=== block 1 ===
<file path="config.mk">
export PLATFORM = sky130hd
export DESIGN_NAME = mem16x2_ctrl
export DESIGN_NICKNAME = d
export VERILOG_FILES = /design/src/rtl/mem16x2_ctrl.sv
export SDC_FILE = /design/constraint.sdc
export NUM_CORES = 1
export LEC_CHECK = 0
export CAP_MARGIN = 10
export CORE_ASPECT_RATIO = 0.6
export CORE_UTILIZATION = 55
export CTS_BUF_LIST = sky130_fd_sc_hd__clkbuf_16
export DETAILED_ROUTE_END_ITERATION = 8
export GPL_TIMING_DRIVEN = 0
export PLACE_DENSITY = 0.86
export SLEW_MARGIN = 20
export SYNTH_ARGS = -nofsm -noshare
export SYNTH_HDL_FRONTEND = slang
export SYNTH_SLANG_ARGS = --single-unit
</file>
<file path="constraint.sdc">
create_clock -name clk -period 3.4 [get_ports clk]
set_input_delay 0.68 -clock clk [delete_from_list [all_inputs] [get_ports clk]]
set_output_delay 0.68 -clock clk [all_outputs]
set_load 0.005 [all_outputs]
</file>
<file path="src/rtl/mem16x2_ctrl.sv">
// 16 x 2-bit storage array with a combinational read port, a post-reset
// fill sequencer that loads a known pattern, and a req/ack write port that
// commits one write every two cycles at most.
module mem16x2_ctrl #(
  parameter int            AW       = 4,
  parameter int            DW       = 2,
  parameter logic [DW-1:0] INIT_XOR = '0,
  parameter int            CNT_W    = 8
) (
  input  logic             clk,
  input  logic             rst,
  input  logic [AW-1:0]    addr,
  output logic [DW-1:0]    data,
  input  logic             wr_req,
  input  logic [AW-1:0]    wr_addr,
  input  logic [DW-1:0]    wr_data,
  output logic             wr_ack,
  output logic             ready,
  output logic [CNT_W-1:0] wr_count
);

  localparam int DEPTH = 1 << AW;

  typedef enum logic [1:0] {FILL, IDLE, COMMIT} state_t;

  state_t            state_reg;
  logic [AW-1:0]     fill_ptr_reg;
  logic [AW-1:0]     cap_addr_reg;
  logic [DW-1:0]     cap_data_reg;
  logic              ready_reg;
  logic              wr_ack_reg;
  logic [CNT_W-1:0]  wr_count_reg;

  logic [DW-1:0]     mem [DEPTH];
  logic [DW-1:0]     fill_rom [DEPTH];

  logic              mem_we;
  logic [AW-1:0]     mem_waddr;
  logic [DW-1:0]     mem_wdata;

  // Constant fill pattern: entry i holds the low DW bits of i, XOR-masked.
  genvar gi;
  generate
    for (gi = 0; gi < DEPTH; gi++) begin : g_fill_rom
      assign fill_rom[gi] = DW'(gi) ^ INIT_XOR;
    end
  endgenerate

  // Single write port shared by the fill sequencer and committed writes;
  // held off while reset is asserted so a pending commit never lands.
  always_comb begin
    mem_we    = 1'b0;
    mem_waddr = fill_ptr_reg;
    mem_wdata = fill_rom[fill_ptr_reg];
    if (!rst) begin
      case (state_reg)
        FILL: begin
          mem_we = 1'b1;
        end
        COMMIT: begin
          mem_we    = 1'b1;
          mem_waddr = cap_addr_reg;
          mem_wdata = cap_data_reg;
        end
        default: begin
          mem_we = 1'b0;
        end
      endcase
    end
  end

  // Array storage: contents survive reset, the fill pass overwrites them.
  always_ff @(posedge clk) begin
    if (mem_we) begin
      mem[mem_waddr] <= mem_wdata;
    end
  end

  // Read is purely combinational; data is forced to zero until filled.
  assign data = ready_reg ? mem[addr] : '0;

  // Control FSM: fill pass, then request capture and one-cycle commit.
  always_ff @(posedge clk or posedge rst) begin
    if (rst) begin
      state_reg    <= FILL;
      fill_ptr_reg <= '0;
      cap_addr_reg <= '0;
      cap_data_reg <= '0;
      ready_reg    <= 1'b0;
      wr_ack_reg   <= 1'b0;
      wr_count_reg <= '0;
    end else begin
      wr_ack_reg <= 1'b0;
      case (state_reg)
        FILL: begin
          fill_ptr_reg <= fill_ptr_reg + 1'b1;
          if (fill_ptr_reg == AW'(DEPTH - 1)) begin
            state_reg <= IDLE;
            ready_reg <= 1'b1;
          end
        end
        IDLE: begin
          if (wr_req) begin
            cap_addr_reg <= wr_addr;
            cap_data_reg <= wr_data;
            state_reg    <= COMMIT;
          end
        end
        COMMIT: begin
          wr_ack_reg <= 1'b1;
          if (wr_count_reg != '1) begin
            wr_count_reg <= wr_count_reg + 1'b1;
          end
          state_reg <= IDLE;
        end
        default: begin
          state_reg <= FILL;
        end
      endcase
    end
  end

  assign ready    = ready_reg;
  assign wr_ack   = wr_ack_reg;
  assign wr_count = wr_count_reg;

endmodule
</file>
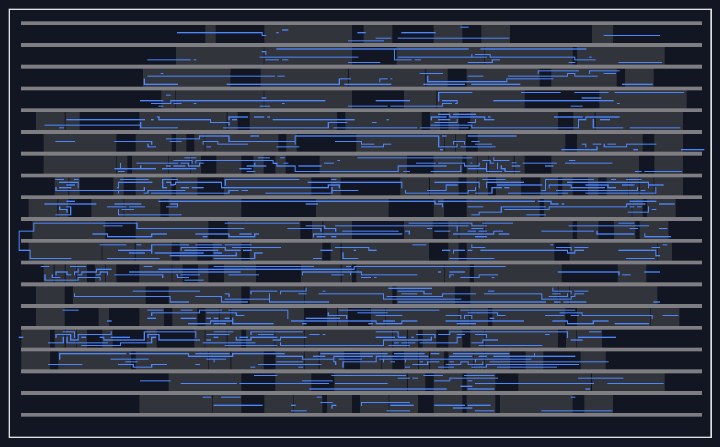
*Metal 1, block 1*
Scale: 8 px per um. Supply wires on this layer in gray. Cells faint in the background.
The layer holds 52% of the routed length. 209 nets have wire on it. The wires run mostly horizontal.

==> results.py <==
# Synthesis and PnR figures
metrics = {
    "yosys": {
        "ys.flops": 54,
        "share_of_flip_flops_with_an_asynchronous_set_or_reset": 0.407,
        "synth-cells-yosys": 181,
        "net_count_after_synthesis": 196,
        "cell_area_after_synthesis_mm2": 0.00241,
        "synth_dominant_cell_count": "edfxtp_1",
        "syn-instance-count": 181,
        "synth.mux.area_fraction": 0.101,
    },
    "final_layout": {
        "area_dominant_class": "sequential cells",
        "layout.area.comb_um2": 853,
        "leading_cell_type_in_the_layout_fill_and_taps_excluded": "edfxtp_1",
        "non_clock_buffer_share_of_cell_area": 0.0981,
        "largest_register_ff_count": 32,
        "final_cells": 275,
        "final_core_util": 0.692,
        "seq-cell-share": 0.525,
    },
    "die": {
        "die_span_y_um": 53.3,
        "coreArea_mm2": 0.00417,
        "num_rows": 18,
    },
    "clocking": {
        "post-cts-setup-buffer-count": 0,
        "cts_resized": 0,
        "cts-htree-levels": 2,
        "clock.latency.late_pin_ns": 0.28,
        "post_cts_hold_buffer_count": 0,
    },
    "setup_path": {
        "regToRegEndpoint": "mem[2][1]",
        "max_stage_delay_ns": 0.54,
        "reg2reg_slack_ns": 1.41,
        "crit_path_end_kind": "primary output",
    },
    "flow_run": {
        "maxCapViolCount": 0,
        "warning_count": 26,
    },
    "sta": {
        "hold_viol_final": 0,
    },
    "global_routing": {
        "grt.overflow.total": 0,
    },
    "routing": {
        "met3_wire_length_um": 214,
        "drt_first_iter_violations": 81,
    },
    "hold_path": {
        "min_from": "cap_data_reg[0]",
        "hold_path_cells": 2,
    },
    "power": {
        "worst_ir_drop_vdd_mv": 0.461,
        "total_leakage_power_uw": 0.00111,
        "power.clock.total_uw": 472,
        "power.switching_uw": 690,
    },
    "run_status": {
        "status": "finished clean",
    },
    "placement": {
        "io_buffer_count": 24,
    },
}
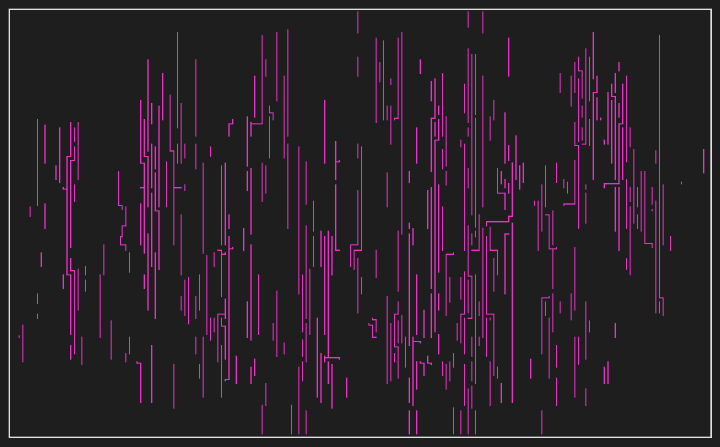
*Signal wires on met2, block 1*
Scale: 8 px per um.
The longest straight run is 32.8 um. The layer holds 42% of the routed length. The layer carries 1870 um of wire. 196 nets have wire on it. The wires run mostly vertical.
vias: 1508
wirelength, routed: 4.42 mm


=== block 2 ===
### Metal 1, block 2

Scale: 3 px per um. Supply wires on this layer in gray. Cells faint in the background.
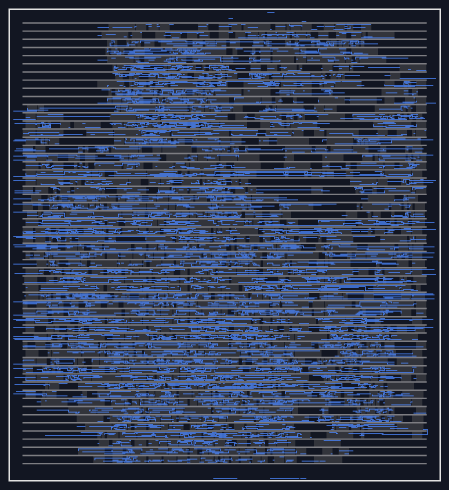
### Signal wires on met2, block 2

Scale: 3 px per um.
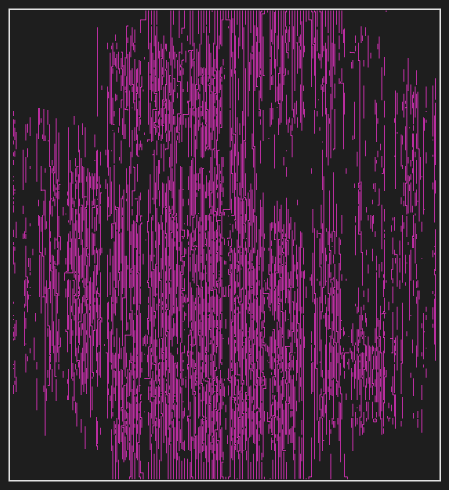
===== src/rtl/fetch_stage.sv =====
// Instruction-fetch stage: program counter, instruction-memory address and the IF/ID register.
// Inserts bubbles on memory wait, branch flush and faulting fetch; keeps saturating fetch/bubble counters.
module fetch_stage #(
  parameter logic [31:0] RESET_PC   = 32'h0,
  parameter int unsigned IMEM_WORDS = 28,
  parameter int unsigned COUNT_W    = 16
) (
  input  logic               CLK,
  input  logic               reset,
  input  logic               StallF,
  input  logic               StallD,
  input  logic               PCSrcD,
  input  logic [31:0]        PCBranchD,
  output logic [31:0]        imem_addr,
  input  logic [31:0]        imem_rdata,
  input  logic               imem_ready,
  output logic [31:0]        PCF,
  output logic [31:0]        PCPlus4F,
  output logic [31:0]        InstrD,
  output logic [31:0]        PCPlus4D,
  output logic               ValidD,
  output logic               fetch_fault,
  output logic [COUNT_W-1:0] InstrCount,
  output logic [COUNT_W-1:0] BubbleCount
);

  localparam logic [32:0]        PC_LIMIT  = 33'(IMEM_WORDS) * 33'd4;
  localparam logic [COUNT_W-1:0] COUNT_MAX = '1;
  localparam logic [COUNT_W-1:0] COUNT_ONE = COUNT_W'(1);

  logic fetchOk;
  logic loadValid;

  assign imem_addr   = PCF;
  assign PCPlus4F    = PCF + 32'd4;
  assign fetch_fault = ({1'b0, PCF} >= PC_LIMIT) || (PCF[1:0] != 2'b00);
  assign fetchOk     = imem_ready && !fetch_fault;
  // A redirect flushes whatever was fetched this cycle.
  assign loadValid   = !PCSrcD && fetchOk;

  always_ff @(posedge CLK or negedge reset) begin
    if (!reset) begin
      PCF <= RESET_PC;
    end else if (!StallF) begin
      if (PCSrcD)       PCF <= PCBranchD;
      else if (fetchOk) PCF <= PCPlus4F;
    end
  end

  always_ff @(posedge CLK or negedge reset) begin
    if (!reset) begin
      InstrD   <= '0;
      PCPlus4D <= '0;
      ValidD   <= 1'b0;
    end else if (!StallD) begin
      InstrD   <= loadValid ? imem_rdata : 32'h0;
      PCPlus4D <= PCPlus4F;
      ValidD   <= loadValid;
    end
  end

  always_ff @(posedge CLK or negedge reset) begin
    if (!reset) begin
      InstrCount  <= '0;
      BubbleCount <= '0;
    end else if (!StallD) begin
      if (loadValid) begin
        if (InstrCount != COUNT_MAX) InstrCount <= InstrCount + COUNT_ONE;
      end else begin
        if (BubbleCount != COUNT_MAX) BubbleCount <= BubbleCount + COUNT_ONE;
      end
    end
  end

endmodule


===== config.mk =====
export PLATFORM = sky130hd
export DESIGN_NAME = fetch_stage
export DESIGN_NICKNAME = d
export VERILOG_FILES = /design/src/rtl/fetch_stage.sv
export SDC_FILE = /design/constraint.sdc
export NUM_CORES = 1
export LEC_CHECK = 0
export ABC_AREA = 1
export CAP_MARGIN = 20
export CORE_ASPECT_RATIO = 1.1
export CORE_MARGIN = 4
export CORE_UTILIZATION = 36
export CTS_CLUSTER_DIAMETER = 30
export DETAILED_ROUTE_END_ITERATION = 7
export MAX_ROUTING_LAYER = met4
export PLACE_DENSITY = 0.69
export SLEW_MARGIN = 20
export SYNTH_ARGS = -nofsm -noshare
export SYNTH_HDL_FRONTEND = slang
export SYNTH_SLANG_ARGS = --single-unit

===== constraint.sdc =====
create_clock -name CLK -period 1.9 [get_ports CLK]
set_input_delay 0.38 -clock CLK [delete_from_list [all_inputs] [get_ports CLK]]
set_output_delay 0.38 -clock CLK [all_outputs]
set_load 0.005 [all_outputs]

==> results.py <==
# Synthesis and PnR figures
metrics = {
    "die": {
        "ioPinCount": 264,
        "tap_cells": 252,
    },
    "final_layout": {
        "fillers": 1329,
        "nonClockInverterCount": 60,
        "nClkBuffers": 19,
    },
    "yosys": {
        "enable_flop_cells": 0,
        "yosysTopAreaCell": "dfrtp_1",
        "netlist_top_cells_area": "dfrtp_1, nand2_1, nor2_1",
        "share_of_flip_flops_with_an_asynchronous_set_or_reset": 1.00,
        "synth-compound-area-share": 0.0391,
        "synth_top_flop_cell": "dfrtp_1",
        "cell_area_after_synthesis_mm2": 0.00723,
    },
    "clocking": {
        "cts_tree": "yes",
        "clockRootBuffer": "clkbuf_16",
        "numClockSinks": 129,
    },
    "power": {
        "share_seq_of_total_power": 0.308,
        "power_frac_comb": 0.325,
        "share_clk_of_total_power": 0.367,
        "power.switching_uw": 3180,
        "total_leakage_power_uw": 0.00728,
    },
    "global_routing": {
        "grt_pass1_vias": 9092,
        "grt_busiest_layer": "met2",
        "grt_max_degree": 47,
    },
    "sta": {
        "setup_slack_ns": -0.629,
        "setup_viol": 131,
        "report.final.slew_viol_count": 0,
        "finalCriticalPeriod_ns": 2.53,
        "worst_pin_slew_ns": 0.456,
        "grt_setup_unrepaired": "yes",
    },
    "setup_path": {
        "r2r_startpoint": "PCF[23]",
        "worstSetupPathDepth": 7,
        "path_max_fanout": 4,
        "reg2reg_depth": 15,
    },
    "placement": {
        "hpwl_mm": 18.9,
        "gp_congestion": 0.937,
    },
    "run_status": {
        "status": "finished with violations",
        "violated_checks": "setup timing",
    },
    "hold_path": {
        "timing.hold.worst.class": "primary input to asynchronous set/reset pin",
    },
}
Notes on 'Metal 1' of block 2 above:
The layer holds 36% of the routed length. The layer carries 12700 um of wire. The longest straight run is 50.6 um. 1395 nets have wire on it. The wires run mostly horizontal.
vias: 9124
Global Route met1 Usage: 0.316
wirelength, routed: 34.9 mm

Notes on 'Signal wires on met2' of block 2 above:
1373 nets have wire on it. The longest straight run is 54.6 um. The wires run mostly vertical. The layer carries 17400 um of wire. The layer holds 50% of the routed length.


=== block 3 ===
### Metal 1, block 3

Scale: 6 px per um. Supply wires on this layer in gray. Cells faint in the background.
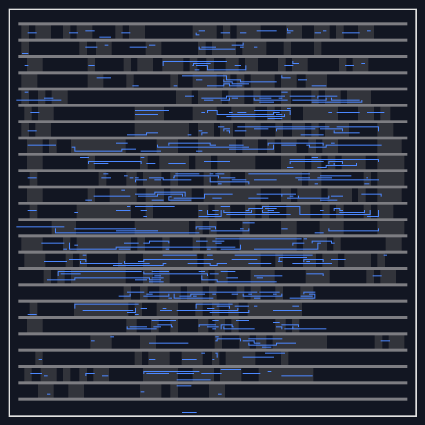
### Signal wires on met2, block 3

Scale: 6 px per um.
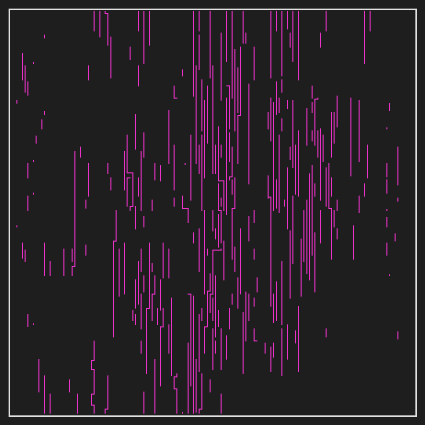
**config.mk**
```make
export PLATFORM = sky130hd
export DESIGN_NAME = multicycle_ctrl_fsm
export DESIGN_NICKNAME = d
export VERILOG_FILES = /design/src/rtl/multicycle_ctrl_fsm.sv
export SDC_FILE = /design/constraint.sdc
export NUM_CORES = 1
export LEC_CHECK = 0
export ABC_AREA = 1
export CELL_PAD_IN_SITES_DETAIL_PLACEMENT = 1
export CELL_PAD_IN_SITES_GLOBAL_PLACEMENT = 1
export CORE_UTILIZATION = 27
export DETAILED_ROUTE_END_ITERATION = 8
export GPL_TIMING_DRIVEN = 0
export PLACE_DENSITY = 0.78
export SKIP_CTS_REPAIR_TIMING = 1
export SLEW_MARGIN = 20
export SYNTH_ARGS = -nofsm -noshare
export SYNTH_HDL_FRONTEND = slang
export SYNTH_SLANG_ARGS = --single-unit
```
**constraint.sdc**
```tcl
create_clock -name clk -period 1.3 [get_ports clk]
set_input_delay 0.13 -clock clk [delete_from_list [all_inputs] [get_ports clk]]
set_output_delay 0.13 -clock clk [all_outputs]
set_load 0.02 [all_outputs]
```
**src/rtl/multicycle_ctrl_fsm.sv**
```systemverilog
`default_nettype none
// ============================================================================
// Module      : multicycle_ctrl_fsm
// Description : Multi-cycle control sequencer for an RV32I subset (R-type, LW,
//               SW, BEQ). It steps the shared ALU, register file and unified
//               memory through fetch / decode / execute / memory / writeback.
//               Memory handshakes use mem_ready. A per-access timeout aborts
//               hung accesses with a one-cycle bus_error pulse.
// Ports       : clk, rst_n (async active-low)
//               opcode, zero, mem_ready                  -> inputs
//               PCWrite, IRWrite, IorD, MemRead, MemWrite,
//               MemtoReg, RegWrite, ALUSrc, ALUOp, Branch -> datapath controls
//               illegal_op, bus_error                     -> 1-cycle event pulses
//               state_o (debug), instret (retired count)
// Config      : `define CTRL_PERF_EN enables the 32-bit instret counter;
//               otherwise instret is tied to zero.
// Revision    : 1.0 - initial release
// ============================================================================
module multicycle_ctrl_fsm #(
    parameter int MEM_TIMEOUT = 15,
    parameter int CNT_W       = 4
) (
    input  logic        clk,
    input  logic        rst_n,
    input  logic [6:0]  opcode,
    input  logic        zero,
    input  logic        mem_ready,
    output logic        PCWrite,
    output logic        IRWrite,
    output logic        IorD,
    output logic        MemRead,
    output logic        MemWrite,
    output logic        MemtoReg,
    output logic        RegWrite,
    output logic        ALUSrc,
    output logic [1:0]  ALUOp,
    output logic        Branch,
    output logic        illegal_op,
    output logic        bus_error,
    output logic [3:0]  state_o,
    output logic [31:0] instret
);

    localparam logic [6:0] c_OP_RTYPE  = 7'b0110011;
    localparam logic [6:0] c_OP_LOAD   = 7'b0000011;
    localparam logic [6:0] c_OP_STORE  = 7'b0100011;
    localparam logic [6:0] c_OP_BRANCH = 7'b1100011;

    typedef enum logic [3:0] {
        S_IDLE   = 4'd0,
        S_FETCH  = 4'd1,
        S_DECODE = 4'd2,
        S_EXEC_R = 4'd3,
        S_WB_R   = 4'd4,
        S_ADDR   = 4'd5,
        S_MEM_RD = 4'd6,
        S_WB_LD  = 4'd7,
        S_MEM_WR = 4'd8,
        S_BRANCH = 4'd9
    } state_t;

    state_t           state_q, state_d;
    logic [6:0]       op_q;
    logic [CNT_W-1:0] cnt_q;

    logic w_mem_state;
    logic w_timeout;

    assign w_mem_state = (state_q == S_FETCH) || (state_q == S_MEM_RD) || (state_q == S_MEM_WR);
    // mem_ready on the final allowed cycle still completes normally.
    assign w_timeout   = w_mem_state && !mem_ready && (cnt_q == CNT_W'(MEM_TIMEOUT));

    // ------------------------------------------------------------------
    // Next-state logic
    // ------------------------------------------------------------------
    always_comb begin
        state_d = state_q;
        unique case (state_q)
            S_IDLE:   state_d = S_FETCH;
            S_FETCH:  if (mem_ready) state_d = S_DECODE;
                      else if (w_timeout) state_d = S_FETCH;  // retry same PC
            S_DECODE: begin
                unique case (opcode)
                    c_OP_RTYPE:             state_d = S_EXEC_R;
                    c_OP_LOAD, c_OP_STORE:  state_d = S_ADDR;
                    c_OP_BRANCH:            state_d = S_BRANCH;
                    default:                state_d = S_FETCH;
                endcase
            end
            S_EXEC_R: state_d = S_WB_R;
            S_WB_R:   state_d = S_FETCH;
            S_ADDR:   state_d = (op_q == c_OP_LOAD) ? S_MEM_RD : S_MEM_WR;
            S_MEM_RD: if (mem_ready) state_d = S_WB_LD;
                      else if (w_timeout) state_d = S_FETCH;
            S_WB_LD:  state_d = S_FETCH;
            S_MEM_WR: if (mem_ready || w_timeout) state_d = S_FETCH;
            S_BRANCH: state_d = S_FETCH;
            default:  state_d = S_IDLE;
        endcase
    end

    // ------------------------------------------------------------------
    // Control outputs. FETCH completion, BRANCH PCWrite and the timeout
    // strobe drop depend on same-cycle inputs, so these are Mealy terms
    // decoded from the state register.
    // ------------------------------------------------------------------
    always_comb begin
        PCWrite    = 1'b0;
        IRWrite    = 1'b0;
        IorD       = 1'b0;
        MemRead    = 1'b0;
        MemWrite   = 1'b0;
        MemtoReg   = 1'b0;
        RegWrite   = 1'b0;
        ALUSrc     = 1'b0;
        ALUOp      = 2'b00;
        Branch     = 1'b0;
        illegal_op = 1'b0;
        bus_error  = w_timeout;
        unique case (state_q)
            S_FETCH: begin
                MemRead = !w_timeout;
                IRWrite = mem_ready;
                PCWrite = mem_ready;
            end
            S_DECODE: begin
                illegal_op = !((opcode == c_OP_RTYPE) || (opcode == c_OP_LOAD) ||
                               (opcode == c_OP_STORE) || (opcode == c_OP_BRANCH));
            end
            S_EXEC_R: ALUOp = 2'b10;
            S_WB_R: begin
                RegWrite = 1'b1;
                ALUOp    = 2'b10;
            end
            S_ADDR:   ALUSrc = 1'b1;
            S_MEM_RD: begin
                IorD    = 1'b1;
                MemRead = !w_timeout;
            end
            S_WB_LD: begin
                RegWrite = 1'b1;
                MemtoReg = 1'b1;
            end
            S_MEM_WR: begin
                IorD     = 1'b1;
                MemWrite = !w_timeout;
            end
            S_BRANCH: begin
                ALUOp   = 2'b01;
                Branch  = 1'b1;
                PCWrite = zero;
            end
            default: ;
        endcase
    end

    // ------------------------------------------------------------------
    // State, latched opcode and timeout counter
    // ------------------------------------------------------------------
    always_ff @(posedge clk or negedge rst_n) begin
        if (!rst_n) begin
            state_q <= S_IDLE;
            op_q    <= '0;
            cnt_q   <= '0;
        end else begin
            state_q <= state_d;
            if (state_q == S_DECODE) begin
                op_q <= opcode;
            end
            // Any state change (or a fetch retry) starts a fresh wait window.
            if ((state_d != state_q) || w_timeout) begin
                cnt_q <= '0;
            end else if (w_mem_state && !mem_ready && (cnt_q != {CNT_W{1'b1}})) begin
                cnt_q <= cnt_q + 1'b1;
            end
        end
    end

    assign state_o = state_q;

`ifdef CTRL_PERF_EN
    logic [31:0] instret_q;
    logic        w_retire;

    assign w_retire = (state_q == S_WB_R) || (state_q == S_WB_LD) || (state_q == S_BRANCH) ||
                      ((state_q == S_MEM_WR) && mem_ready);

    always_ff @(posedge clk or negedge rst_n) begin
        if (!rst_n) begin
            instret_q <= '0;
        end else if (w_retire) begin
            instret_q <= instret_q + 32'd1;
        end
    end

    assign instret = instret_q;
`else
    assign instret = '0;
`endif

endmodule
`default_nettype wire

```
==> results.py <==
# Synthesis and PnR figures
metrics = {
    "hold_path": {
        "timing.hold.worst.class": "primary input to asynchronous set/reset pin",
    },
    "clocking": {
        "clockRootBuffer": "clkbuf_8",
    },
    "yosys": {
        "cell_area_after_synthesis_mm2": 0.00116,
        "dominant_kind_of_combinational_cell": "simple AND/OR/NAND/NOR gates",
    },
    "setup_path": {
        "crit_path_end_kind": "primary output",
    },
    "run_status": {
        "violated_checks": "setup timing",
        "status": "finished with violations",
    },
    "routing": {
        "dr.max_layer_used": "met4",
    },
    "final_layout": {
        "area_dominant_class": "logic gates",
        "fillers": 502,
        "final_layout_size_suffix_gt1_frac": 0.424,
    },
    "global_routing": {
        "grt_pass1_wl_mm": 4.31,
    },
    "sta": {
        "setup_slack_ns": -0.308,
        "setup_viol": 16,
    },
    "power": {
        "worst_ir_drop_vdd_mv": 0.538,
    },
    "placement": {
        "placed_cell_area_mm2": 0.00164,
        "gp_congestion": 0.753,
    },
    "flow_run": {
        "warning_count": 28,
    },
}
## Picture notes: 'Metal 1' of block 3
The layer holds 43% of the routed length. The longest straight run is 23.9 um.
Global Route met1 Usage: 0.157
wirelength, routed: 2.90 mm
vias: 1101

## Picture notes: 'Signal wires on met2' of block 3
The longest straight run is 19.6 um. The wires run mostly vertical. The layer holds 51% of the routed length. 207 nets have wire on it.


=== block 4 ===
`config.mk`:
```
export PLATFORM = sky130hd
export DESIGN_NAME = ladybird_mem_arbiter
export DESIGN_NICKNAME = d
export VERILOG_FILES = /design/src/rtl/ladybird_mem_arbiter.sv
export SDC_FILE = /design/constraint.sdc
export NUM_CORES = 1
export LEC_CHECK = 0
export CAP_MARGIN = 30
export CORE_AREA = 2 2 107 109
export DETAILED_ROUTE_END_ITERATION = 10
export DIE_AREA = 0 0 109 111
export DONT_BUFFER_PORTS = 1
export HOLD_SLACK_MARGIN = 0.08
export PLACE_DENSITY = 0.38
export SLEW_MARGIN = 10
export SYNTH_ARGS = -nofsm -noshare
export SYNTH_HDL_FRONTEND = slang
export SYNTH_SLANG_ARGS = --single-unit
```
`constraint.sdc`:
```
create_clock -name clk -period 3.3 [get_ports clk]
set_clock_uncertainty 0.1 [all_clocks]
set_input_delay 0.99 -clock clk [delete_from_list [all_inputs] [get_ports clk]]
set_output_delay 0.99 -clock clk [all_outputs]
set_load 0.02 [all_outputs]
```
`src/rtl/ladybird_mem_arbiter.sv`:
```
// Round-robin I/D arbiter onto one memory port; an in-order ID FIFO routes responses back.
// Optional grant/stall counters are enabled with `define LADYBIRD_MEM_ARBITER_PERF_EN.
module ladybird_mem_arbiter #(
  parameter int unsigned XLEN            = 32,
  parameter int unsigned MAX_OUTSTANDING = 2
) (
  input  logic            clk,
  input  logic            anrst,
  input  logic            i_req,
  output logic            i_gnt,
  input  logic [XLEN-1:0] i_addr,
  output logic            i_rvalid,
  output logic [XLEN-1:0] i_rdata,
  input  logic            d_req,
  output logic            d_gnt,
  input  logic [XLEN-1:0] d_addr,
  input  logic            d_we,
  input  logic [3:0]      d_be,
  input  logic [XLEN-1:0] d_wdata,
  output logic            d_rvalid,
  output logic [XLEN-1:0] d_rdata,
  output logic            m_req,
  input  logic            m_gnt,
  output logic [XLEN-1:0] m_addr,
  output logic            m_we,
  output logic [3:0]      m_be,
  output logic [XLEN-1:0] m_wdata,
  input  logic            m_rvalid,
  input  logic [XLEN-1:0] m_rdata,
  output logic            err
`ifdef LADYBIRD_MEM_ARBITER_PERF_EN
  ,
  output logic [31:0]     i_grant_cnt,
  output logic [31:0]     d_grant_cnt,
  output logic [31:0]     stall_cnt
`endif
);

  localparam int unsigned PTR_W = (MAX_OUTSTANDING > 1) ? $clog2(MAX_OUTSTANDING) : 1;
  localparam int unsigned CNT_W = $clog2(MAX_OUTSTANDING + 1);
  localparam logic [PTR_W-1:0] PTR_LAST = PTR_W'(MAX_OUTSTANDING - 1);
  localparam logic [CNT_W-1:0] CNT_MAX  = CNT_W'(MAX_OUTSTANDING);

  typedef enum logic {ID_I = 1'b0, ID_D = 1'b1} id_e;

  typedef struct packed {
    logic [XLEN-1:0] addr;
    logic            we;
    logic [3:0]      be;
    logic [XLEN-1:0] wdata;
  } req_t;

  id_e             fifo_q [MAX_OUTSTANDING];
  logic [PTR_W-1:0] wr_ptr_q, rd_ptr_q;
  logic [CNT_W-1:0] count_q;
  id_e             last_grant_q;
  id_e             sel;
  id_e             head;
  req_t            payload;
  logic            avail, handshake, pop, spurious;

  function automatic logic [PTR_W-1:0] next_ptr(input logic [PTR_W-1:0] p);
    return (p == PTR_LAST) ? '0 : p + PTR_W'(1);
  endfunction

  // Selection and payload mux; on conflict the requester not granted last wins.
  always_comb begin
    sel     = ID_I;
    payload = '{addr: i_addr, we: 1'b0, be: 4'hF, wdata: '0};
    if (d_req && (!i_req || last_grant_q == ID_I)) begin
      sel     = ID_D;
      payload = '{addr: d_addr, we: d_we, be: d_be, wdata: d_wdata};
    end
  end

  // A same-cycle pop does not free a slot, keeping m_rvalid off the m_req path.
  assign avail     = (count_q < CNT_MAX);
  assign m_req     = anrst & avail & (i_req | d_req);
  assign handshake = m_req & m_gnt;
  assign i_gnt     = handshake & (sel == ID_I);
  assign d_gnt     = handshake & (sel == ID_D);
  assign m_addr    = payload.addr;
  assign m_we      = payload.we;
  assign m_be      = payload.be;
  assign m_wdata   = payload.wdata;

  assign head      = fifo_q[rd_ptr_q];
  assign pop       = anrst & m_rvalid & (count_q != '0);
  assign spurious  = m_rvalid & (count_q == '0);
  assign i_rvalid  = pop & (head == ID_I);
  assign d_rvalid  = pop & (head == ID_D);
  assign i_rdata   = m_rdata;
  assign d_rdata   = m_rdata;

  // ID FIFO, occupancy, round-robin history and sticky error.
  always_ff @(posedge clk or negedge anrst) begin
    if (!anrst) begin
      for (int k = 0; k < int'(MAX_OUTSTANDING); k++) fifo_q[k] <= ID_I;
      wr_ptr_q     <= '0;
      rd_ptr_q     <= '0;
      count_q      <= '0;
      last_grant_q <= ID_D;
      err          <= 1'b0;
    end else begin
      if (handshake) begin
        fifo_q[wr_ptr_q] <= sel;
        wr_ptr_q         <= next_ptr(wr_ptr_q);
        last_grant_q     <= sel;
      end
      if (pop) rd_ptr_q <= next_ptr(rd_ptr_q);
      unique case ({handshake, pop})
        2'b10:   count_q <= count_q + CNT_W'(1);
        2'b01:   count_q <= count_q - CNT_W'(1);
        default: count_q <= count_q;
      endcase
      if (spurious) err <= 1'b1;
    end
  end

`ifdef LADYBIRD_MEM_ARBITER_PERF_EN
  logic stall;
  assign stall = (i_req | d_req) & ~(i_gnt | d_gnt);

  // Saturating performance counters.
  always_ff @(posedge clk or negedge anrst) begin
    if (!anrst) begin
      i_grant_cnt <= '0;
      d_grant_cnt <= '0;
      stall_cnt   <= '0;
    end else begin
      if (i_gnt && i_grant_cnt != '1) i_grant_cnt <= i_grant_cnt + 32'd1;
      if (d_gnt && d_grant_cnt != '1) d_grant_cnt <= d_grant_cnt + 32'd1;
      if (stall && stall_cnt != '1)   stall_cnt   <= stall_cnt + 32'd1;
    end
  end
`endif

endmodule

```
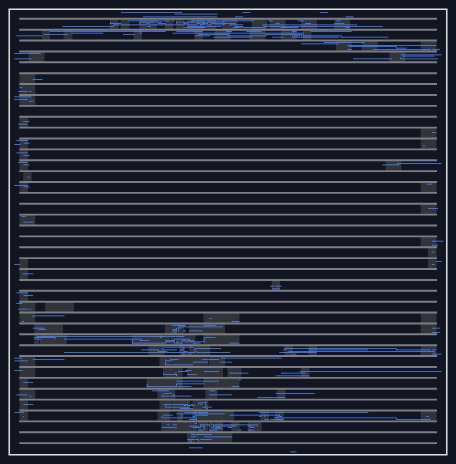
*Metal 1, block 4*
Scale: 4 px per um. Supply wires on this layer in gray. Cells faint in the background.
The layer carries 1370 um of wire. The longest straight run is 36.8 um. The wires run mostly horizontal. 155 nets have wire on it. The layer holds 30% of the routed length.
Global Route met1 Usage: 0.0568
vias: 932

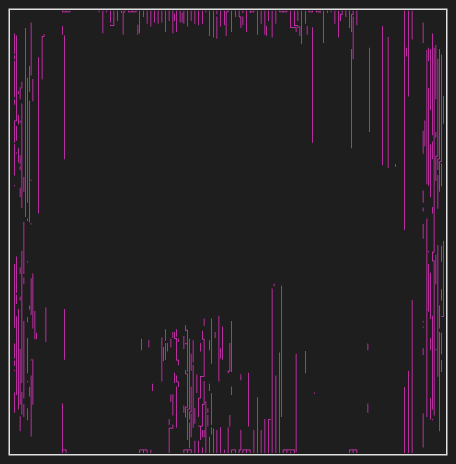
*Signal wires on met2, block 4*
Scale: 4 px per um.
The longest straight run is 54.7 um. The layer carries 2360 um of wire. The layer holds 52% of the routed length. 234 nets have wire on it.

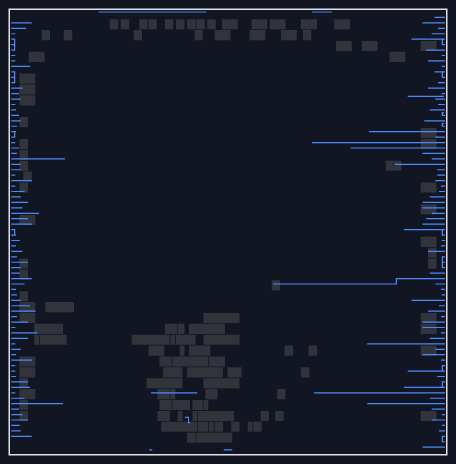
*Met3 routing, block 4*
Scale: 4 px per um. Cells faint in the background.
The longest straight run is 32.9 um. 132 nets have wire on it. The layer holds 15% of the routed length.

==> results.py <==
# Synthesis and PnR figures
metrics = {
    "final_layout": {
        "final_core_util": 0.120,
        "nClkBuffers": 4,
        "largest_registers": "count_q (2), fifo_q (2)",
        "register_area_um2": 201,
        "fillers": 1257,
    },
    "setup_path": {
        "timing.critical_path.arrival_ns": 1.89,
        "crit_top_cell": "nor2_1",
        "path_max_fanout": 4,
        "timing.critical_path.slowest_stage_cell": "or3b_1",
    },
    "yosys": {
        "yosys.area_share.adder": 0.00821,
        "synth-compound-area-share": 0.0148,
        "net_count_after_synthesis": 317,
        "synth.mux.area_fraction": 0.268,
    },
    "power": {
        "total_leakage_power_uw": 0.000471,
        "p_comb_uw": 453,
    },
    "flow_run": {
        "maxCapViolCount": 0,
    },
    "sta": {
        "worst_pin_slew_ns": 0.486,
    },
    "routing": {
        "met3_wire_length_um": 668,
    },
    "clocking": {
        "cts-htree-levels": 1,
    },
    "run_status": {
        "status": "finished clean",
    },
}

=== block 5 ===
===== config.mk =====
export PLATFORM = sky130hd
export DESIGN_NAME = bit_destuffer
export DESIGN_NICKNAME = d
export VERILOG_FILES = /design/src/rtl/bit_destuffer.sv
export SDC_FILE = /design/constraint.sdc
export NUM_CORES = 1
export LEC_CHECK = 0
export ABC_AREA = 1
export CORE_MARGIN = 5
export CORE_UTILIZATION = 40
export DETAILED_ROUTE_END_ITERATION = 12
export HOLD_SLACK_MARGIN = 0.05
export PLACE_DENSITY = 0.73
export SYNTH_ARGS = -nofsm -noshare
export SYNTH_HDL_FRONTEND = slang
export SYNTH_SLANG_ARGS = --single-unit

===== constraint.sdc =====
create_clock -name clk -period 1.4 [get_ports clk]
set_input_delay 0.21 -clock clk [delete_from_list [all_inputs] [get_ports clk]]
set_output_delay 0.21 -clock clk [all_outputs]
set_load 0.005 [all_outputs]

===== src/rtl/bit_destuffer.sv =====
// bit_destuffer: CAN receive-path bit destuffing stage.
// Tracks runs of equal sampled bits inside the stuffed region, flags the bit
// period that carries an inserted stuff bit (is_stuff), forwards destuffed
// data bits, detects stuff errors and counts removed stuff bits.
module bit_destuffer #(
  parameter int STUFF_LEN = 5,
  parameter int CNT_W     = 8
) (
  input  logic             clk,
  input  logic             reset,
  input  logic             sp,
  input  logic             rx_bit,
  input  logic             stuff_en,
  output logic             is_stuff,
  output logic             data_valid,
  output logic             data_bit,
  output logic             stuff_err,
  output logic [CNT_W-1:0] stuff_cnt
);

  typedef enum logic [1:0] {
    IDLE  = 2'd0,
    RUN   = 2'd1,
    STUFF = 2'd2,
    ERROR = 2'd3
  } state_t;

  localparam logic [2:0]       STUFF_LEN_W = 3'(STUFF_LEN);
  localparam logic [CNT_W-1:0] CNT_MAX     = {CNT_W{1'b1}};

  state_t     state;
  logic       sp_q;
  logic       sp_ev;
  logic [2:0] run_cnt;
  logic       last_bit;
  logic [2:0] run_next;

  // Rising edge of the sample-point strobe: one event per strobe, however long
  assign sp_ev = sp & ~sp_q;

  // Length the current run would have if rx_bit were accepted as a data bit
  always_comb begin
    run_next = 3'd1;
    if ((run_cnt == 3'd0) || (rx_bit != last_bit)) begin
      run_next = 3'd1;
    end else begin
      run_next = run_cnt + 3'd1;
    end
  end

  // Destuffing state machine with all outputs registered
  always_ff @(posedge clk or negedge reset) begin
    if (!reset) begin
      state      <= IDLE;
      sp_q       <= 1'b0;
      is_stuff   <= 1'b0;
      data_valid <= 1'b0;
      data_bit   <= 1'b0;
      stuff_err  <= 1'b0;
      stuff_cnt  <= '0;
      run_cnt    <= 3'd0;
      last_bit   <= 1'b1;
    end else begin
      sp_q       <= sp;
      data_valid <= 1'b0;
      if (state == IDLE || !stuff_en) begin
        // Outside the stuffed region (or leaving it): plain pass-through,
        // all tracking cleared; entering the region takes effect next clk.
        is_stuff  <= 1'b0;
        stuff_err <= 1'b0;
        stuff_cnt <= '0;
        run_cnt   <= 3'd0;
        if (sp_ev) begin
          data_valid <= 1'b1;
          data_bit   <= rx_bit;
        end
        if (stuff_en) begin
          state <= RUN;
        end else begin
          state <= IDLE;
        end
      end else begin
        case (state)
          RUN: begin
            if (sp_ev) begin
              data_valid <= 1'b1;
              data_bit   <= rx_bit;
              run_cnt    <= run_next;
              last_bit   <= rx_bit;
              if (run_next == STUFF_LEN_W) begin
                state    <= STUFF;
                is_stuff <= 1'b1;
              end
            end
          end
          STUFF: begin
            if (sp_ev) begin
              is_stuff <= 1'b0;
              if (rx_bit != last_bit) begin
                // Valid stuff bit: dropped, but it opens a new run
                last_bit <= rx_bit;
                run_cnt  <= 3'd1;
                state    <= RUN;
                if (stuff_cnt != CNT_MAX) begin
                  stuff_cnt <= stuff_cnt + {{(CNT_W-1){1'b0}}, 1'b1};
                end
              end else begin
                stuff_err <= 1'b1;
                state     <= ERROR;
              end
            end
          end
          ERROR: begin
            // Parked until the stuffed region ends or reset
            stuff_err <= 1'b1;
          end
          default: begin
            state <= IDLE;
          end
        endcase
      end
    end
  end

endmodule


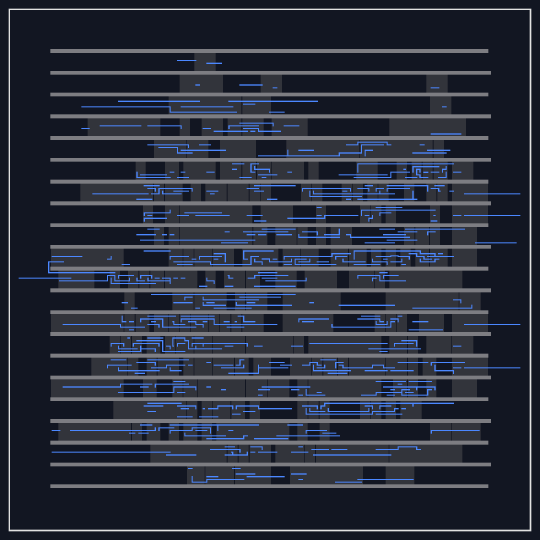
*Metal 1, block 5*
Scale: 8 px per um. Supply wires on this layer in gray. Cells faint in the background.
207 nets have wire on it. The longest straight run is 17.9 um. The layer carries 1250 um of wire. The layer holds 45% of the routed length.
wirelength, routed: 2.77 mm
vias: 1162
Global Route met1 Usage: 0.164

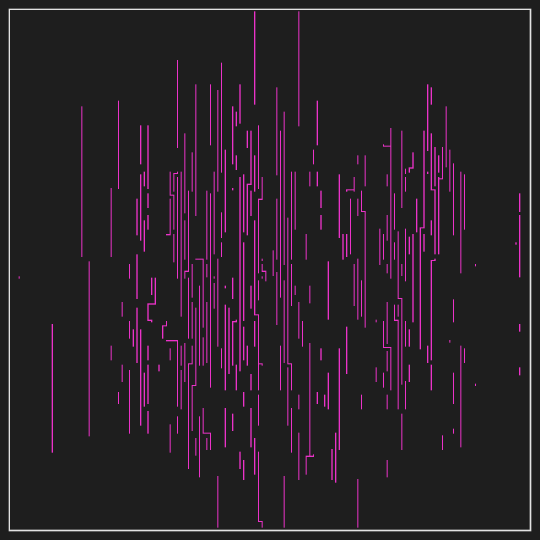
*Signal wires on met2, block 5*
Scale: 8 px per um.
The wires run mostly vertical. The layer carries 1400 um of wire.
fraction of met2 tracks used by global routing: 0.259

==> results.py <==
# Synthesis and PnR figures
metrics = {
    "yosys": {
        "synth-compound-area-share": 0.0921,
        "ys.flops": 19,
        "synth.cells.most_frequent": "nand2_1, inv_1, dfrtp_1",
        "synth_dominant_cell_count": "nand2_1",
        "netlist_top_cells_area": "dfrtp_1, nand2_1, ha_1",
        "net_count_after_synthesis": 176,
        "yosys.stat.chipArea_mm2": 0.00121,
    },
    "setup_path": {
        "max_stage_delay_ns": 0.45,
        "timing.critical_path.arrival_ns": 1.63,
        "reg2reg_slack_ns": -0.02,
        "worst_path_dominant_cell_family": "flip-flops",
    },
    "final_layout": {
        "largest_registers": "stuff_cnt (8), run_cnt (3), state (2)",
        "area_dominant_class": "logic gates",
        "synthToLayoutAreaGrowth_pct": 46.9,
        "seq_cell_count": 19,
    },
    "die": {
        "tap_cells": 33,
        "coreArea_mm2": 0.00298,
        "ioPinCount": 17,
        "fp_util": 0.406,
    },
    "placement": {
        "placed_cells_incl_taps": 230,
    },
    "hold_path": {
        "timing.hold.worst.class": "primary input to asynchronous set/reset pin",
    },
    "run_status": {
        "status": "finished with violations",
        "violated_checks": "setup timing",
    },
    "sta": {
        "max-slew-margin-rel": 0.837,
        "report.final.slew_viol_count": 0,
        "setup_slack_ns": -0.0239,
        "setup_viol": 1,
    },
    "routing": {
        "drc": 0,
    },
    "flow_run": {
        "warning_count": 31,
    },
    "global_routing": {
        "grt_busiest_layer": "met2",
    },
    "power": {
        "p_comb_uw": 931,
    },
}

=== block 6 ===
### Metal 1, block 6

Scale: 2 px per um. Supply wires on this layer in gray. Cells faint in the background.
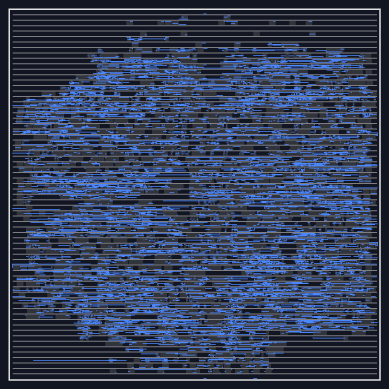
### src/rtl/mac_seq_pkg.sv
`default_nettype none
// ============================================================================
//  Module   : mac_seq_pkg
//  Brief    : Shared types and helpers for the sequenced MAC array:
//             FSM state encoding, accumulator saturation and ReLU clamp.
//  Revision : 1.0 - initial release
// ============================================================================
package mac_seq_pkg;

  // Sequencer states
  typedef enum logic [1:0] {
    ST_IDLE  = 2'd0,
    ST_ACCUM = 2'd1,
    ST_DRAIN = 2'd2
  } state_e;

  // Helpers operate on a wide signed carrier so any ACC_W up to 63 fits
  localparam int SAT_W     = 64;
  localparam int DEF_ACC_W = 16;

  // Result range for the default 16-bit accumulator
  localparam logic signed [SAT_W-1:0] ACC_MAX = (64'sd1 <<< (DEF_ACC_W - 1)) - 64'sd1;
  localparam logic signed [SAT_W-1:0] ACC_MIN = -(64'sd1 <<< (DEF_ACC_W - 1));

  // Clamp a signed sum into the range of an acc_w-bit two's complement value
  function automatic logic signed [SAT_W-1:0] sat_acc(input logic signed [SAT_W-1:0] sum,
                                                      input int acc_w);
    logic signed [SAT_W-1:0] hi;
    logic signed [SAT_W-1:0] lo;
    hi = (64'sd1 <<< (acc_w - 1)) - 64'sd1;
    lo = -(64'sd1 <<< (acc_w - 1));
    if (sum > hi)      return hi;
    else if (sum < lo) return lo;
    else               return sum;
  endfunction

  // max(x, 0)
  function automatic logic signed [SAT_W-1:0] relu(input logic signed [SAT_W-1:0] x);
    return (x < 0) ? '0 : x;
  endfunction

endpackage
`default_nettype wire

### src/rtl/mac_lane.sv
`default_nettype none
// ============================================================================
//  Module   : mac_lane
//  Brief    : One saturating multiply-accumulate lane. Full-precision signed
//             product is added to the accumulator with one guard bit and the
//             sum is clamped, so overflow sticks at the rail instead of wrapping.
//  Revision : 1.0 - initial release
// ============================================================================
module mac_lane
  import mac_seq_pkg::*;
#(
  parameter int W     = 8,
  parameter int ACC_W = 16
) (
  input  logic                    clk,
  input  logic                    rst_n,
  input  logic                    en_i,
  input  logic                    clr_i,
  input  logic                    step_i,
  input  logic signed [W-1:0]     a_i,
  input  logic signed [W-1:0]     w_i,
  output logic signed [ACC_W-1:0] acc_o
);

  logic signed [ACC_W-1:0] acc_q;
  logic signed [ACC_W-1:0] acc_d;
  logic signed [2*W-1:0]   prod;
  logic signed [ACC_W:0]   sum;

  // Next accumulator: clear wins, a disabled lane is pinned at zero
  always_comb begin
    prod  = a_i * w_i;
    sum   = (ACC_W + 1)'(acc_q) + (ACC_W + 1)'(prod);
    acc_d = acc_q;
    if (clr_i || !en_i) begin
      acc_d = '0;
    end else if (step_i) begin
      acc_d = ACC_W'(sat_acc(SAT_W'(sum), ACC_W));
    end
  end

  // Accumulator register
  always_ff @(posedge clk or negedge rst_n) begin
    if (!rst_n) acc_q <= '0;
    else        acc_q <= acc_d;
  end

  assign acc_o = acc_q;

endmodule
`default_nettype wire

### src/rtl/mac_array_seq.sv
`default_nettype none
// ============================================================================
//  Module   : mac_array_seq
//  Brief    : Sequences one K-deep dot-product pass over N_MACS lanes.
//             Activations stream in on a valid/ready port, results leave on
//             a valid/ready port; supports lane mask, ReLU and abort.
//  Revision : 1.0 - initial release
// ============================================================================
module mac_array_seq
  import mac_seq_pkg::*;
#(
  parameter int W      = 8,
  parameter int ACC_W  = 16,
  parameter int N_MACS = 4,
  parameter int K_MAX  = 16,
  parameter int KW     = $clog2(K_MAX + 1)
) (
  input  logic                      clk,
  input  logic                      rst_n,
  input  logic                      start_i,
  input  logic [KW-1:0]             cfg_k_i,
  input  logic [N_MACS-1:0]         cfg_lane_en_i,
  input  logic                      cfg_relu_i,
  input  logic                      clear_i,
  input  logic                      in_valid_i,
  output logic                      in_ready_o,
  input  logic [W-1:0]              a_i,
  input  logic [N_MACS*W-1:0]       w_i,
  output logic                      out_valid_o,
  input  logic                      out_ready_i,
  output logic [N_MACS*ACC_W-1:0]   out_data_o,
  output logic                      busy_o,
  output logic                      done_o
);

  localparam logic [KW-1:0] C_K_MAX = KW'(K_MAX);

  state_e              state_q, state_d;
  logic [KW-1:0]       cnt_q, cnt_d;
  logic [KW-1:0]       k_q, k_d;
  logic [N_MACS-1:0]   en_q, en_d;
  logic                relu_q, relu_d;
  logic                done_q, done_d;
  logic                lane_clr;
  logic                lane_step;

  // Next-state, config latching and lane control; clear overrides everything
  always_comb begin
    state_d   = state_q;
    cnt_d     = cnt_q;
    k_d       = k_q;
    en_d      = en_q;
    relu_d    = relu_q;
    done_d    = 1'b0;
    lane_clr  = 1'b0;
    lane_step = 1'b0;
    if (clear_i) begin
      state_d  = ST_IDLE;
      cnt_d    = '0;
      lane_clr = 1'b1;
    end else begin
      case (state_q)
        ST_IDLE: begin
          if (start_i) begin
            k_d      = (cfg_k_i > C_K_MAX) ? C_K_MAX : cfg_k_i;
            en_d     = cfg_lane_en_i;
            relu_d   = cfg_relu_i;
            cnt_d    = '0;
            lane_clr = 1'b1;
            state_d  = (cfg_k_i == '0) ? ST_DRAIN : ST_ACCUM;
          end
        end
        ST_ACCUM: begin
          // in_ready is high throughout ACCUM, so valid alone is a handshake
          if (in_valid_i) begin
            lane_step = 1'b1;
            cnt_d     = cnt_q + KW'(1);
            if (cnt_q + KW'(1) == k_q) state_d = ST_DRAIN;
          end
        end
        ST_DRAIN: begin
          if (out_ready_i) begin
            state_d = ST_IDLE;
            done_d  = 1'b1;
          end
        end
        default: state_d = ST_IDLE;
      endcase
    end
  end

  // Sequencer and configuration registers
  always_ff @(posedge clk or negedge rst_n) begin
    if (!rst_n) begin
      state_q <= ST_IDLE;
      cnt_q   <= '0;
      k_q     <= '0;
      en_q    <= '0;
      relu_q  <= 1'b0;
      done_q  <= 1'b0;
    end else begin
      state_q <= state_d;
      cnt_q   <= cnt_d;
      k_q     <= k_d;
      en_q    <= en_d;
      relu_q  <= relu_d;
      done_q  <= done_d;
    end
  end

  // Lanes; results are shown only while draining so nothing partial leaks out
  for (genvar gi = 0; gi < N_MACS; gi++) begin : g_lane
    logic signed [ACC_W-1:0] acc;

    mac_lane #(
      .W     (W),
      .ACC_W (ACC_W)
    ) u_lane (
      .clk    (clk),
      .rst_n  (rst_n),
      .en_i   (en_q[gi]),
      .clr_i  (lane_clr),
      .step_i (lane_step),
      .a_i    (a_i),
      .w_i    (w_i[gi*W +: W]),
      .acc_o  (acc)
    );

    assign out_data_o[gi*ACC_W +: ACC_W] =
      (state_q == ST_DRAIN) ? (relu_q ? ACC_W'(relu(SAT_W'(acc))) : acc) : '0;
  end

  assign in_ready_o  = (state_q == ST_ACCUM);
  assign out_valid_o = (state_q == ST_DRAIN);
  assign busy_o      = (state_q != ST_IDLE);
  assign done_o      = done_q;

endmodule
`default_nettype wire

### config.mk
export PLATFORM = sky130hd
export DESIGN_NAME = mac_array_seq
export DESIGN_NICKNAME = d
export VERILOG_FILES = /design/src/rtl/mac_seq_pkg.sv /design/src/rtl/mac_lane.sv /design/src/rtl/mac_array_seq.sv
export SDC_FILE = /design/constraint.sdc
export NUM_CORES = 1
export LEC_CHECK = 0
export CAP_MARGIN = 25
export CORE_UTILIZATION = 50
export DETAILED_ROUTE_END_ITERATION = 16
export GPL_TIMING_DRIVEN = 1
export PLACE_DENSITY = 0.74
export SYNTH_ARGS = -nofsm -noshare
export SYNTH_HDL_FRONTEND = slang
export SYNTH_SLANG_ARGS = --single-unit
### constraint.sdc
create_clock -name clk -period 12.8 [get_ports clk]
set_input_delay 2.56 -clock clk [delete_from_list [all_inputs] [get_ports clk]]
set_output_delay 2.56 -clock clk [all_outputs]
set_load 0.02 [all_outputs]
==> results.py <==
# Synthesis and PnR figures
metrics = {
    "routing": {
        "via_per_inst": 5.39,
        "final_antenna_net_count": 0,
        "drt_first_iter_violations": 616,
        "drc": 0,
    },
    "placement": {
        "placed_cells_incl_taps": 2248,
        "hpwl_mm": 30.6,
        "io_buffer_count": 123,
    },
    "run_status": {
        "status": "finished clean",
    },
    "setup_path": {
        "crit_buf_inv": 4,
        "worstSetupPathDepth": 18,
        "crit_top_cell": "fa_1",
        "reg2reg_depth": 15,
    },
    "yosys": {
        "synth-compound-area-share": 0.0945,
        "dominant_kind_of_combinational_cell": "adder cells",
        "synth_cell_type_count": 70,
        "synth_dominant_cell_count": "inv_1",
        "yosys.stat.chipArea_mm2": 0.0167,
    },
    "final_layout": {
        "area_dominant_class": "logic gates",
        "logic_gate_count": 1261,
        "leading_cell_type_in_the_layout_fill_and_taps_excluded": "inv_1",
        "register_area_mm2": 0.00205,
    },
    "global_routing": {
        "grt_pass1_wl_mm": 65.2,
        "grt_max_degree": 43,
    },
    "die": {
        "num_rows": 66,
    },
}
About 'Metal 1' of block 6:
The wires run mostly horizontal. The layer holds 41% of the routed length.
vias: 12200
wirelength, routed: 37.6 mm


=== block 7 ===
### Metal 1, block 7

Scale: 4 px per um. Supply wires on this layer in gray. Cells faint in the background.
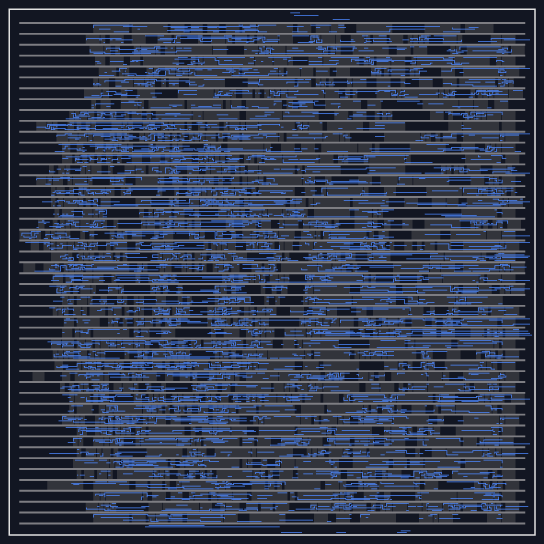
File: src/rtl/load_store_unit_pkg.sv
// -----------------------------------------------------------------------------
// lsu_pkg
//   Shared definitions for the load/store unit: RV32I load/store funct3
//   encodings, the sequencing FSM state type and an access-size helper.
// -----------------------------------------------------------------------------
package lsu_pkg;

  // RV32I load/store width encodings (funct3). BU/HU exist for loads only.
  localparam logic [2:0] F3_B  = 3'b000;
  localparam logic [2:0] F3_H  = 3'b001;
  localparam logic [2:0] F3_W  = 3'b010;
  localparam logic [2:0] F3_BU = 3'b100;
  localparam logic [2:0] F3_HU = 3'b101;

  typedef enum logic [1:0] {
    ST_IDLE,
    ST_ACCESS,
    ST_CAPTURE,
    ST_RESP
  } lsu_state_e;

  // Access size in bytes. funct3[1:0] carries the width; funct3[2] only
  // selects zero- vs sign-extension. Unused encodings report 4, which is
  // harmless because they are rejected as illegal before use.
  function automatic logic [2:0] size_bytes(input logic [2:0] funct3);
    case (funct3[1:0])
      2'b00:   size_bytes = 3'd1;
      2'b01:   size_bytes = 3'd2;
      default: size_bytes = 3'd4;
    endcase
  endfunction

endpackage

File: src/rtl/load_store_unit_if.sv
// -----------------------------------------------------------------------------
// load_store_unit_if
//   Request/response channel between the pipeline MEM stage (master) and the
//   load/store unit (slave).
//   req_valid/req_ready     : accept handshake, accept when both are high
//   req_is_load/req_is_store: direction (exactly one must be set)
//   req_funct3              : RV32I width/extension code
//   req_addr/req_wdata      : effective byte address and store data (rs2)
//   resp_valid/resp_err     : one-cycle completion pulse and its error flag
//   load_data               : extended load result
// -----------------------------------------------------------------------------
interface load_store_unit_if #(
  parameter int XLEN = 32
) ();

  logic            req_valid;
  logic            req_ready;
  logic            req_is_load;
  logic            req_is_store;
  logic [2:0]      req_funct3;
  logic [XLEN-1:0] req_addr;
  logic [XLEN-1:0] req_wdata;
  logic            resp_valid;
  logic            resp_err;
  logic [XLEN-1:0] load_data;

  modport master (
    output req_valid, req_is_load, req_is_store, req_funct3, req_addr, req_wdata,
    input  req_ready, resp_valid, resp_err, load_data
  );

  modport slave (
    input  req_valid, req_is_load, req_is_store, req_funct3, req_addr, req_wdata,
    output req_ready, resp_valid, resp_err, load_data
  );

endinterface

File: src/rtl/load_store_unit_load_extend.sv
// -----------------------------------------------------------------------------
// load_extend
//   Combinational load-data extension. The data memory returns the accessed
//   byte/half zero-extended in the low bits; this applies the RV32I rule.
//   funct3 : load width/extension code
//   rdata  : raw memory read data
//   data   : extended result (B/H sign-extend, BU/HU zero-extend, W as-is)
// -----------------------------------------------------------------------------
module load_extend
  import lsu_pkg::*;
#(
  parameter int XLEN = 32
) (
  input  logic [2:0]      funct3,
  input  logic [XLEN-1:0] rdata,
  output logic [XLEN-1:0] data
);

  always_comb begin
    // NOTE: default assignment first, so every path drives data and no latch is inferred.
    data = rdata;
    case (funct3)
      F3_B:    data = {{(XLEN-8){rdata[7]}}, rdata[7:0]};
      F3_BU:   data = {{(XLEN-8){1'b0}}, rdata[7:0]};
      F3_H:    data = {{(XLEN-16){rdata[15]}}, rdata[15:0]};
      F3_HU:   data = {{(XLEN-16){1'b0}}, rdata[15:0]};
      default: data = rdata;
    endcase
  end

endmodule

File: src/rtl/load_store_unit.sv
// -----------------------------------------------------------------------------
// load_store_unit
//   Initiator side of the data-memory interface. Accepts one load/store from
//   the MEM stage, screens it (illegal / misaligned / out of range), drives a
//   single-cycle memory strobe and returns a one-cycle response.
//   clk, rst_n   : clock (rising edge), asynchronous active-low reset
//   bus (slave)  : request/response channel, see load_store_unit_if
//   mem_addr     : byte address to memory, held until the next accept
//   mem_read     : read strobe, one cycle per good load
//   mem_write    : write strobe, one cycle per good store
//   mem_half     : access is a halfword
//   mem_byte     : access is a byte
//   mem_wdata    : store data to memory, held until the next accept
//   mem_rdata    : memory read data, valid the cycle after mem_read
// Latency from accept edge to resp_valid: load 3, store 2, error 1 cycle.
// -----------------------------------------------------------------------------
module load_store_unit
  import lsu_pkg::*;
#(
  parameter int MEM_BYTES = 256,
  parameter int XLEN      = 32
) (
  input  logic                clk,
  input  logic                rst_n,
  load_store_unit_if.slave    bus,
  output logic [XLEN-1:0]     mem_addr,
  output logic                mem_read,
  output logic                mem_write,
  output logic                mem_half,
  output logic                mem_byte,
  output logic [XLEN-1:0]     mem_wdata,
  input  logic [XLEN-1:0]     mem_rdata
);

  localparam logic [XLEN:0] MEM_LIMIT = (XLEN+1)'(MEM_BYTES);

  lsu_state_e      state;
  logic [2:0]      funct3_q;
  logic            is_load_q;
  logic [XLEN-1:0] ext_data;

  // ---------------------------------------------------------------------------
  // Request screening, evaluated on the incoming request while IDLE.
  // ---------------------------------------------------------------------------
  logic          req_byte;
  logic          req_half;
  logic          req_word;
  logic          req_illegal;
  logic          req_misaligned;
  logic          req_out_of_range;
  logic          req_bad;
  logic [XLEN:0] req_last_byte;

  assign req_byte = (bus.req_funct3[1:0] == 2'b00);
  assign req_half = (bus.req_funct3[1:0] == 2'b01);
  assign req_word = (bus.req_funct3[1:0] == 2'b10);

  assign req_illegal =
      (bus.req_is_load == bus.req_is_store)
    | (bus.req_is_store & ~(bus.req_funct3 inside {F3_B, F3_H, F3_W}))
    | (bus.req_is_load  &  (bus.req_funct3 inside {3'b011, 3'b110, 3'b111}));

  assign req_misaligned = (req_half & bus.req_addr[0])
                        | (req_word & (bus.req_addr[1:0] != 2'b00));

  // Last byte touched, one bit wider than the address so a request near the
  // top of the address space cannot wrap back into range.
  assign req_last_byte = {1'b0, bus.req_addr}
                       + {{(XLEN-2){1'b0}}, size_bytes(bus.req_funct3)}
                       - {{XLEN{1'b0}}, 1'b1};

  assign req_out_of_range = (req_last_byte >= MEM_LIMIT);
  assign req_bad          = req_illegal | req_misaligned | req_out_of_range;

  // Ready is the only combinational output.
  assign bus.req_ready = (state == ST_IDLE);

  load_extend #(.XLEN(XLEN)) u_load_extend (
    .funct3 (funct3_q),
    .rdata  (mem_rdata),
    .data   (ext_data)
  );

  // ---------------------------------------------------------------------------
  // Sequencing FSM with registered outputs.
  // ---------------------------------------------------------------------------
  // NOTE: sequential state uses non-blocking assignments so every register updates from pre-edge values.
  always_ff @(posedge clk or negedge rst_n) begin
    if (!rst_n) begin
      state          <= ST_IDLE;
      funct3_q       <= 3'b000;
      is_load_q      <= 1'b0;
      bus.resp_valid <= 1'b0;
      bus.resp_err   <= 1'b0;
      bus.load_data  <= '0;
      mem_addr       <= '0;
      mem_wdata      <= '0;
      mem_read       <= 1'b0;
      mem_write      <= 1'b0;
      mem_half       <= 1'b0;
      mem_byte       <= 1'b0;
    end else begin
      case (state)
        ST_IDLE: begin
          if (bus.req_valid) begin
            funct3_q  <= bus.req_funct3;
            is_load_q <= bus.req_is_load;
            mem_addr  <= bus.req_addr;
            mem_wdata <= bus.req_wdata;
            if (req_bad) begin
              // Rejected requests never touch memory.
              state          <= ST_RESP;
              bus.resp_valid <= 1'b1;
              bus.resp_err   <= 1'b1;
            end else begin
              state     <= ST_ACCESS;
              mem_read  <= bus.req_is_load;
              mem_write <= bus.req_is_store;
              mem_half  <= req_half;
              mem_byte  <= req_byte;
            end
          end
        end

        ST_ACCESS: begin
          mem_read  <= 1'b0;
          mem_write <= 1'b0;
          mem_half  <= 1'b0;
          mem_byte  <= 1'b0;
          if (is_load_q) begin
            state <= ST_CAPTURE;
          end else begin
            state          <= ST_RESP;
            bus.resp_valid <= 1'b1;
            bus.resp_err   <= 1'b0;
          end
        end

        ST_CAPTURE: begin
          // Memory data registered at the end of ACCESS is valid now.
          bus.load_data  <= ext_data;
          bus.resp_valid <= 1'b1;
          bus.resp_err   <= 1'b0;
          state          <= ST_RESP;
        end

        ST_RESP: begin
          bus.resp_valid <= 1'b0;
          bus.resp_err   <= 1'b0;
          state          <= ST_IDLE;
        end

        default: state <= ST_IDLE;
      endcase
    end
  end

endmodule

File: src/flat_wrapper.sv
// flat-port wrapper written by rule: the top's interface ports become plain ports
module load_store_unit_flat import lsu_pkg::*;
#(
  parameter int MEM_BYTES = 256,
  parameter int XLEN      = 32
)
  (clk, rst_n, mem_addr, mem_read, mem_write, mem_half, mem_byte, mem_wdata, mem_rdata, bus_req_valid, bus_req_is_load, bus_req_is_store, bus_req_funct3, bus_req_addr, bus_req_wdata, bus_req_ready, bus_resp_valid, bus_resp_err, bus_load_data);
  load_store_unit_if #(.XLEN(XLEN)) bus_i ();
  input  logic clk;
  input  logic rst_n;
  output logic [XLEN-1:0] mem_addr;
  output logic mem_read;
  output logic mem_write;
  output logic mem_half;
  output logic mem_byte;
  output logic [XLEN-1:0] mem_wdata;
  input  logic [XLEN-1:0] mem_rdata;
  input wire logic [$bits(bus_i.req_valid)-1:0] bus_req_valid;
  input wire logic [$bits(bus_i.req_is_load)-1:0] bus_req_is_load;
  input wire logic [$bits(bus_i.req_is_store)-1:0] bus_req_is_store;
  input wire logic [$bits(bus_i.req_funct3)-1:0] bus_req_funct3;
  input wire logic [$bits(bus_i.req_addr)-1:0] bus_req_addr;
  input wire logic [$bits(bus_i.req_wdata)-1:0] bus_req_wdata;
  output wire logic [$bits(bus_i.req_ready)-1:0] bus_req_ready;
  output wire logic [$bits(bus_i.resp_valid)-1:0] bus_resp_valid;
  output wire logic [$bits(bus_i.resp_err)-1:0] bus_resp_err;
  output wire logic [$bits(bus_i.load_data)-1:0] bus_load_data;
  assign bus_i.req_valid = bus_req_valid;
  assign bus_i.req_is_load = bus_req_is_load;
  assign bus_i.req_is_store = bus_req_is_store;
  assign bus_i.req_funct3 = bus_req_funct3;
  assign bus_i.req_addr = bus_req_addr;
  assign bus_i.req_wdata = bus_req_wdata;
  assign bus_req_ready = bus_i.req_ready;
  assign bus_resp_valid = bus_i.resp_valid;
  assign bus_resp_err = bus_i.resp_err;
  assign bus_load_data = bus_i.load_data;
  load_store_unit #(.MEM_BYTES(MEM_BYTES), .XLEN(XLEN)) u_core (.clk(clk), .rst_n(rst_n), .bus(bus_i), .mem_addr(mem_addr), .mem_read(mem_read), .mem_write(mem_write), .mem_half(mem_half), .mem_byte(mem_byte), .mem_wdata(mem_wdata), .mem_rdata(mem_rdata));
endmodule
File: config.mk
export PLATFORM = sky130hd
export DESIGN_NAME = load_store_unit_flat
export DESIGN_NICKNAME = d
export VERILOG_FILES = /design/src/rtl/load_store_unit_pkg.sv /design/src/rtl/load_store_unit_if.sv /design/src/rtl/load_store_unit_load_extend.sv /design/src/rtl/load_store_unit.sv /design/src/flat_wrapper.sv
export SDC_FILE = /design/constraint.sdc
export NUM_CORES = 1
export LEC_CHECK = 0
export ABC_AREA = 1
export CORE_MARGIN = 2
export CORE_UTILIZATION = 44
export CTS_CLUSTER_SIZE = 10
export DETAILED_ROUTE_END_ITERATION = 12
export GPL_TIMING_DRIVEN = 1
export PLACE_DENSITY_LB_ADDON = 0.3
export SYNTH_ARGS = -nofsm -noshare
export SYNTH_HDL_FRONTEND = slang
export SYNTH_SLANG_ARGS = --single-unit
File: constraint.sdc
create_clock -name clk -period 2 [get_ports clk]
set_input_delay 0.4 -clock clk [delete_from_list [all_inputs] [get_ports clk]]
set_output_delay 0.4 -clock clk [all_outputs]
set_load 0.02 [all_outputs]
==> results.py <==
# Synthesis and PnR figures
metrics = {
    "run_status": {
        "status": "finished with violations",
        "violated_checks": "setup timing",
    },
    "hold_path": {
        "timing.hold.worst.class": "primary input to register",
    },
    "clocking": {
        "clk_pin_slew_worst_paths_ns": 0.07,
    },
    "routing": {
        "drt_first_iter_violations": 438,
        "m1WireLength_mm": 9.68,
    },
    "yosys": {
        "synth_dominant_cell_count": "nand2_1",
        "xor_xnor_area_share": 0.00123,
    },
    "sta": {
        "setup_viol": 7,
        "setup_slack_ns": -0.671,
    },
    "setup_path": {
        "reg2reg_slack_ns": 0.25,
    },
    "global_routing": {
        "grt_max_degree": 83,
        "total_track_usage": 0.266,
    },
    "final_layout": {
        "final_layout_size_suffix_gt1_frac": 0.201,
        "most-common-layout-cells": "nand2_1, clkdlybuf4s50_1, inv_1",
    },
}
## Picture notes: 'Metal 1' of block 7
The wires run mostly horizontal. The layer carries 9680 um of wire. 1392 nets have wire on it. The layer holds 41% of the routed length.


=== block 8 ===
<file path="src/rtl/jtag_instruction_register_gen.sv">
// JTAG instruction register, second generation.
// Combines the IR shift stage, the update stage and the one-hot opcode decoder.
module jtag_instruction_register_gen #(
  parameter int                IR_LEN          = 4,
  parameter logic [IR_LEN-1:0] OPC_IDCODE      = IR_LEN'(4'b0001),
  parameter logic [IR_LEN-1:0] OPC_SAMPLE      = IR_LEN'(4'b0010),
  parameter logic [IR_LEN-1:0] OPC_EXTEST      = IR_LEN'(4'b0000),
  parameter logic [IR_LEN-1:0] OPC_PROGRAM     = IR_LEN'(4'b0101),
  parameter logic [IR_LEN-1:0] OPC_INTEST      = IR_LEN'(4'b0110),
  parameter bit                IDCODE_AT_RESET = 1'b1
) (
  input  logic              clkIR,
  input  logic              reset,
  input  logic              tlr,
  input  logic              capIR,
  input  logic              shIR,
  input  logic              upIR,
  input  logic              tdi,
  input  logic [IR_LEN-1:0] piData,
  output logic              tdo_mux,
  output logic [5:0]        instrB,
  output logic [IR_LEN-1:0] opcode,
  output logic              instr_changed
);

  localparam logic [IR_LEN-1:0] ALL1   = '1;
  localparam logic [IR_LEN-1:0] SR_RST = IR_LEN'(2'b01);

  localparam logic [IR_LEN-1:0] OPC_RST =
    IDCODE_AT_RESET ? OPC_IDCODE : ALL1;

  localparam logic [5:0] INS_RST =
    IDCODE_AT_RESET ? 6'b000010 : 6'b000001;

  logic [IR_LEN-1:0] sr;
  logic [IR_LEN-1:0] cap_val;
  logic [5:0]        dec;

  // All-ones is BYPASS regardless of the map; otherwise first match wins.
  function automatic logic [5:0] decode(input logic [IR_LEN-1:0] op);
    logic [5:0] d;
    d = 6'b000001;
    if (op == ALL1)             d = 6'b000001;
    else if (op == OPC_IDCODE)  d = 6'b000010;
    else if (op == OPC_SAMPLE)  d = 6'b000100;
    else if (op == OPC_EXTEST)  d = 6'b001000;
    else if (op == OPC_PROGRAM) d = 6'b010000;
    else if (op == OPC_INTEST)  d = 6'b100000;
    return d;
  endfunction

  always_comb begin
    cap_val      = piData;
    cap_val[1:0] = 2'b01;
  end

  assign dec     = decode(sr);
  assign tdo_mux = sr[0];

  always_ff @(posedge clkIR or posedge reset) begin
    if (reset) begin
      sr            <= SR_RST;
      opcode        <= OPC_RST;
      instrB        <= INS_RST;
      instr_changed <= 1'b0;
    end else begin
      instr_changed <= 1'b0;
      if (tlr) begin
        opcode        <= OPC_RST;
        instrB        <= INS_RST;
        instr_changed <= (instrB != INS_RST);
      end else if (capIR) begin
        sr <= cap_val;
      end else if (shIR) begin
        sr <= {tdi, sr[IR_LEN-1:1]};
      end else if (upIR) begin
        opcode        <= sr;
        instrB        <= dec;
        instr_changed <= (dec != instrB);
      end
    end
  end

endmodule

</file>
<file path="config.mk">
export PLATFORM = sky130hd
export DESIGN_NAME = jtag_instruction_register_gen
export DESIGN_NICKNAME = d
export VERILOG_FILES = /design/src/rtl/jtag_instruction_register_gen.sv
export SDC_FILE = /design/constraint.sdc
export NUM_CORES = 1
export LEC_CHECK = 0
export ABC_AREA = 1
export CORE_MARGIN = 1
export CORE_UTILIZATION = 45
export DETAILED_ROUTE_END_ITERATION = 7
export HOLD_SLACK_MARGIN = 0.06
export PLACE_DENSITY = 0.84
export SYNTH_ARGS = -nofsm -noshare
export SYNTH_HDL_FRONTEND = slang
export SYNTH_SLANG_ARGS = --single-unit
</file>
<file path="constraint.sdc">
create_clock -name clkIR -period 3.3 [get_ports clkIR]
set_input_delay 0.825 -clock clkIR [delete_from_list [all_inputs] [get_ports clkIR]]
set_output_delay 0.825 -clock clkIR [all_outputs]
set_load 0.02 [all_outputs]
</file>
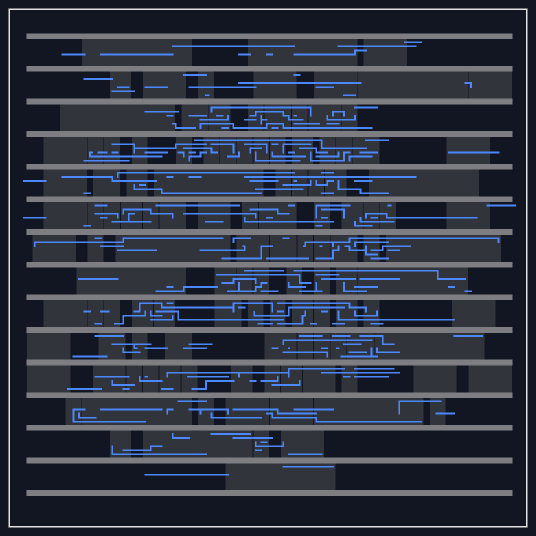
*Metal 1, block 8*
Scale: 12 px per um. Supply wires on this layer in gray. Cells faint in the background.
114 nets have wire on it. The longest straight run is 14.7 um. The layer holds 46% of the routed length.

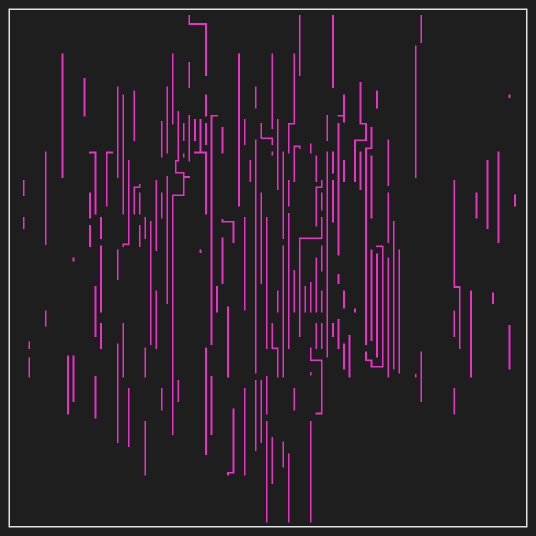
*Signal wires on met2, block 8*
Scale: 12 px per um.
The longest straight run is 19.9 um. The layer carries 750 um of wire. The wires run mostly vertical. The layer holds 47% of the routed length. 107 nets have wire on it.

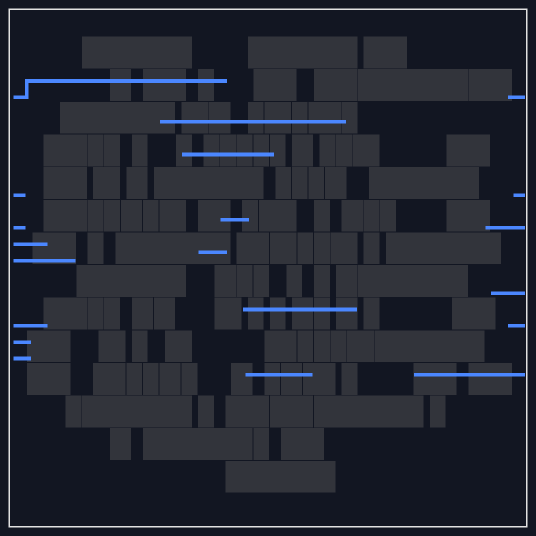
*Met3 routing, block 8*
Scale: 12 px per um. Cells faint in the background.
The longest straight run is 16.6 um. The layer holds 5.7% of the routed length. The layer carries 91.1 um of wire. 18 nets have wire on it. The wires run mostly horizontal.

==> results.py <==
# Synthesis and PnR figures
metrics = {
    "die": {
        "die_span_y_um": 43.0,
    },
    "global_routing": {
        "global_route.usage.met2": 0.324,
        "grt_busiest_layer": "met2",
        "grt_pass1_vias": 624,
        "total_track_usage": 0.192,
    },
    "setup_path": {
        "reg2reg_slack_ns": 1.91,
        "crit_buf_inv": 1,
    },
    "final_layout": {
        "leading_cell_type_in_the_layout_fill_and_taps_excluded": "nand2_1",
        "clockNetworkAreaShare": 0.0262,
        "logic_gate_count": 68,
        "area.share.combinational": 0.320,
        "non_clock_buffer_share_of_cell_area": 0.200,
    },
    "yosys": {
        "area_fraction_of_the_dominant_cell_type_after_synthesis": 0.397,
        "post_synth_and_or_nand_nor_area_fraction": 0.275,
    },
    "sta": {
        "setup_viol": 0,
        "worst_pin_slew_ns": 0.561,
        "finalCritPeriodShare": 0.700,
        "finalCriticalPeriod_ns": 2.31,
        "clock-skew-final_ns": 0.00159,
    },
    "clocking": {
        "cts_tree": "yes",
    },
    "placement": {
        "io_buffer_count": 20,
    },
    "routing": {
        "via_per_inst": 5.14,
    },
    "power": {
        "power.clock.total_uw": 105,
        "total_leakage_power_uw": 0.000467,
    },
    "run_status": {
        "status": "finished clean",
    },
}

=== block 9 ===
### Metal 1, block 9

Scale: 3 px per um. Supply wires on this layer in gray. Cells faint in the background.
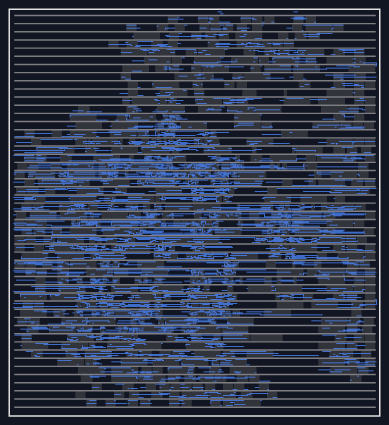
### Signal wires on met2, block 9

Scale: 3 px per um.
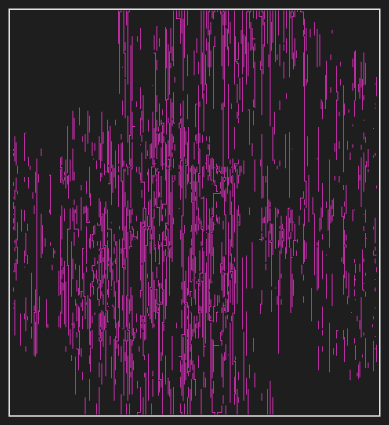
[config.mk]
export PLATFORM = sky130hd
export DESIGN_NAME = mips_fetch_unit
export DESIGN_NICKNAME = d
export VERILOG_FILES = /design/src/rtl/mips_pkg.sv /design/src/rtl/mips_fetch_unit.sv
export SDC_FILE = /design/constraint.sdc
export NUM_CORES = 1
export LEC_CHECK = 0
export CAP_MARGIN = 30
export CELL_PAD_IN_SITES_DETAIL_PLACEMENT = 0
export CELL_PAD_IN_SITES_GLOBAL_PLACEMENT = 1
export CORE_ASPECT_RATIO = 1.1
export CORE_UTILIZATION = 37
export CTS_CLUSTER_SIZE = 25
export DETAILED_ROUTE_END_ITERATION = 7
export MAX_ROUTING_LAYER = met4
export PLACE_DENSITY = 0.87
export SLEW_MARGIN = 40
export SYNTH_ARGS = -nofsm -noshare
export SYNTH_HDL_FRONTEND = slang
export SYNTH_SLANG_ARGS = --single-unit
[constraint.sdc]
create_clock -name clk -period 2.5 [get_ports clk]
set_input_delay 0.375 -clock clk [delete_from_list [all_inputs] [get_ports clk]]
set_output_delay 0.375 -clock clk [all_outputs]
set_load 0.005 [all_outputs]
[src/rtl/mips_pkg.sv]
`default_nettype none
// ============================================================================
// Module   : mips_pkg
// Brief    : Shared constants, fetch state encoding and byte-swap helper for
//            the multi-cycle MIPS CPU.
// Revision : 1.0
// ============================================================================
package mips_pkg;

  localparam logic [31:0] RESET_VECTOR_DEFAULT = 32'hBFC0_0000;
  localparam logic [31:0] HALT_ADDR_DEFAULT    = 32'h0000_0000;

  typedef enum logic [1:0] {
    FETCH   = 2'd0,
    DELIVER = 2'd1,
    HALTED  = 2'd2
  } fetch_state_t;

  // Memory bus is little-endian; the core works on big-endian words.
  function automatic logic [31:0] bswap32(input logic [31:0] w);
    return {w[7:0], w[15:8], w[23:16], w[31:24]};
  endfunction

endpackage
`default_nettype wire

[src/rtl/mips_fetch_unit.sv]
`default_nettype none
// ============================================================================
// Module   : mips_fetch_unit
// Brief    : Program counter owner; fetches one word at a time, hands it to
//            the decoder and applies branch redirects after the delay slot.
// Revision : 1.0
// ============================================================================
module mips_fetch_unit
  import mips_pkg::*;
#(
  parameter logic [31:0] RESET_VECTOR = RESET_VECTOR_DEFAULT,
  parameter logic [31:0] HALT_ADDR    = HALT_ADDR_DEFAULT
) (
  input  logic        clk,
  input  logic        rst_n,
  output logic [31:0] address,
  output logic        read,
  input  logic        waitrequest,
  input  logic [31:0] readdata,
  output logic [31:0] instr,
  output logic [31:0] instr_pc,
  output logic        instr_valid,
  input  logic        instr_ready,
  input  logic        redirect_valid,
  input  logic [31:0] redirect_target,
  output logic        active
);

  fetch_state_t r_state;
  logic [31:0]  r_pc;
  logic [31:0]  r_target;
  logic         r_pending;
  logic         r_read;
  logic [31:0]  r_instr;
  logic [31:0]  r_instr_pc;
  logic         r_instr_valid;
  logic         r_active;

  logic         w_complete;
  logic         w_handshake;
  logic [31:0]  w_next_pc;

  // r_read is only ever high in FETCH, so it doubles as the state qualifier.
  assign w_complete  = r_read & ~waitrequest;
  assign w_handshake = r_instr_valid & instr_ready;
  assign w_next_pc   = r_pending ? r_target : (r_pc + 32'd4);

  always_ff @(posedge clk or negedge rst_n) begin
    if (!rst_n) begin
      r_state       <= FETCH;
      r_pc          <= RESET_VECTOR;
      r_target      <= 32'd0;
      r_pending     <= 1'b0;
      r_read        <= 1'b0;
      r_instr       <= 32'd0;
      r_instr_pc    <= 32'd0;
      r_instr_valid <= 1'b0;
      r_active      <= 1'b1;
    end else begin
      case (r_state)
        FETCH: begin
          if (w_complete) begin
            r_read        <= 1'b0;
            r_instr       <= bswap32(readdata);
            r_instr_pc    <= r_pc;
            r_instr_valid <= 1'b1;
            r_state       <= DELIVER;
          end else begin
            r_read <= 1'b1;
          end
        end

        DELIVER: begin
          if (w_handshake) begin
            r_instr_valid <= 1'b0;
            r_pc          <= w_next_pc;
            if (r_pending) begin
              // Delay slot accepted: the stored target takes effect now and
              // any branch sitting in the slot is dropped.
              r_pending <= 1'b0;
              if (r_target == HALT_ADDR) begin
                r_state  <= HALTED;
                r_active <= 1'b0;
              end else begin
                r_state <= FETCH;
                r_read  <= 1'b1;
              end
            end else begin
              if (redirect_valid) begin
                r_pending <= 1'b1;
                r_target  <= redirect_target;
              end
              r_state <= FETCH;
              r_read  <= 1'b1;
            end
          end
        end

        HALTED: begin
          r_read        <= 1'b0;
          r_instr_valid <= 1'b0;
          r_active      <= 1'b0;
        end

        default: begin
          r_state <= FETCH;
          r_read  <= 1'b0;
        end
      endcase
    end
  end

  assign address     = r_pc;
  assign read        = r_read;
  assign instr       = r_instr;
  assign instr_pc    = r_instr_pc;
  assign instr_valid = r_instr_valid;
  assign active      = r_active;

endmodule
`default_nettype wire

==> results.py <==
# Synthesis and PnR figures
metrics = {
    "placement": {
        "hpwl_mm": 11.4,
        "placed_cell_area_mm2": 0.00795,
    },
    "sta": {
        "worst_pin_slew_ns": 0.570,
        "setup_viol": 0,
    },
    "run_status": {
        "status": "finished clean",
    },
    "clocking": {
        "numCtsBuffers": 17,
        "cts-htree-levels": 4,
        "clock.latency.late_pin_ns": 0.42,
    },
    "die": {
        "tap_cells": 200,
        "fp_util": 0.379,
    },
    "final_layout": {
        "leading_cell_type_in_the_layout_fill_and_taps_excluded": "clkdlybuf4s50_1",
        "most-common-layout-cells": "clkdlybuf4s50_1, dfrtp_1, mux2_2",
    },
    "power": {
        "share_clk_of_total_power": 0.254,
    },
    "routing": {
        "m1WireLength_mm": 6.97,
        "via_per_inst": 5.36,
    },
    "yosys": {
        "xor_xnor_area_share": 0,
    },
}
Notes on 'Metal 1' of block 9 above:
The layer carries 6970 um of wire. 647 nets have wire on it.
Global Route met1 Usage: 0.257
wirelength, routed: 15.9 mm

Notes on 'Signal wires on met2' of block 9 above:
670 nets have wire on it. The longest straight run is 64.9 um. The layer holds 48% of the routed length. The layer carries 7680 um of wire. The wires run mostly vertical.


=== block 10 ===
### Metal 1, block 10

Scale: 6 px per um. Supply wires on this layer in gray. Cells faint in the background.
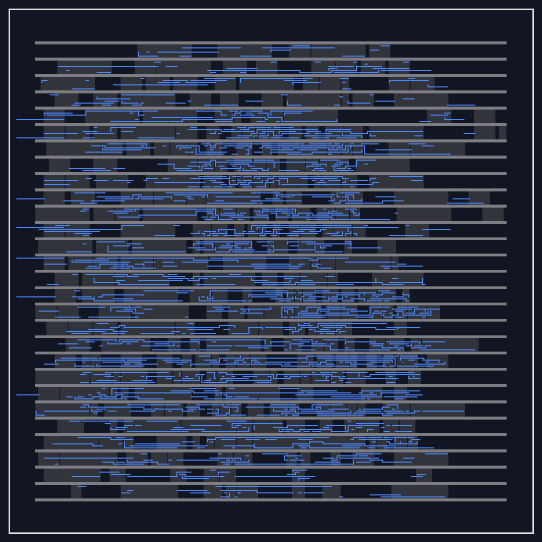
### Signal wires on met2, block 10

Scale: 6 px per um.
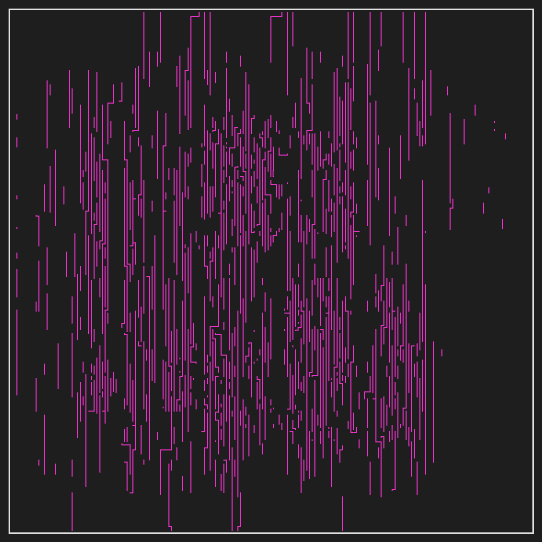
### Met3 routing, block 10

Scale: 6 px per um. Cells faint in the background.
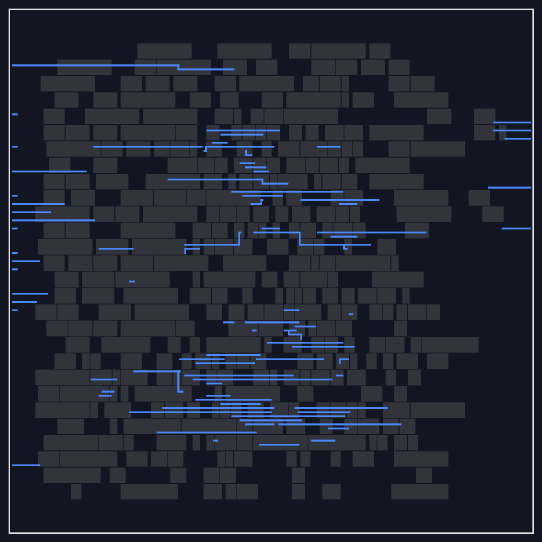
$ cat src/rtl/i2c_target_regs_if.sv
// I2C pin and register-port bundle for i2c_target_regs.
// slave = the target block, master = the pads/register file around it.
`timescale 1ns/1ps
interface i2c_target_regs_if;
  logic       sda_in;
  logic       scl_in;
  logic       sda_out;
  logic       sda_oe;
  logic       wr_valid;
  logic [7:0] wr_addr;
  logic [7:0] wr_data;
  logic [7:0] rd_addr;
  logic [7:0] rd_data;
  logic       busy;

  modport slave (
    input  sda_in, scl_in, rd_data,
    output sda_out, sda_oe, wr_valid, wr_addr, wr_data, rd_addr, busy
  );

  modport master (
    output sda_in, scl_in, rd_data,
    input  sda_out, sda_oe, wr_valid, wr_addr, wr_data, rd_addr, busy
  );
endinterface

$ cat src/rtl/i2c_target_regs.sv
// I2C target for the configuration register space: sub-address pointer, write strobes, reads.
// Pins are oversampled on clk (2-FF sync + history FF); SDA is open-drain (pull-low only).
`timescale 1ns/1ps
module i2c_target_regs #(
  parameter logic [6:0] I2C_ADDR = 7'h70
) (
  input  logic           clk,
  input  logic           rst_n,
  input  logic           ena,
  i2c_target_regs_if.slave bus
);

  localparam logic [3:0] S_IDLE      = 4'd0;
  localparam logic [3:0] S_ADDR      = 4'd1;
  localparam logic [3:0] S_ADDR_ACK  = 4'd2;
  localparam logic [3:0] S_SUB       = 4'd3;
  localparam logic [3:0] S_SUB_ACK   = 4'd4;
  localparam logic [3:0] S_WDATA     = 4'd5;
  localparam logic [3:0] S_WDATA_ACK = 4'd6;
  localparam logic [3:0] S_RDATA     = 4'd7;
  localparam logic [3:0] S_RACK      = 4'd8;
  localparam logic [3:0] S_WAIT_STOP = 4'd9;

  logic       r_sda_s1, r_sda_s2, r_sda_h;
  logic       r_scl_s1, r_scl_s2, r_scl_h;
  logic [3:0] r_state;
  logic [2:0] r_bit_cnt;
  logic [7:0] r_shift;
  logic       r_rw;
  logic       r_ack_drv;
  logic       r_mack;
  logic       r_inc_pend;
  logic       r_sda_oe;
  logic       r_busy;
  logic       r_wr_valid;
  logic [7:0] r_wr_addr;
  logic [7:0] r_wr_data;
  logic [7:0] r_rd_addr;

  logic       w_sda;
  logic       w_scl_hi;
  logic       w_scl_rise;
  logic       w_scl_fall;
  logic       w_start;
  logic       w_stop;
  logic       w_last;
  logic [7:0] w_byte;

  // Sync FFs idle high to match the pulled-up bus, so reset release makes no false edge.
  always_ff @(posedge clk or negedge rst_n) begin
    if (!rst_n) begin
      r_sda_s1 <= 1'b1;
      r_sda_s2 <= 1'b1;
      r_sda_h  <= 1'b1;
      r_scl_s1 <= 1'b1;
      r_scl_s2 <= 1'b1;
      r_scl_h  <= 1'b1;
    end else begin
      r_sda_s1 <= bus.sda_in;
      r_sda_s2 <= r_sda_s1;
      r_sda_h  <= r_sda_s2;
      r_scl_s1 <= bus.scl_in;
      r_scl_s2 <= r_scl_s1;
      r_scl_h  <= r_scl_s2;
    end
  end

  assign w_sda      = r_sda_s2;
  assign w_scl_hi   = r_scl_s2 & r_scl_h;
  assign w_scl_rise = r_scl_s2 & ~r_scl_h;
  assign w_scl_fall = ~r_scl_s2 & r_scl_h;
  assign w_start    = w_scl_hi & ~r_sda_s2 & r_sda_h;
  assign w_stop     = w_scl_hi & r_sda_s2 & ~r_sda_h;
  assign w_last     = (r_bit_cnt == 3'd7);
  assign w_byte     = {r_shift[6:0], w_sda};

  always_ff @(posedge clk or negedge rst_n) begin
    if (!rst_n) begin
      r_state    <= S_IDLE;
      r_bit_cnt  <= 3'd0;
      r_shift    <= 8'h00;
      r_rw       <= 1'b0;
      r_ack_drv  <= 1'b0;
      r_mack     <= 1'b0;
      r_inc_pend <= 1'b0;
      r_sda_oe   <= 1'b0;
      r_busy     <= 1'b0;
      r_wr_valid <= 1'b0;
      r_wr_addr  <= 8'h00;
      r_wr_data  <= 8'h00;
      r_rd_addr  <= 8'h00;
    end else begin
      r_wr_valid <= 1'b0;
      if (r_inc_pend) begin
        r_rd_addr  <= r_rd_addr + 8'd1;
        r_inc_pend <= 1'b0;
      end

      if (!ena) begin
        r_state   <= S_IDLE;
        r_sda_oe  <= 1'b0;
        r_busy    <= 1'b0;
        r_ack_drv <= 1'b0;
        r_mack    <= 1'b0;
      end else if (w_start) begin
        r_state   <= S_ADDR;
        r_bit_cnt <= 3'd0;
        r_sda_oe  <= 1'b0;
        r_ack_drv <= 1'b0;
        r_mack    <= 1'b0;
      end else if (w_stop) begin
        r_state   <= S_IDLE;
        r_sda_oe  <= 1'b0;
        r_busy    <= 1'b0;
        r_ack_drv <= 1'b0;
        r_mack    <= 1'b0;
      end else begin
        case (r_state)
          S_ADDR, S_SUB, S_WDATA: begin
            if (w_scl_rise) begin
              r_shift   <= w_byte;
              r_bit_cnt <= r_bit_cnt + 3'd1;
              if (w_last) begin
                case (r_state)
                  S_ADDR: begin
                    if (w_byte[7:1] == I2C_ADDR) begin
                      r_state <= S_ADDR_ACK;
                      r_rw    <= w_byte[0];
                      r_busy  <= 1'b1;
                    end else begin
                      r_state <= S_WAIT_STOP;
                      r_busy  <= 1'b0;
                    end
                  end
                  S_SUB: begin
                    r_rd_addr <= w_byte;
                    r_state   <= S_SUB_ACK;
                  end
                  default: begin
                    r_wr_valid <= 1'b1;
                    r_wr_addr  <= r_rd_addr;
                    r_wr_data  <= w_byte;
                    r_inc_pend <= 1'b1;
                    r_state    <= S_WDATA_ACK;
                  end
                endcase
              end
            end
          end

          // First SCL fall after the 8th bit pulls SDA for ACK; the second ends the ACK slot.
          S_ADDR_ACK, S_SUB_ACK, S_WDATA_ACK: begin
            if (w_scl_fall) begin
              if (!r_ack_drv) begin
                r_sda_oe  <= 1'b1;
                r_ack_drv <= 1'b1;
              end else begin
                r_ack_drv <= 1'b0;
                r_bit_cnt <= 3'd0;
                if (r_state == S_ADDR_ACK && r_rw) begin
                  r_shift   <= bus.rd_data;
                  r_rd_addr <= r_rd_addr + 8'd1;
                  r_sda_oe  <= ~bus.rd_data[7];
                  r_state   <= S_RDATA;
                end else begin
                  r_sda_oe <= 1'b0;
                  r_state  <= (r_state == S_ADDR_ACK) ? S_SUB : S_WDATA;
                end
              end
            end
          end

          // Bit counter wraps to 0 on the 8th rise, so a fall with count 0 ends the byte.
          S_RDATA: begin
            if (w_scl_rise) begin
              r_bit_cnt <= r_bit_cnt + 3'd1;
            end else if (w_scl_fall) begin
              if (r_bit_cnt == 3'd0) begin
                r_sda_oe <= 1'b0;
                r_mack   <= 1'b0;
                r_state  <= S_RACK;
              end else begin
                r_sda_oe <= ~r_shift[3'd7 - r_bit_cnt];
              end
            end
          end

          S_RACK: begin
            if (w_scl_rise) begin
              if (w_sda) begin
                r_state <= S_WAIT_STOP;
              end else begin
                r_mack <= 1'b1;
              end
            end else if (w_scl_fall && r_mack) begin
              r_mack    <= 1'b0;
              r_bit_cnt <= 3'd0;
              r_shift   <= bus.rd_data;
              r_rd_addr <= r_rd_addr + 8'd1;
              r_sda_oe  <= ~bus.rd_data[7];
              r_state   <= S_RDATA;
            end
          end

          default: begin
          end
        endcase
      end
    end
  end

  assign bus.sda_out  = 1'b0;
  assign bus.sda_oe   = r_sda_oe & ena;
  assign bus.wr_valid = r_wr_valid;
  assign bus.wr_addr  = r_wr_addr;
  assign bus.wr_data  = r_wr_data;
  assign bus.rd_addr  = r_rd_addr;
  assign bus.busy     = r_busy;

endmodule

$ cat src/flat_wrapper.sv
// flat-port wrapper written by rule: the top's interface ports become plain ports
module i2c_target_regs_flat 
#(
  parameter logic [6:0] I2C_ADDR = 7'h70
)
  (clk, rst_n, ena, bus_sda_in, bus_scl_in, bus_rd_data, bus_sda_out, bus_sda_oe, bus_wr_valid, bus_wr_addr, bus_wr_data, bus_rd_addr, bus_busy);
  i2c_target_regs_if bus_i ();
  input  logic clk;
  input  logic rst_n;
  input  logic ena;
  input wire logic [$bits(bus_i.sda_in)-1:0] bus_sda_in;
  input wire logic [$bits(bus_i.scl_in)-1:0] bus_scl_in;
  input wire logic [$bits(bus_i.rd_data)-1:0] bus_rd_data;
  output wire logic [$bits(bus_i.sda_out)-1:0] bus_sda_out;
  output wire logic [$bits(bus_i.sda_oe)-1:0] bus_sda_oe;
  output wire logic [$bits(bus_i.wr_valid)-1:0] bus_wr_valid;
  output wire logic [$bits(bus_i.wr_addr)-1:0] bus_wr_addr;
  output wire logic [$bits(bus_i.wr_data)-1:0] bus_wr_data;
  output wire logic [$bits(bus_i.rd_addr)-1:0] bus_rd_addr;
  output wire logic [$bits(bus_i.busy)-1:0] bus_busy;
  assign bus_i.sda_in = bus_sda_in;
  assign bus_i.scl_in = bus_scl_in;
  assign bus_i.rd_data = bus_rd_data;
  assign bus_sda_out = bus_i.sda_out;
  assign bus_sda_oe = bus_i.sda_oe;
  assign bus_wr_valid = bus_i.wr_valid;
  assign bus_wr_addr = bus_i.wr_addr;
  assign bus_wr_data = bus_i.wr_data;
  assign bus_rd_addr = bus_i.rd_addr;
  assign bus_busy = bus_i.busy;
  i2c_target_regs #(.I2C_ADDR(I2C_ADDR)) u_core (.clk(clk), .rst_n(rst_n), .ena(ena), .bus(bus_i));
endmodule
$ cat config.mk
export PLATFORM = sky130hd
export DESIGN_NAME = i2c_target_regs_flat
export DESIGN_NICKNAME = d
export VERILOG_FILES = /design/src/rtl/i2c_target_regs_if.sv /design/src/rtl/i2c_target_regs.sv /design/src/flat_wrapper.sv
export SDC_FILE = /design/constraint.sdc
export NUM_CORES = 1
export LEC_CHECK = 0
export CAP_MARGIN = 15
export CORE_MARGIN = 4
export CORE_UTILIZATION = 50
export DETAILED_ROUTE_END_ITERATION = 10
export PLACE_DENSITY = 0.77
export SYNTH_ARGS = -nofsm -noshare
export SYNTH_HDL_FRONTEND = slang
export SYNTH_SLANG_ARGS = --single-unit
$ cat constraint.sdc
create_clock -name clk -period 2.3 [get_ports clk]
set_input_delay 0.575 -clock clk [delete_from_list [all_inputs] [get_ports clk]]
set_output_delay 0.575 -clock clk [all_outputs]
set_load 0.02 [all_outputs]
==> results.py <==
# Synthesis and PnR figures
metrics = {
    "setup_path": {
        "timing.critical_path.slowest_stage_cell": "or4b_2",
        "worstSetupPathDepth": 5,
        "worst_path_dominant_cell_family": "simple AND/OR/NAND/NOR gates",
        "crit_buf_inv": 0,
        "timing.critical_path.arrival_ns": 2.42,
    },
    "die": {
        "num_rows": 28,
    },
    "power": {
        "power_frac_comb": 0.485,
        "seq-power_uw": 1410,
        "power.clock.total_uw": 550,
        "p_per_area_mw_per_mm2": 990,
    },
    "routing": {
        "m1WireLength_mm": 3.66,
        "final_antenna_net_count": 0,
        "met3_wire_length_um": 642,
        "wl_per_cell_um": 19.1,
    },
    "sta": {
        "worst_pin_slew_ns": 0.551,
        "finalCritPeriodShare": 0.956,
        "max_clock_freq_mhz": 455,
        "finalCriticalPeriod_ns": 2.20,
    },
    "final_layout": {
        "non_clock_buffer_share_of_cell_area": 0.160,
        "synthToLayoutAreaGrowth_pct": 22.9,
        "final_cells": 432,
        "register_area_mm2": 0.00129,
        "logic_gate_count": 223,
        "nonClockInverterCount": 7,
        "seq_cell_count": 51,
    },
    "placement": {
        "placed_cell_area_mm2": 0.00374,
        "placed_cells_incl_taps": 424,
    },
    "yosys": {
        "cell_area_after_synthesis_mm2": 0.00313,
        "synth_cell_type_count": 66,
        "synth-cells-yosys": 298,
        "enable_flop_cells": 0,
        "netlist_top_cells_area": "dfrtp_1, mux2_2, dfstp_2",
        "xor_xnor_area_share": 0.0308,
        "share_of_flip_flops_with_an_asynchronous_set_or_reset": 1.00,
        "syn-instance-count": 298,
    },
    "global_routing": {
        "antenna_violations_before_repair": 0,
        "grt_max_degree": 19,
        "grt_use_met1": 0.331,
        "grt_pass1_wl_mm": 13.8,
    },
    "hold_path": {
        "timing.hold.worst.class": "primary input to asynchronous set/reset pin",
    },
    "run_status": {
        "status": "finished clean",
    },
}
Notes on 'Metal 1' of block 10 above:
The layer holds 44% of the routed length. The longest straight run is 22.5 um. 345 nets have wire on it. The wires run mostly horizontal. The layer carries 3660 um of wire.

Notes on 'Signal wires on met2' of block 10 above:
The layer carries 3800 um of wire. The layer holds 46% of the routed length. The wires run mostly vertical. 322 nets have wire on it.

Notes on 'Met3 routing' of block 10 above:
70 nets have wire on it. The wires run mostly horizontal. The longest straight run is 27.6 um. The layer holds 7.8% of the routed length. The layer carries 642 um of wire.


=== block 11 ===
### Metal 1, block 11

Scale: 2 px per um. Supply wires on this layer in gray. Cells faint in the background.
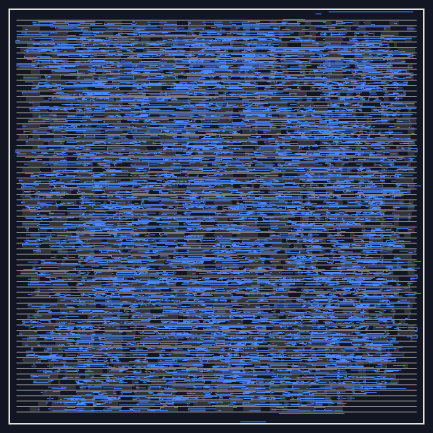
### Signal wires on met2, block 11

Scale: 2 px per um.
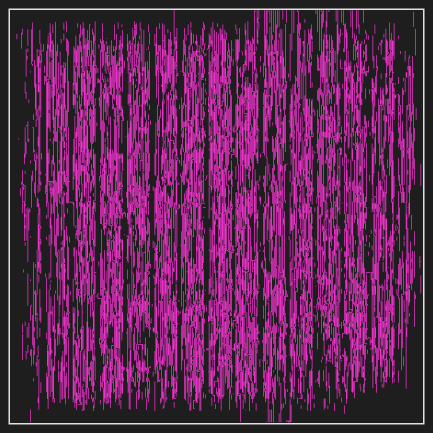
===== src/rtl/pipelined_datapath_pkg.sv =====
// rtl/pipelined_datapath_pkg.sv - opcode encodings and decode helpers for the two-stage datapath
package pipelined_datapath_pkg;

    typedef logic [3:0] alu_op_t;

    localparam alu_op_t OP_ADD     = 4'd0;
    localparam alu_op_t OP_SUB     = 4'd1;
    localparam alu_op_t OP_AND     = 4'd2;
    localparam alu_op_t OP_OR      = 4'd3;
    localparam alu_op_t OP_XOR     = 4'd4;
    localparam alu_op_t OP_SLL     = 4'd5;
    localparam alu_op_t OP_SRL     = 4'd6;
    localparam alu_op_t OP_ADDI    = 4'd7;
    localparam alu_op_t OP_NOP_MIN = 4'd8;

    function automatic logic writes_reg(input alu_op_t op);
        return op < OP_NOP_MIN;
    endfunction

    // Opcodes above OP_XOR reinterpret the rs2 field as an immediate.
    function automatic logic reads_rs2(input alu_op_t op);
        return op <= OP_XOR;
    endfunction

endpackage


===== src/rtl/pipelined_datapath_if.sv =====
// rtl/pipelined_datapath_if.sv - instruction, init-load and result signals of the datapath
interface pipelined_datapath_if #(
    parameter int DATA_W = 16,
    parameter int NREGS  = 16
);
    localparam int RA_W    = $clog2(NREGS);
    localparam int INSTR_W = 4 + 3 * RA_W;

    logic               in_valid;
    logic               in_ready;
    logic [INSTR_W-1:0] instr;
    logic               init_we;
    logic [RA_W-1:0]    init_addr;
    logic [DATA_W-1:0]  init_data;
    logic               init_ack;
    logic               out_valid;
    logic [DATA_W-1:0]  alu_out;

    modport master (
        output in_valid, instr, init_we, init_addr, init_data,
        input  in_ready, init_ack, out_valid, alu_out
    );

    modport slave (
        input  in_valid, instr, init_we, init_addr, init_data,
        output in_ready, init_ack, out_valid, alu_out
    );
endinterface


===== src/rtl/pipelined_datapath_regfile.sv =====
// rtl/pipelined_datapath_regfile.sv - dp_regfile: two async read ports, one sync write port
module dp_regfile #(
    parameter int DATA_W = 16,
    parameter int NREGS  = 16,
    parameter int RA_W   = $clog2(NREGS)
) (
    input  logic              clk,
    input  logic              reset,
    input  logic              we,
    input  logic [RA_W-1:0]   waddr,
    input  logic [DATA_W-1:0] wdata,
    input  logic [RA_W-1:0]   raddr_a,
    output logic [DATA_W-1:0] rdata_a,
    input  logic [RA_W-1:0]   raddr_b,
    output logic [DATA_W-1:0] rdata_b
);
    logic [DATA_W-1:0] regs_q [NREGS];
    logic [DATA_W-1:0] regs_d [NREGS];

    always_comb begin
        regs_d = regs_q;
        if (we) regs_d[waddr] = wdata;
    end

    always_ff @(posedge clk or negedge reset) begin
        if (!reset) begin
            for (int i = 0; i < NREGS; i++) regs_q[i] <= '0;
        end else begin
            regs_q <= regs_d;
        end
    end

    assign rdata_a = regs_q[raddr_a];
    assign rdata_b = regs_q[raddr_b];
endmodule


===== src/rtl/pipelined_datapath.sv =====
// rtl/pipelined_datapath.sv - two-stage decode/execute datapath with RAW handling
// FORWARD_EN selects EX->DE bypass; otherwise a hazard stalls DE for one cycle.
module pipelined_datapath #(
    parameter int DATA_W = 16,
    parameter int NREGS  = 16
) (
    input  logic                  clk,
    input  logic                  reset,
    pipelined_datapath_if.slave   bus
);
    import pipelined_datapath_pkg::*;

    localparam int RA_W = $clog2(NREGS);
    localparam logic [DATA_W-1:0] SHIFT_LIMIT = DATA_W'(DATA_W);

    alu_op_t           de_op;
    logic [RA_W-1:0]   de_rd, de_rs1, de_rs2;
    logic [DATA_W-1:0] rdata_a, rdata_b;
    logic [DATA_W-1:0] op_a, op_b_reg, op_b;
    logic              hz_a, hz_b, stall, ready, accept;

    logic              ex_valid_q, ex_valid_d;
    alu_op_t           ex_op_q, ex_op_d;
    logic [RA_W-1:0]   ex_rd_q, ex_rd_d;
    logic [DATA_W-1:0] ex_a_q, ex_a_d, ex_b_q, ex_b_d;
    logic              out_valid_q, out_valid_d;
    logic [DATA_W-1:0] alu_out_q, alu_out_d;
    logic [DATA_W-1:0] ex_result;
    logic              ex_writes, init_ack;
    logic              rf_we;
    logic [RA_W-1:0]   rf_waddr;
    logic [DATA_W-1:0] rf_wdata;

    assign {de_op, de_rd, de_rs1, de_rs2} = bus.instr;

    always_comb begin
        ex_result = '0;
        case (ex_op_q)
            OP_ADD:  ex_result = ex_a_q + ex_b_q;
            OP_SUB:  ex_result = ex_a_q - ex_b_q;
            OP_AND:  ex_result = ex_a_q & ex_b_q;
            OP_OR:   ex_result = ex_a_q | ex_b_q;
            OP_XOR:  ex_result = ex_a_q ^ ex_b_q;
            OP_SLL:  ex_result = (ex_b_q >= SHIFT_LIMIT) ? '0 : ex_a_q << ex_b_q;
            OP_SRL:  ex_result = (ex_b_q >= SHIFT_LIMIT) ? '0 : ex_a_q >> ex_b_q;
            OP_ADDI: ex_result = ex_a_q + ex_b_q;
            default: ex_result = '0;
        endcase
    end

    always_comb begin
        ex_writes = ex_valid_q && writes_reg(ex_op_q);
        hz_a      = ex_writes && writes_reg(de_op) && (ex_rd_q == de_rs1);
        hz_b      = ex_writes && reads_rs2(de_op) && (ex_rd_q == de_rs2);
`ifdef FORWARD_EN
        op_a      = hz_a ? ex_result : rdata_a;
        op_b_reg  = hz_b ? ex_result : rdata_b;
        stall     = 1'b0;
`else
        op_a      = rdata_a;
        op_b_reg  = rdata_b;
        stall     = hz_a | hz_b;
`endif
        op_b      = reads_rs2(de_op) ? op_b_reg : DATA_W'(de_rs2);
        // Init loads own the write port only when EX has nothing to retire.
        ready     = ~bus.init_we & ~stall;
        accept    = bus.in_valid & ready;
        init_ack  = bus.init_we & ~ex_valid_q;
        rf_we     = ex_writes | init_ack;
        rf_waddr  = ex_writes ? ex_rd_q   : bus.init_addr;
        rf_wdata  = ex_writes ? ex_result : bus.init_data;
    end

    always_comb begin
        ex_valid_d  = accept;
        ex_op_d     = ex_op_q;
        ex_rd_d     = ex_rd_q;
        ex_a_d      = ex_a_q;
        ex_b_d      = ex_b_q;
        if (accept) begin
            ex_op_d = de_op;
            ex_rd_d = de_rd;
            ex_a_d  = op_a;
            ex_b_d  = op_b;
        end
        out_valid_d = ex_valid_q;
        alu_out_d   = ex_valid_q ? ex_result : alu_out_q;
    end

    always_ff @(posedge clk or negedge reset) begin
        if (!reset) begin
            ex_valid_q  <= 1'b0;
            ex_op_q     <= OP_ADD;
            ex_rd_q     <= '0;
            ex_a_q      <= '0;
            ex_b_q      <= '0;
            out_valid_q <= 1'b0;
            alu_out_q   <= '0;
        end else begin
            ex_valid_q  <= ex_valid_d;
            ex_op_q     <= ex_op_d;
            ex_rd_q     <= ex_rd_d;
            ex_a_q      <= ex_a_d;
            ex_b_q      <= ex_b_d;
            out_valid_q <= out_valid_d;
            alu_out_q   <= alu_out_d;
        end
    end

    dp_regfile #(.DATA_W(DATA_W), .NREGS(NREGS), .RA_W(RA_W)) u_regfile (
        .clk     (clk),
        .reset   (reset),
        .we      (rf_we),
        .waddr   (rf_waddr),
        .wdata   (rf_wdata),
        .raddr_a (de_rs1),
        .rdata_a (rdata_a),
        .raddr_b (de_rs2),
        .rdata_b (rdata_b)
    );

    assign bus.in_ready  = ready;
    assign bus.init_ack  = init_ack;
    assign bus.out_valid = out_valid_q;
    assign bus.alu_out   = alu_out_q;
endmodule


===== src/flat_wrapper.sv =====
// flat-port wrapper written by rule: the top's interface ports become plain ports
module pipelined_datapath_flat import pipelined_datapath_pkg::*;
#(
    parameter int DATA_W = 16,
    parameter int NREGS  = 16
)
  (clk, reset, bus_in_valid, bus_instr, bus_init_we, bus_init_addr, bus_init_data, bus_in_ready, bus_init_ack, bus_out_valid, bus_alu_out);
  pipelined_datapath_if #(.DATA_W(DATA_W), .NREGS(NREGS)) bus_i ();
  input  logic clk;
  input  logic reset;
  input wire logic [$bits(bus_i.in_valid)-1:0] bus_in_valid;
  input wire logic [$bits(bus_i.instr)-1:0] bus_instr;
  input wire logic [$bits(bus_i.init_we)-1:0] bus_init_we;
  input wire logic [$bits(bus_i.init_addr)-1:0] bus_init_addr;
  input wire logic [$bits(bus_i.init_data)-1:0] bus_init_data;
  output wire logic [$bits(bus_i.in_ready)-1:0] bus_in_ready;
  output wire logic [$bits(bus_i.init_ack)-1:0] bus_init_ack;
  output wire logic [$bits(bus_i.out_valid)-1:0] bus_out_valid;
  output wire logic [$bits(bus_i.alu_out)-1:0] bus_alu_out;
  assign bus_i.in_valid = bus_in_valid;
  assign bus_i.instr = bus_instr;
  assign bus_i.init_we = bus_init_we;
  assign bus_i.init_addr = bus_init_addr;
  assign bus_i.init_data = bus_init_data;
  assign bus_in_ready = bus_i.in_ready;
  assign bus_init_ack = bus_i.init_ack;
  assign bus_out_valid = bus_i.out_valid;
  assign bus_alu_out = bus_i.alu_out;
  pipelined_datapath #(.DATA_W(DATA_W), .NREGS(NREGS)) u_core (.clk(clk), .reset(reset), .bus(bus_i));
endmodule

===== config.mk =====
export PLATFORM = sky130hd
export DESIGN_NAME = pipelined_datapath_flat
export DESIGN_NICKNAME = d
export VERILOG_FILES = /design/src/rtl/pipelined_datapath_pkg.sv /design/src/rtl/pipelined_datapath_if.sv /design/src/rtl/pipelined_datapath_regfile.sv /design/src/rtl/pipelined_datapath.sv /design/src/flat_wrapper.sv
export SDC_FILE = /design/constraint.sdc
export NUM_CORES = 1
export LEC_CHECK = 0
export CELL_PAD_IN_SITES_DETAIL_PLACEMENT = 2
export CELL_PAD_IN_SITES_GLOBAL_PLACEMENT = 2
export CORE_MARGIN = 3
export CORE_UTILIZATION = 48
export CTS_BUF_LIST = sky130_fd_sc_hd__clkbuf_8
export CTS_CLUSTER_DIAMETER = 80
export DETAILED_ROUTE_END_ITERATION = 10
export GPL_ROUTABILITY_DRIVEN = 0
export PLACE_DENSITY_LB_ADDON = 0.15
export SLEW_MARGIN = 10
export SYNTH_ARGS = -nofsm -noshare
export SYNTH_HDL_FRONTEND = slang
export SYNTH_SLANG_ARGS = --single-unit

===== constraint.sdc =====
create_clock -name clk -period 9.1 [get_ports clk]
set_clock_uncertainty 0.2 [all_clocks]
set_input_delay 1.82 -clock clk [delete_from_list [all_inputs] [get_ports clk]]
set_output_delay 1.82 -clock clk [all_outputs]
set_load 0.01 [all_outputs]

==> results.py <==
# Synthesis and PnR figures
metrics = {
    "yosys": {
        "synth_dominant_cell_count": "dfrtp_1",
        "synth_top_flop_cell": "dfrtp_1",
        "yosys.stat.chipArea_mm2": 0.0193,
    },
    "routing": {
        "first_pass_iters": 5,
        "wl_per_cell_um": 34.4,
        "drc": 0,
    },
    "placement": {
        "placed_cells_incl_taps": 2143,
    },
    "clocking": {
        "post_cts_hold_buffer_count": 0,
    },
    "power": {
        "total_leakage_power_uw": 0.00896,
        "share_seq_of_total_power": 0.393,
        "worst_ir_drop_vdd_mv": 0.186,
    },
    "final_layout": {
        "clockNetworkAreaShare": 0.0534,
        "synthToLayoutAreaGrowth_pct": 10.4,
    },
    "global_routing": {
        "grt_max_degree": 99,
    },
    "setup_path": {
        "reg2reg_depth": 15,
        "worst_path_dominant_cell_family": "AND-OR/OR-AND gates",
        "crit_path_end": "bus_in_ready",
    },
    "run_status": {
        "status": "finished clean",
    },
    "die": {
        "num_rows": 72,
    },
    "hold_path": {
        "worstHoldEndpoint": "u_core.bus.alu_out[10]",
    },
}
Notes on 'Metal 1' of block 11 above:
1682 nets have wire on it. The longest straight run is 88.8 um. The layer holds 37% of the routed length. The wires run mostly horizontal.

Notes on 'Signal wires on met2' of block 11 above:
The layer carries 38.4 mm of wire. The layer holds 50% of the routed length.
fraction of met2 tracks used by global routing: 0.622
wirelength, routed: 77.1 mm
vias: 15700


=== block 12 ===
==> src/rtl/spi_adc_pkg.sv <==
// Shared state encoding, default frame geometry and counter sizing for the SPI ADC front end.
// Constant and function definitions only; no timing or backpressure behaviour of its own.
package spi_adc_pkg;

  typedef enum logic [1:0] {
    IDLE   = 2'd0,
    SAMPLE = 2'd1,
    WRITE  = 2'd2
  } state_e;

  localparam int HALF_DIV_DEF   = 4;
  localparam int FRAME_BITS_DEF = 16;
  localparam int DATA_MSB_DEF   = 11;

  // Counter width for values 0..n-1, never narrower than one bit.
  function automatic int cnt_width(input int n);
    return (n > 1) ? $clog2(n) : 1;
  endfunction

endpackage

==> src/rtl/spi_sclk_gen.sv <==
// SPI clock generator: holds sclk high when idle, starts low on start and toggles every HALF_DIV cycles.
// The rise/fall strobes are combinational and flag the edge that moves sclk; stop parks sclk high on that edge.
module spi_sclk_gen
  import spi_adc_pkg::*;
#(
  parameter int HALF_DIV = HALF_DIV_DEF
) (
  input  logic clk,
  input  logic rst,
  input  logic start,
  input  logic active,
  input  logic stop,
  output logic sclk,
  output logic sclk_rise,
  output logic sclk_fall
);

  localparam int CW = cnt_width(HALF_DIV);
  localparam logic [CW-1:0] CNT_LAST = CW'(HALF_DIV - 1);

  logic [CW-1:0] cnt_q, cnt_d;
  logic          sclk_q, sclk_d;
  logic          half_end;

  assign half_end  = (cnt_q == CNT_LAST);
  assign sclk_rise = active && half_end && !sclk_q;
  assign sclk_fall = active && half_end && sclk_q;
  assign sclk      = sclk_q;

  always_comb begin
    sclk_d = 1'b1;
    cnt_d  = '0;
    if (start) begin
      sclk_d = 1'b0;
    end else if (active && !stop) begin
      sclk_d = sclk_q;
      cnt_d  = cnt_q + 1'b1;
      if (half_end) begin
        sclk_d = !sclk_q;
        cnt_d  = '0;
      end
    end
  end

  always_ff @(posedge clk or posedge rst) begin
    if (rst) begin
      cnt_q  <= '0;
      sclk_q <= 1'b1;
    end else begin
      cnt_q  <= cnt_d;
      sclk_q <= sclk_d;
    end
  end

endmodule

==> src/rtl/spi_adc_with_fifo_wr.sv <==
// SPI ADC front end: one FRAME_BITS read frame per sample request, 8-bit result written to the FIFO; done 2*HALF_DIV*FRAME_BITS+1 cycles after start.
// No backpressure: the FIFO must take one word per frame. SPI_ADC_FRAME_CHECK_EN adds frame_err (nonzero leading bits).
module spi_adc_with_fifo_wr
  import spi_adc_pkg::*;
#(
  parameter int HALF_DIV   = HALF_DIV_DEF,
  parameter int FRAME_BITS = FRAME_BITS_DEF,
  parameter int DATA_MSB   = DATA_MSB_DEF
) (
  input  logic       clk,
  input  logic       reset,
  input  logic       sample,
  input  logic       din1,
  output logic       cs_n,
  output logic       sclk,
  output logic       write_to_fifo,
  output logic       ready,
  output logic       done,
  output logic [7:0] adc1_dout
`ifdef SPI_ADC_FRAME_CHECK_EN
  ,
  output logic       frame_err
`endif
);

  localparam int BCW = cnt_width(FRAME_BITS + 1);
  localparam logic [BCW-1:0] BITS_LAST = BCW'(FRAME_BITS);

  state_e                  state_q, state_d;
  logic                    cs_n_q, cs_n_d;
  logic [BCW-1:0]          bit_cnt_q, bit_cnt_d;
  logic [FRAME_BITS-1:0]   shift_q, shift_d;
  logic [FRAME_BITS-1:0]   frame_nxt;
  logic [7:0]              dout_q, dout_d;
  logic                    gen_start, gen_active, gen_stop;
  logic                    sclk_rise, sclk_fall;
`ifdef SPI_ADC_FRAME_CHECK_EN
  logic                    err_q, err_d;
`endif

  spi_sclk_gen #(
    .HALF_DIV (HALF_DIV)
  ) u_sclk_gen (
    .clk       (clk),
    .rst       (reset),
    .start     (gen_start),
    .active    (gen_active),
    .stop      (gen_stop),
    .sclk      (sclk),
    .sclk_rise (sclk_rise),
    .sclk_fall (sclk_fall)
  );

  assign gen_active = (state_q == SAMPLE);
  assign frame_nxt  = {shift_q[FRAME_BITS-2:0], din1};

  // bit_cnt counts periods begun (rises); the fall closing period FRAME_BITS is the final capture.
  always_comb begin
    state_d   = state_q;
    cs_n_d    = cs_n_q;
    bit_cnt_d = bit_cnt_q;
    shift_d   = shift_q;
    dout_d    = dout_q;
    gen_start = 1'b0;
    gen_stop  = 1'b0;
`ifdef SPI_ADC_FRAME_CHECK_EN
    err_d     = err_q;
`endif
    case (state_q)
      IDLE: begin
        cs_n_d = 1'b1;
        if (sample) begin
          state_d   = SAMPLE;
          cs_n_d    = 1'b0;
          gen_start = 1'b1;
          bit_cnt_d = '0;
          shift_d   = '0;
        end
      end
      SAMPLE: begin
        cs_n_d = 1'b0;
        if (sclk_rise) begin
          bit_cnt_d = bit_cnt_q + 1'b1;
        end
        if (sclk_fall) begin
          shift_d = frame_nxt;
          if (bit_cnt_q == BITS_LAST) begin
            state_d  = WRITE;
            cs_n_d   = 1'b1;
            gen_stop = 1'b1;
            dout_d   = frame_nxt[DATA_MSB -: 8];
`ifdef SPI_ADC_FRAME_CHECK_EN
            err_d    = |(frame_nxt >> (DATA_MSB + 1));
`endif
          end
        end
      end
      WRITE: begin
        state_d = IDLE;
        cs_n_d  = 1'b1;
      end
      default: begin
        state_d = IDLE;
        cs_n_d  = 1'b1;
      end
    endcase
  end

  always_ff @(posedge clk or posedge reset) begin
    if (reset) begin
      state_q   <= IDLE;
      cs_n_q    <= 1'b1;
      bit_cnt_q <= '0;
      shift_q   <= '0;
      dout_q    <= '0;
`ifdef SPI_ADC_FRAME_CHECK_EN
      err_q     <= 1'b0;
`endif
    end else begin
      state_q   <= state_d;
      cs_n_q    <= cs_n_d;
      bit_cnt_q <= bit_cnt_d;
      shift_q   <= shift_d;
      dout_q    <= dout_d;
`ifdef SPI_ADC_FRAME_CHECK_EN
      err_q     <= err_d;
`endif
    end
  end

  assign cs_n          = cs_n_q;
  assign ready         = (state_q == IDLE);
  assign done          = (state_q == WRITE);
  assign write_to_fifo = (state_q == WRITE);
  assign adc1_dout     = dout_q;
`ifdef SPI_ADC_FRAME_CHECK_EN
  assign frame_err     = err_q;
`endif

endmodule

==> config.mk <==
export PLATFORM = sky130hd
export DESIGN_NAME = spi_adc_with_fifo_wr
export DESIGN_NICKNAME = d
export VERILOG_FILES = /design/src/rtl/spi_adc_pkg.sv /design/src/rtl/spi_sclk_gen.sv /design/src/rtl/spi_adc_with_fifo_wr.sv
export SDC_FILE = /design/constraint.sdc
export NUM_CORES = 1
export LEC_CHECK = 0
export CORE_MARGIN = 2
export CORE_UTILIZATION = 40
export CTS_BUF_LIST = sky130_fd_sc_hd__clkbuf_4 sky130_fd_sc_hd__clkbuf_8
export DETAILED_ROUTE_END_ITERATION = 8
export HOLD_SLACK_MARGIN = 0.06
export SLEW_MARGIN = 10
export SYNTH_ARGS = -nofsm -noshare
export SYNTH_HDL_FRONTEND = slang
export SYNTH_HIERARCHICAL = 1
export SYNTH_SLANG_ARGS = --single-unit
==> constraint.sdc <==
create_clock -name clk -period 2.21 [get_ports clk]
set_input_delay 0.3315 -clock clk [delete_from_list [all_inputs] [get_ports clk]]
set_output_delay 0.3315 -clock clk [all_outputs]
set_load 0.05 [all_outputs]
==> results.py <==
# Synthesis and PnR figures
metrics = {
    "setup_path": {
        "crit_buf_inv": 1,
        "r2r_startpoint": "u_sclk_gen/cnt_q[0]",
        "crit_path_end": "sclk",
        "critical_path_startpoint_category": "register",
        "regToRegEndpoint": "bit_cnt_q[4]",
    },
    "yosys": {
        "cell_area_after_synthesis_mm2": 0.00144,
        "syn-instance-count": 126,
        "share_of_flip_flops_with_an_asynchronous_set_or_reset": 1.00,
    },
    "routing": {
        "drt_first_iter_violations": 24,
    },
    "die": {
        "die_span_y_um": 64.0,
        "coreArea_mm2": 0.00339,
        "die_area_mm2": 0.00409,
    },
    "clocking": {
        "cts_resized": 0,
        "numCtsBuffers": 5,
    },
    "flow_run": {
        "maxCapViolCount": 0,
    },
    "final_layout": {
        "seq_cell_count": 30,
        "final_standard_cell_area_without_fillers_mm2": 0.00171,
        "top_register_by_number_of_flip_flops": "shift_q",
    },
    "placement": {
        "pre_cts_ws_ns": 0.437,
    },
    "sta": {
        "final.setup.tns_ns": 0,
    },
    "power": {
        "share_clk_of_total_power": 0.156,
        "power.internal_uw": 1230,
    },
    "global_routing": {
        "grt_max_degree": 30,
    },
    "run_status": {
        "status": "finished clean",
    },
}
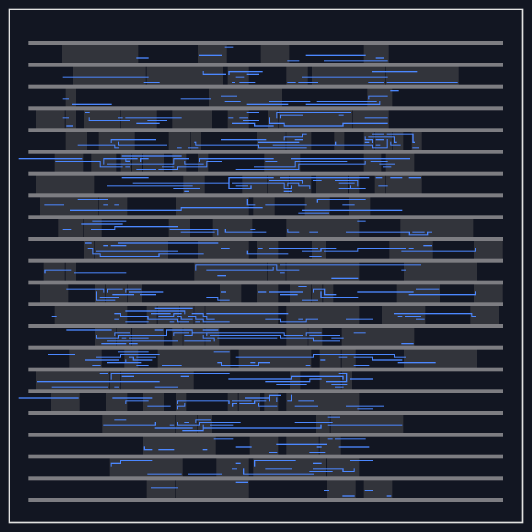
*Metal 1, block 12*
Scale: 8 px per um. Supply wires on this layer in gray. Cells faint in the background.
The layer holds 49% of the routed length. The wires run mostly horizontal. 137 nets have wire on it. The layer carries 1310 um of wire. The longest straight run is 17.5 um.
vias: 994
Global Route met1 Usage: 0.206
wirelength, routed: 2.68 mm

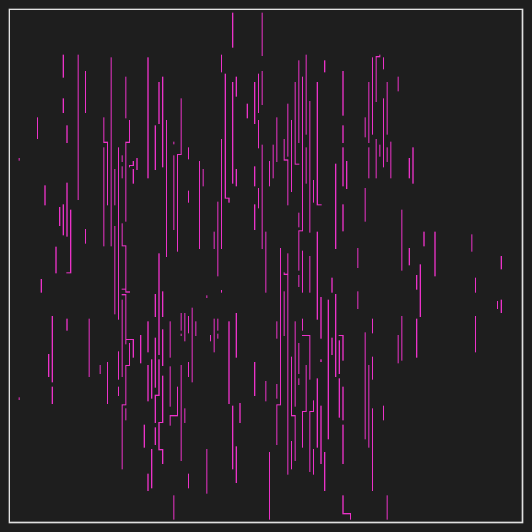
*Signal wires on met2, block 12*
Scale: 8 px per um.
The wires run mostly vertical. 130 nets have wire on it. The layer holds 45% of the routed length. The layer carries 1210 um of wire. The longest straight run is 27.5 um.



## Gallery

Congestion heat map.
shot_01.png
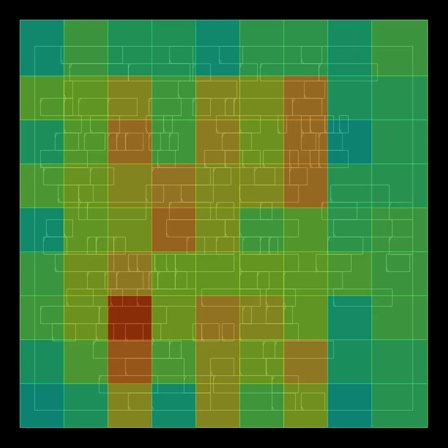
shot_02.png
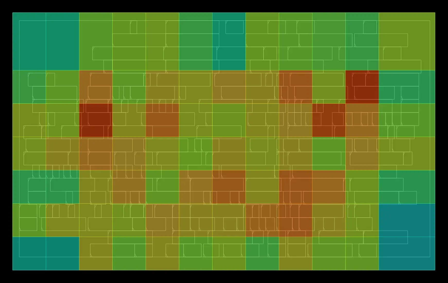
shot_03.png
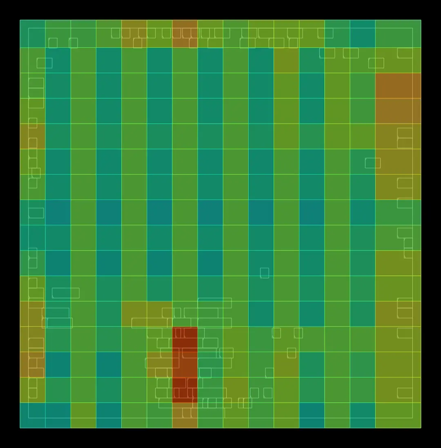
shot_04.png
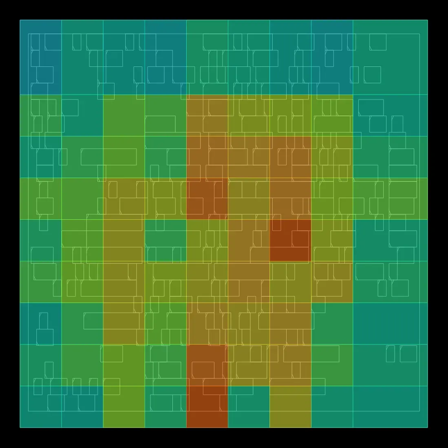
shot_05.png
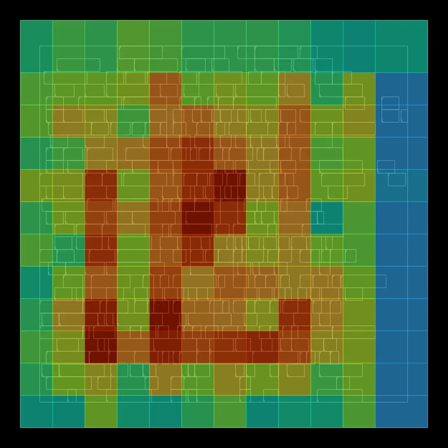
shot_06.png
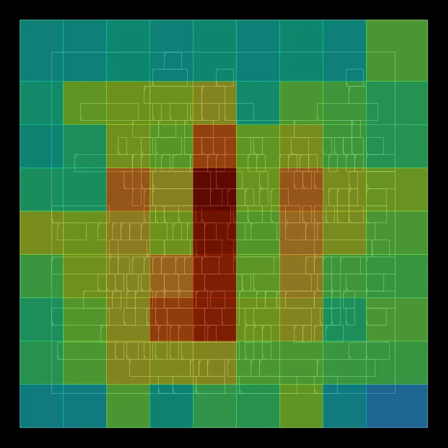
block 3: shot_04.png
block 4: shot_03.png
block 1: shot_02.png
block 12: shot_01.png
block 10: shot_05.png
block 5: shot_06.png
Of these, lowest utilization: shot_03.png


## Gallery

Congestion heat map.
image #1
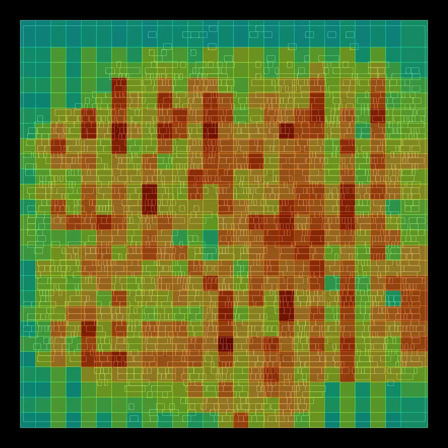
image #2
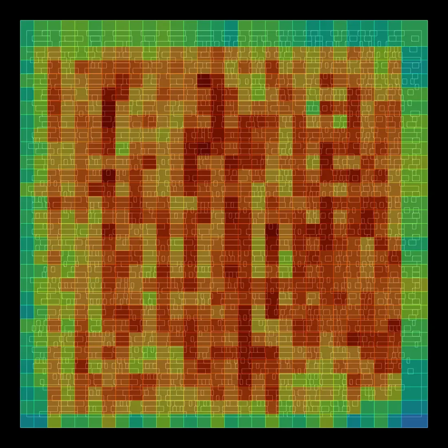
image #3
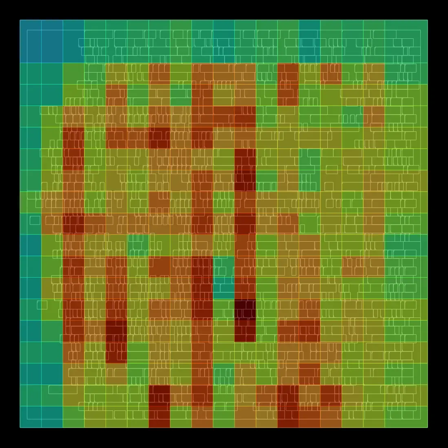
image #4
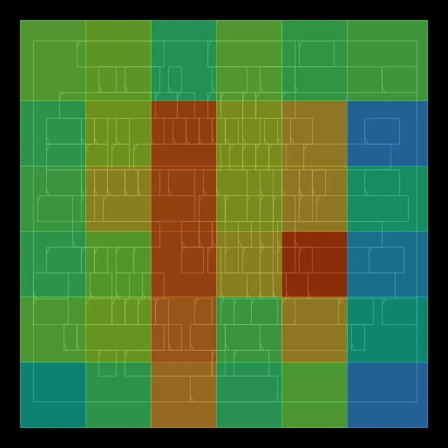
image #5
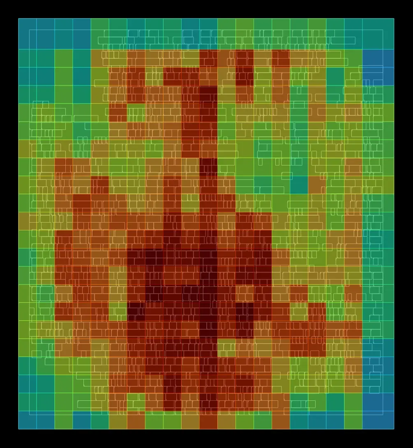
image #6
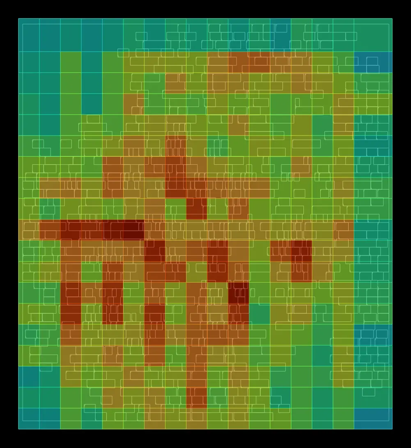
Of these, most wire per cell: image #2
Of these, highest track usage: image #2
- block 9 = image #6
- block 2 = image #5
- block 8 = image #4
- block 7 = image #3
- block 11 = image #2
- block 6 = image #1

Power is estimated from default activity; no workload was simulated.
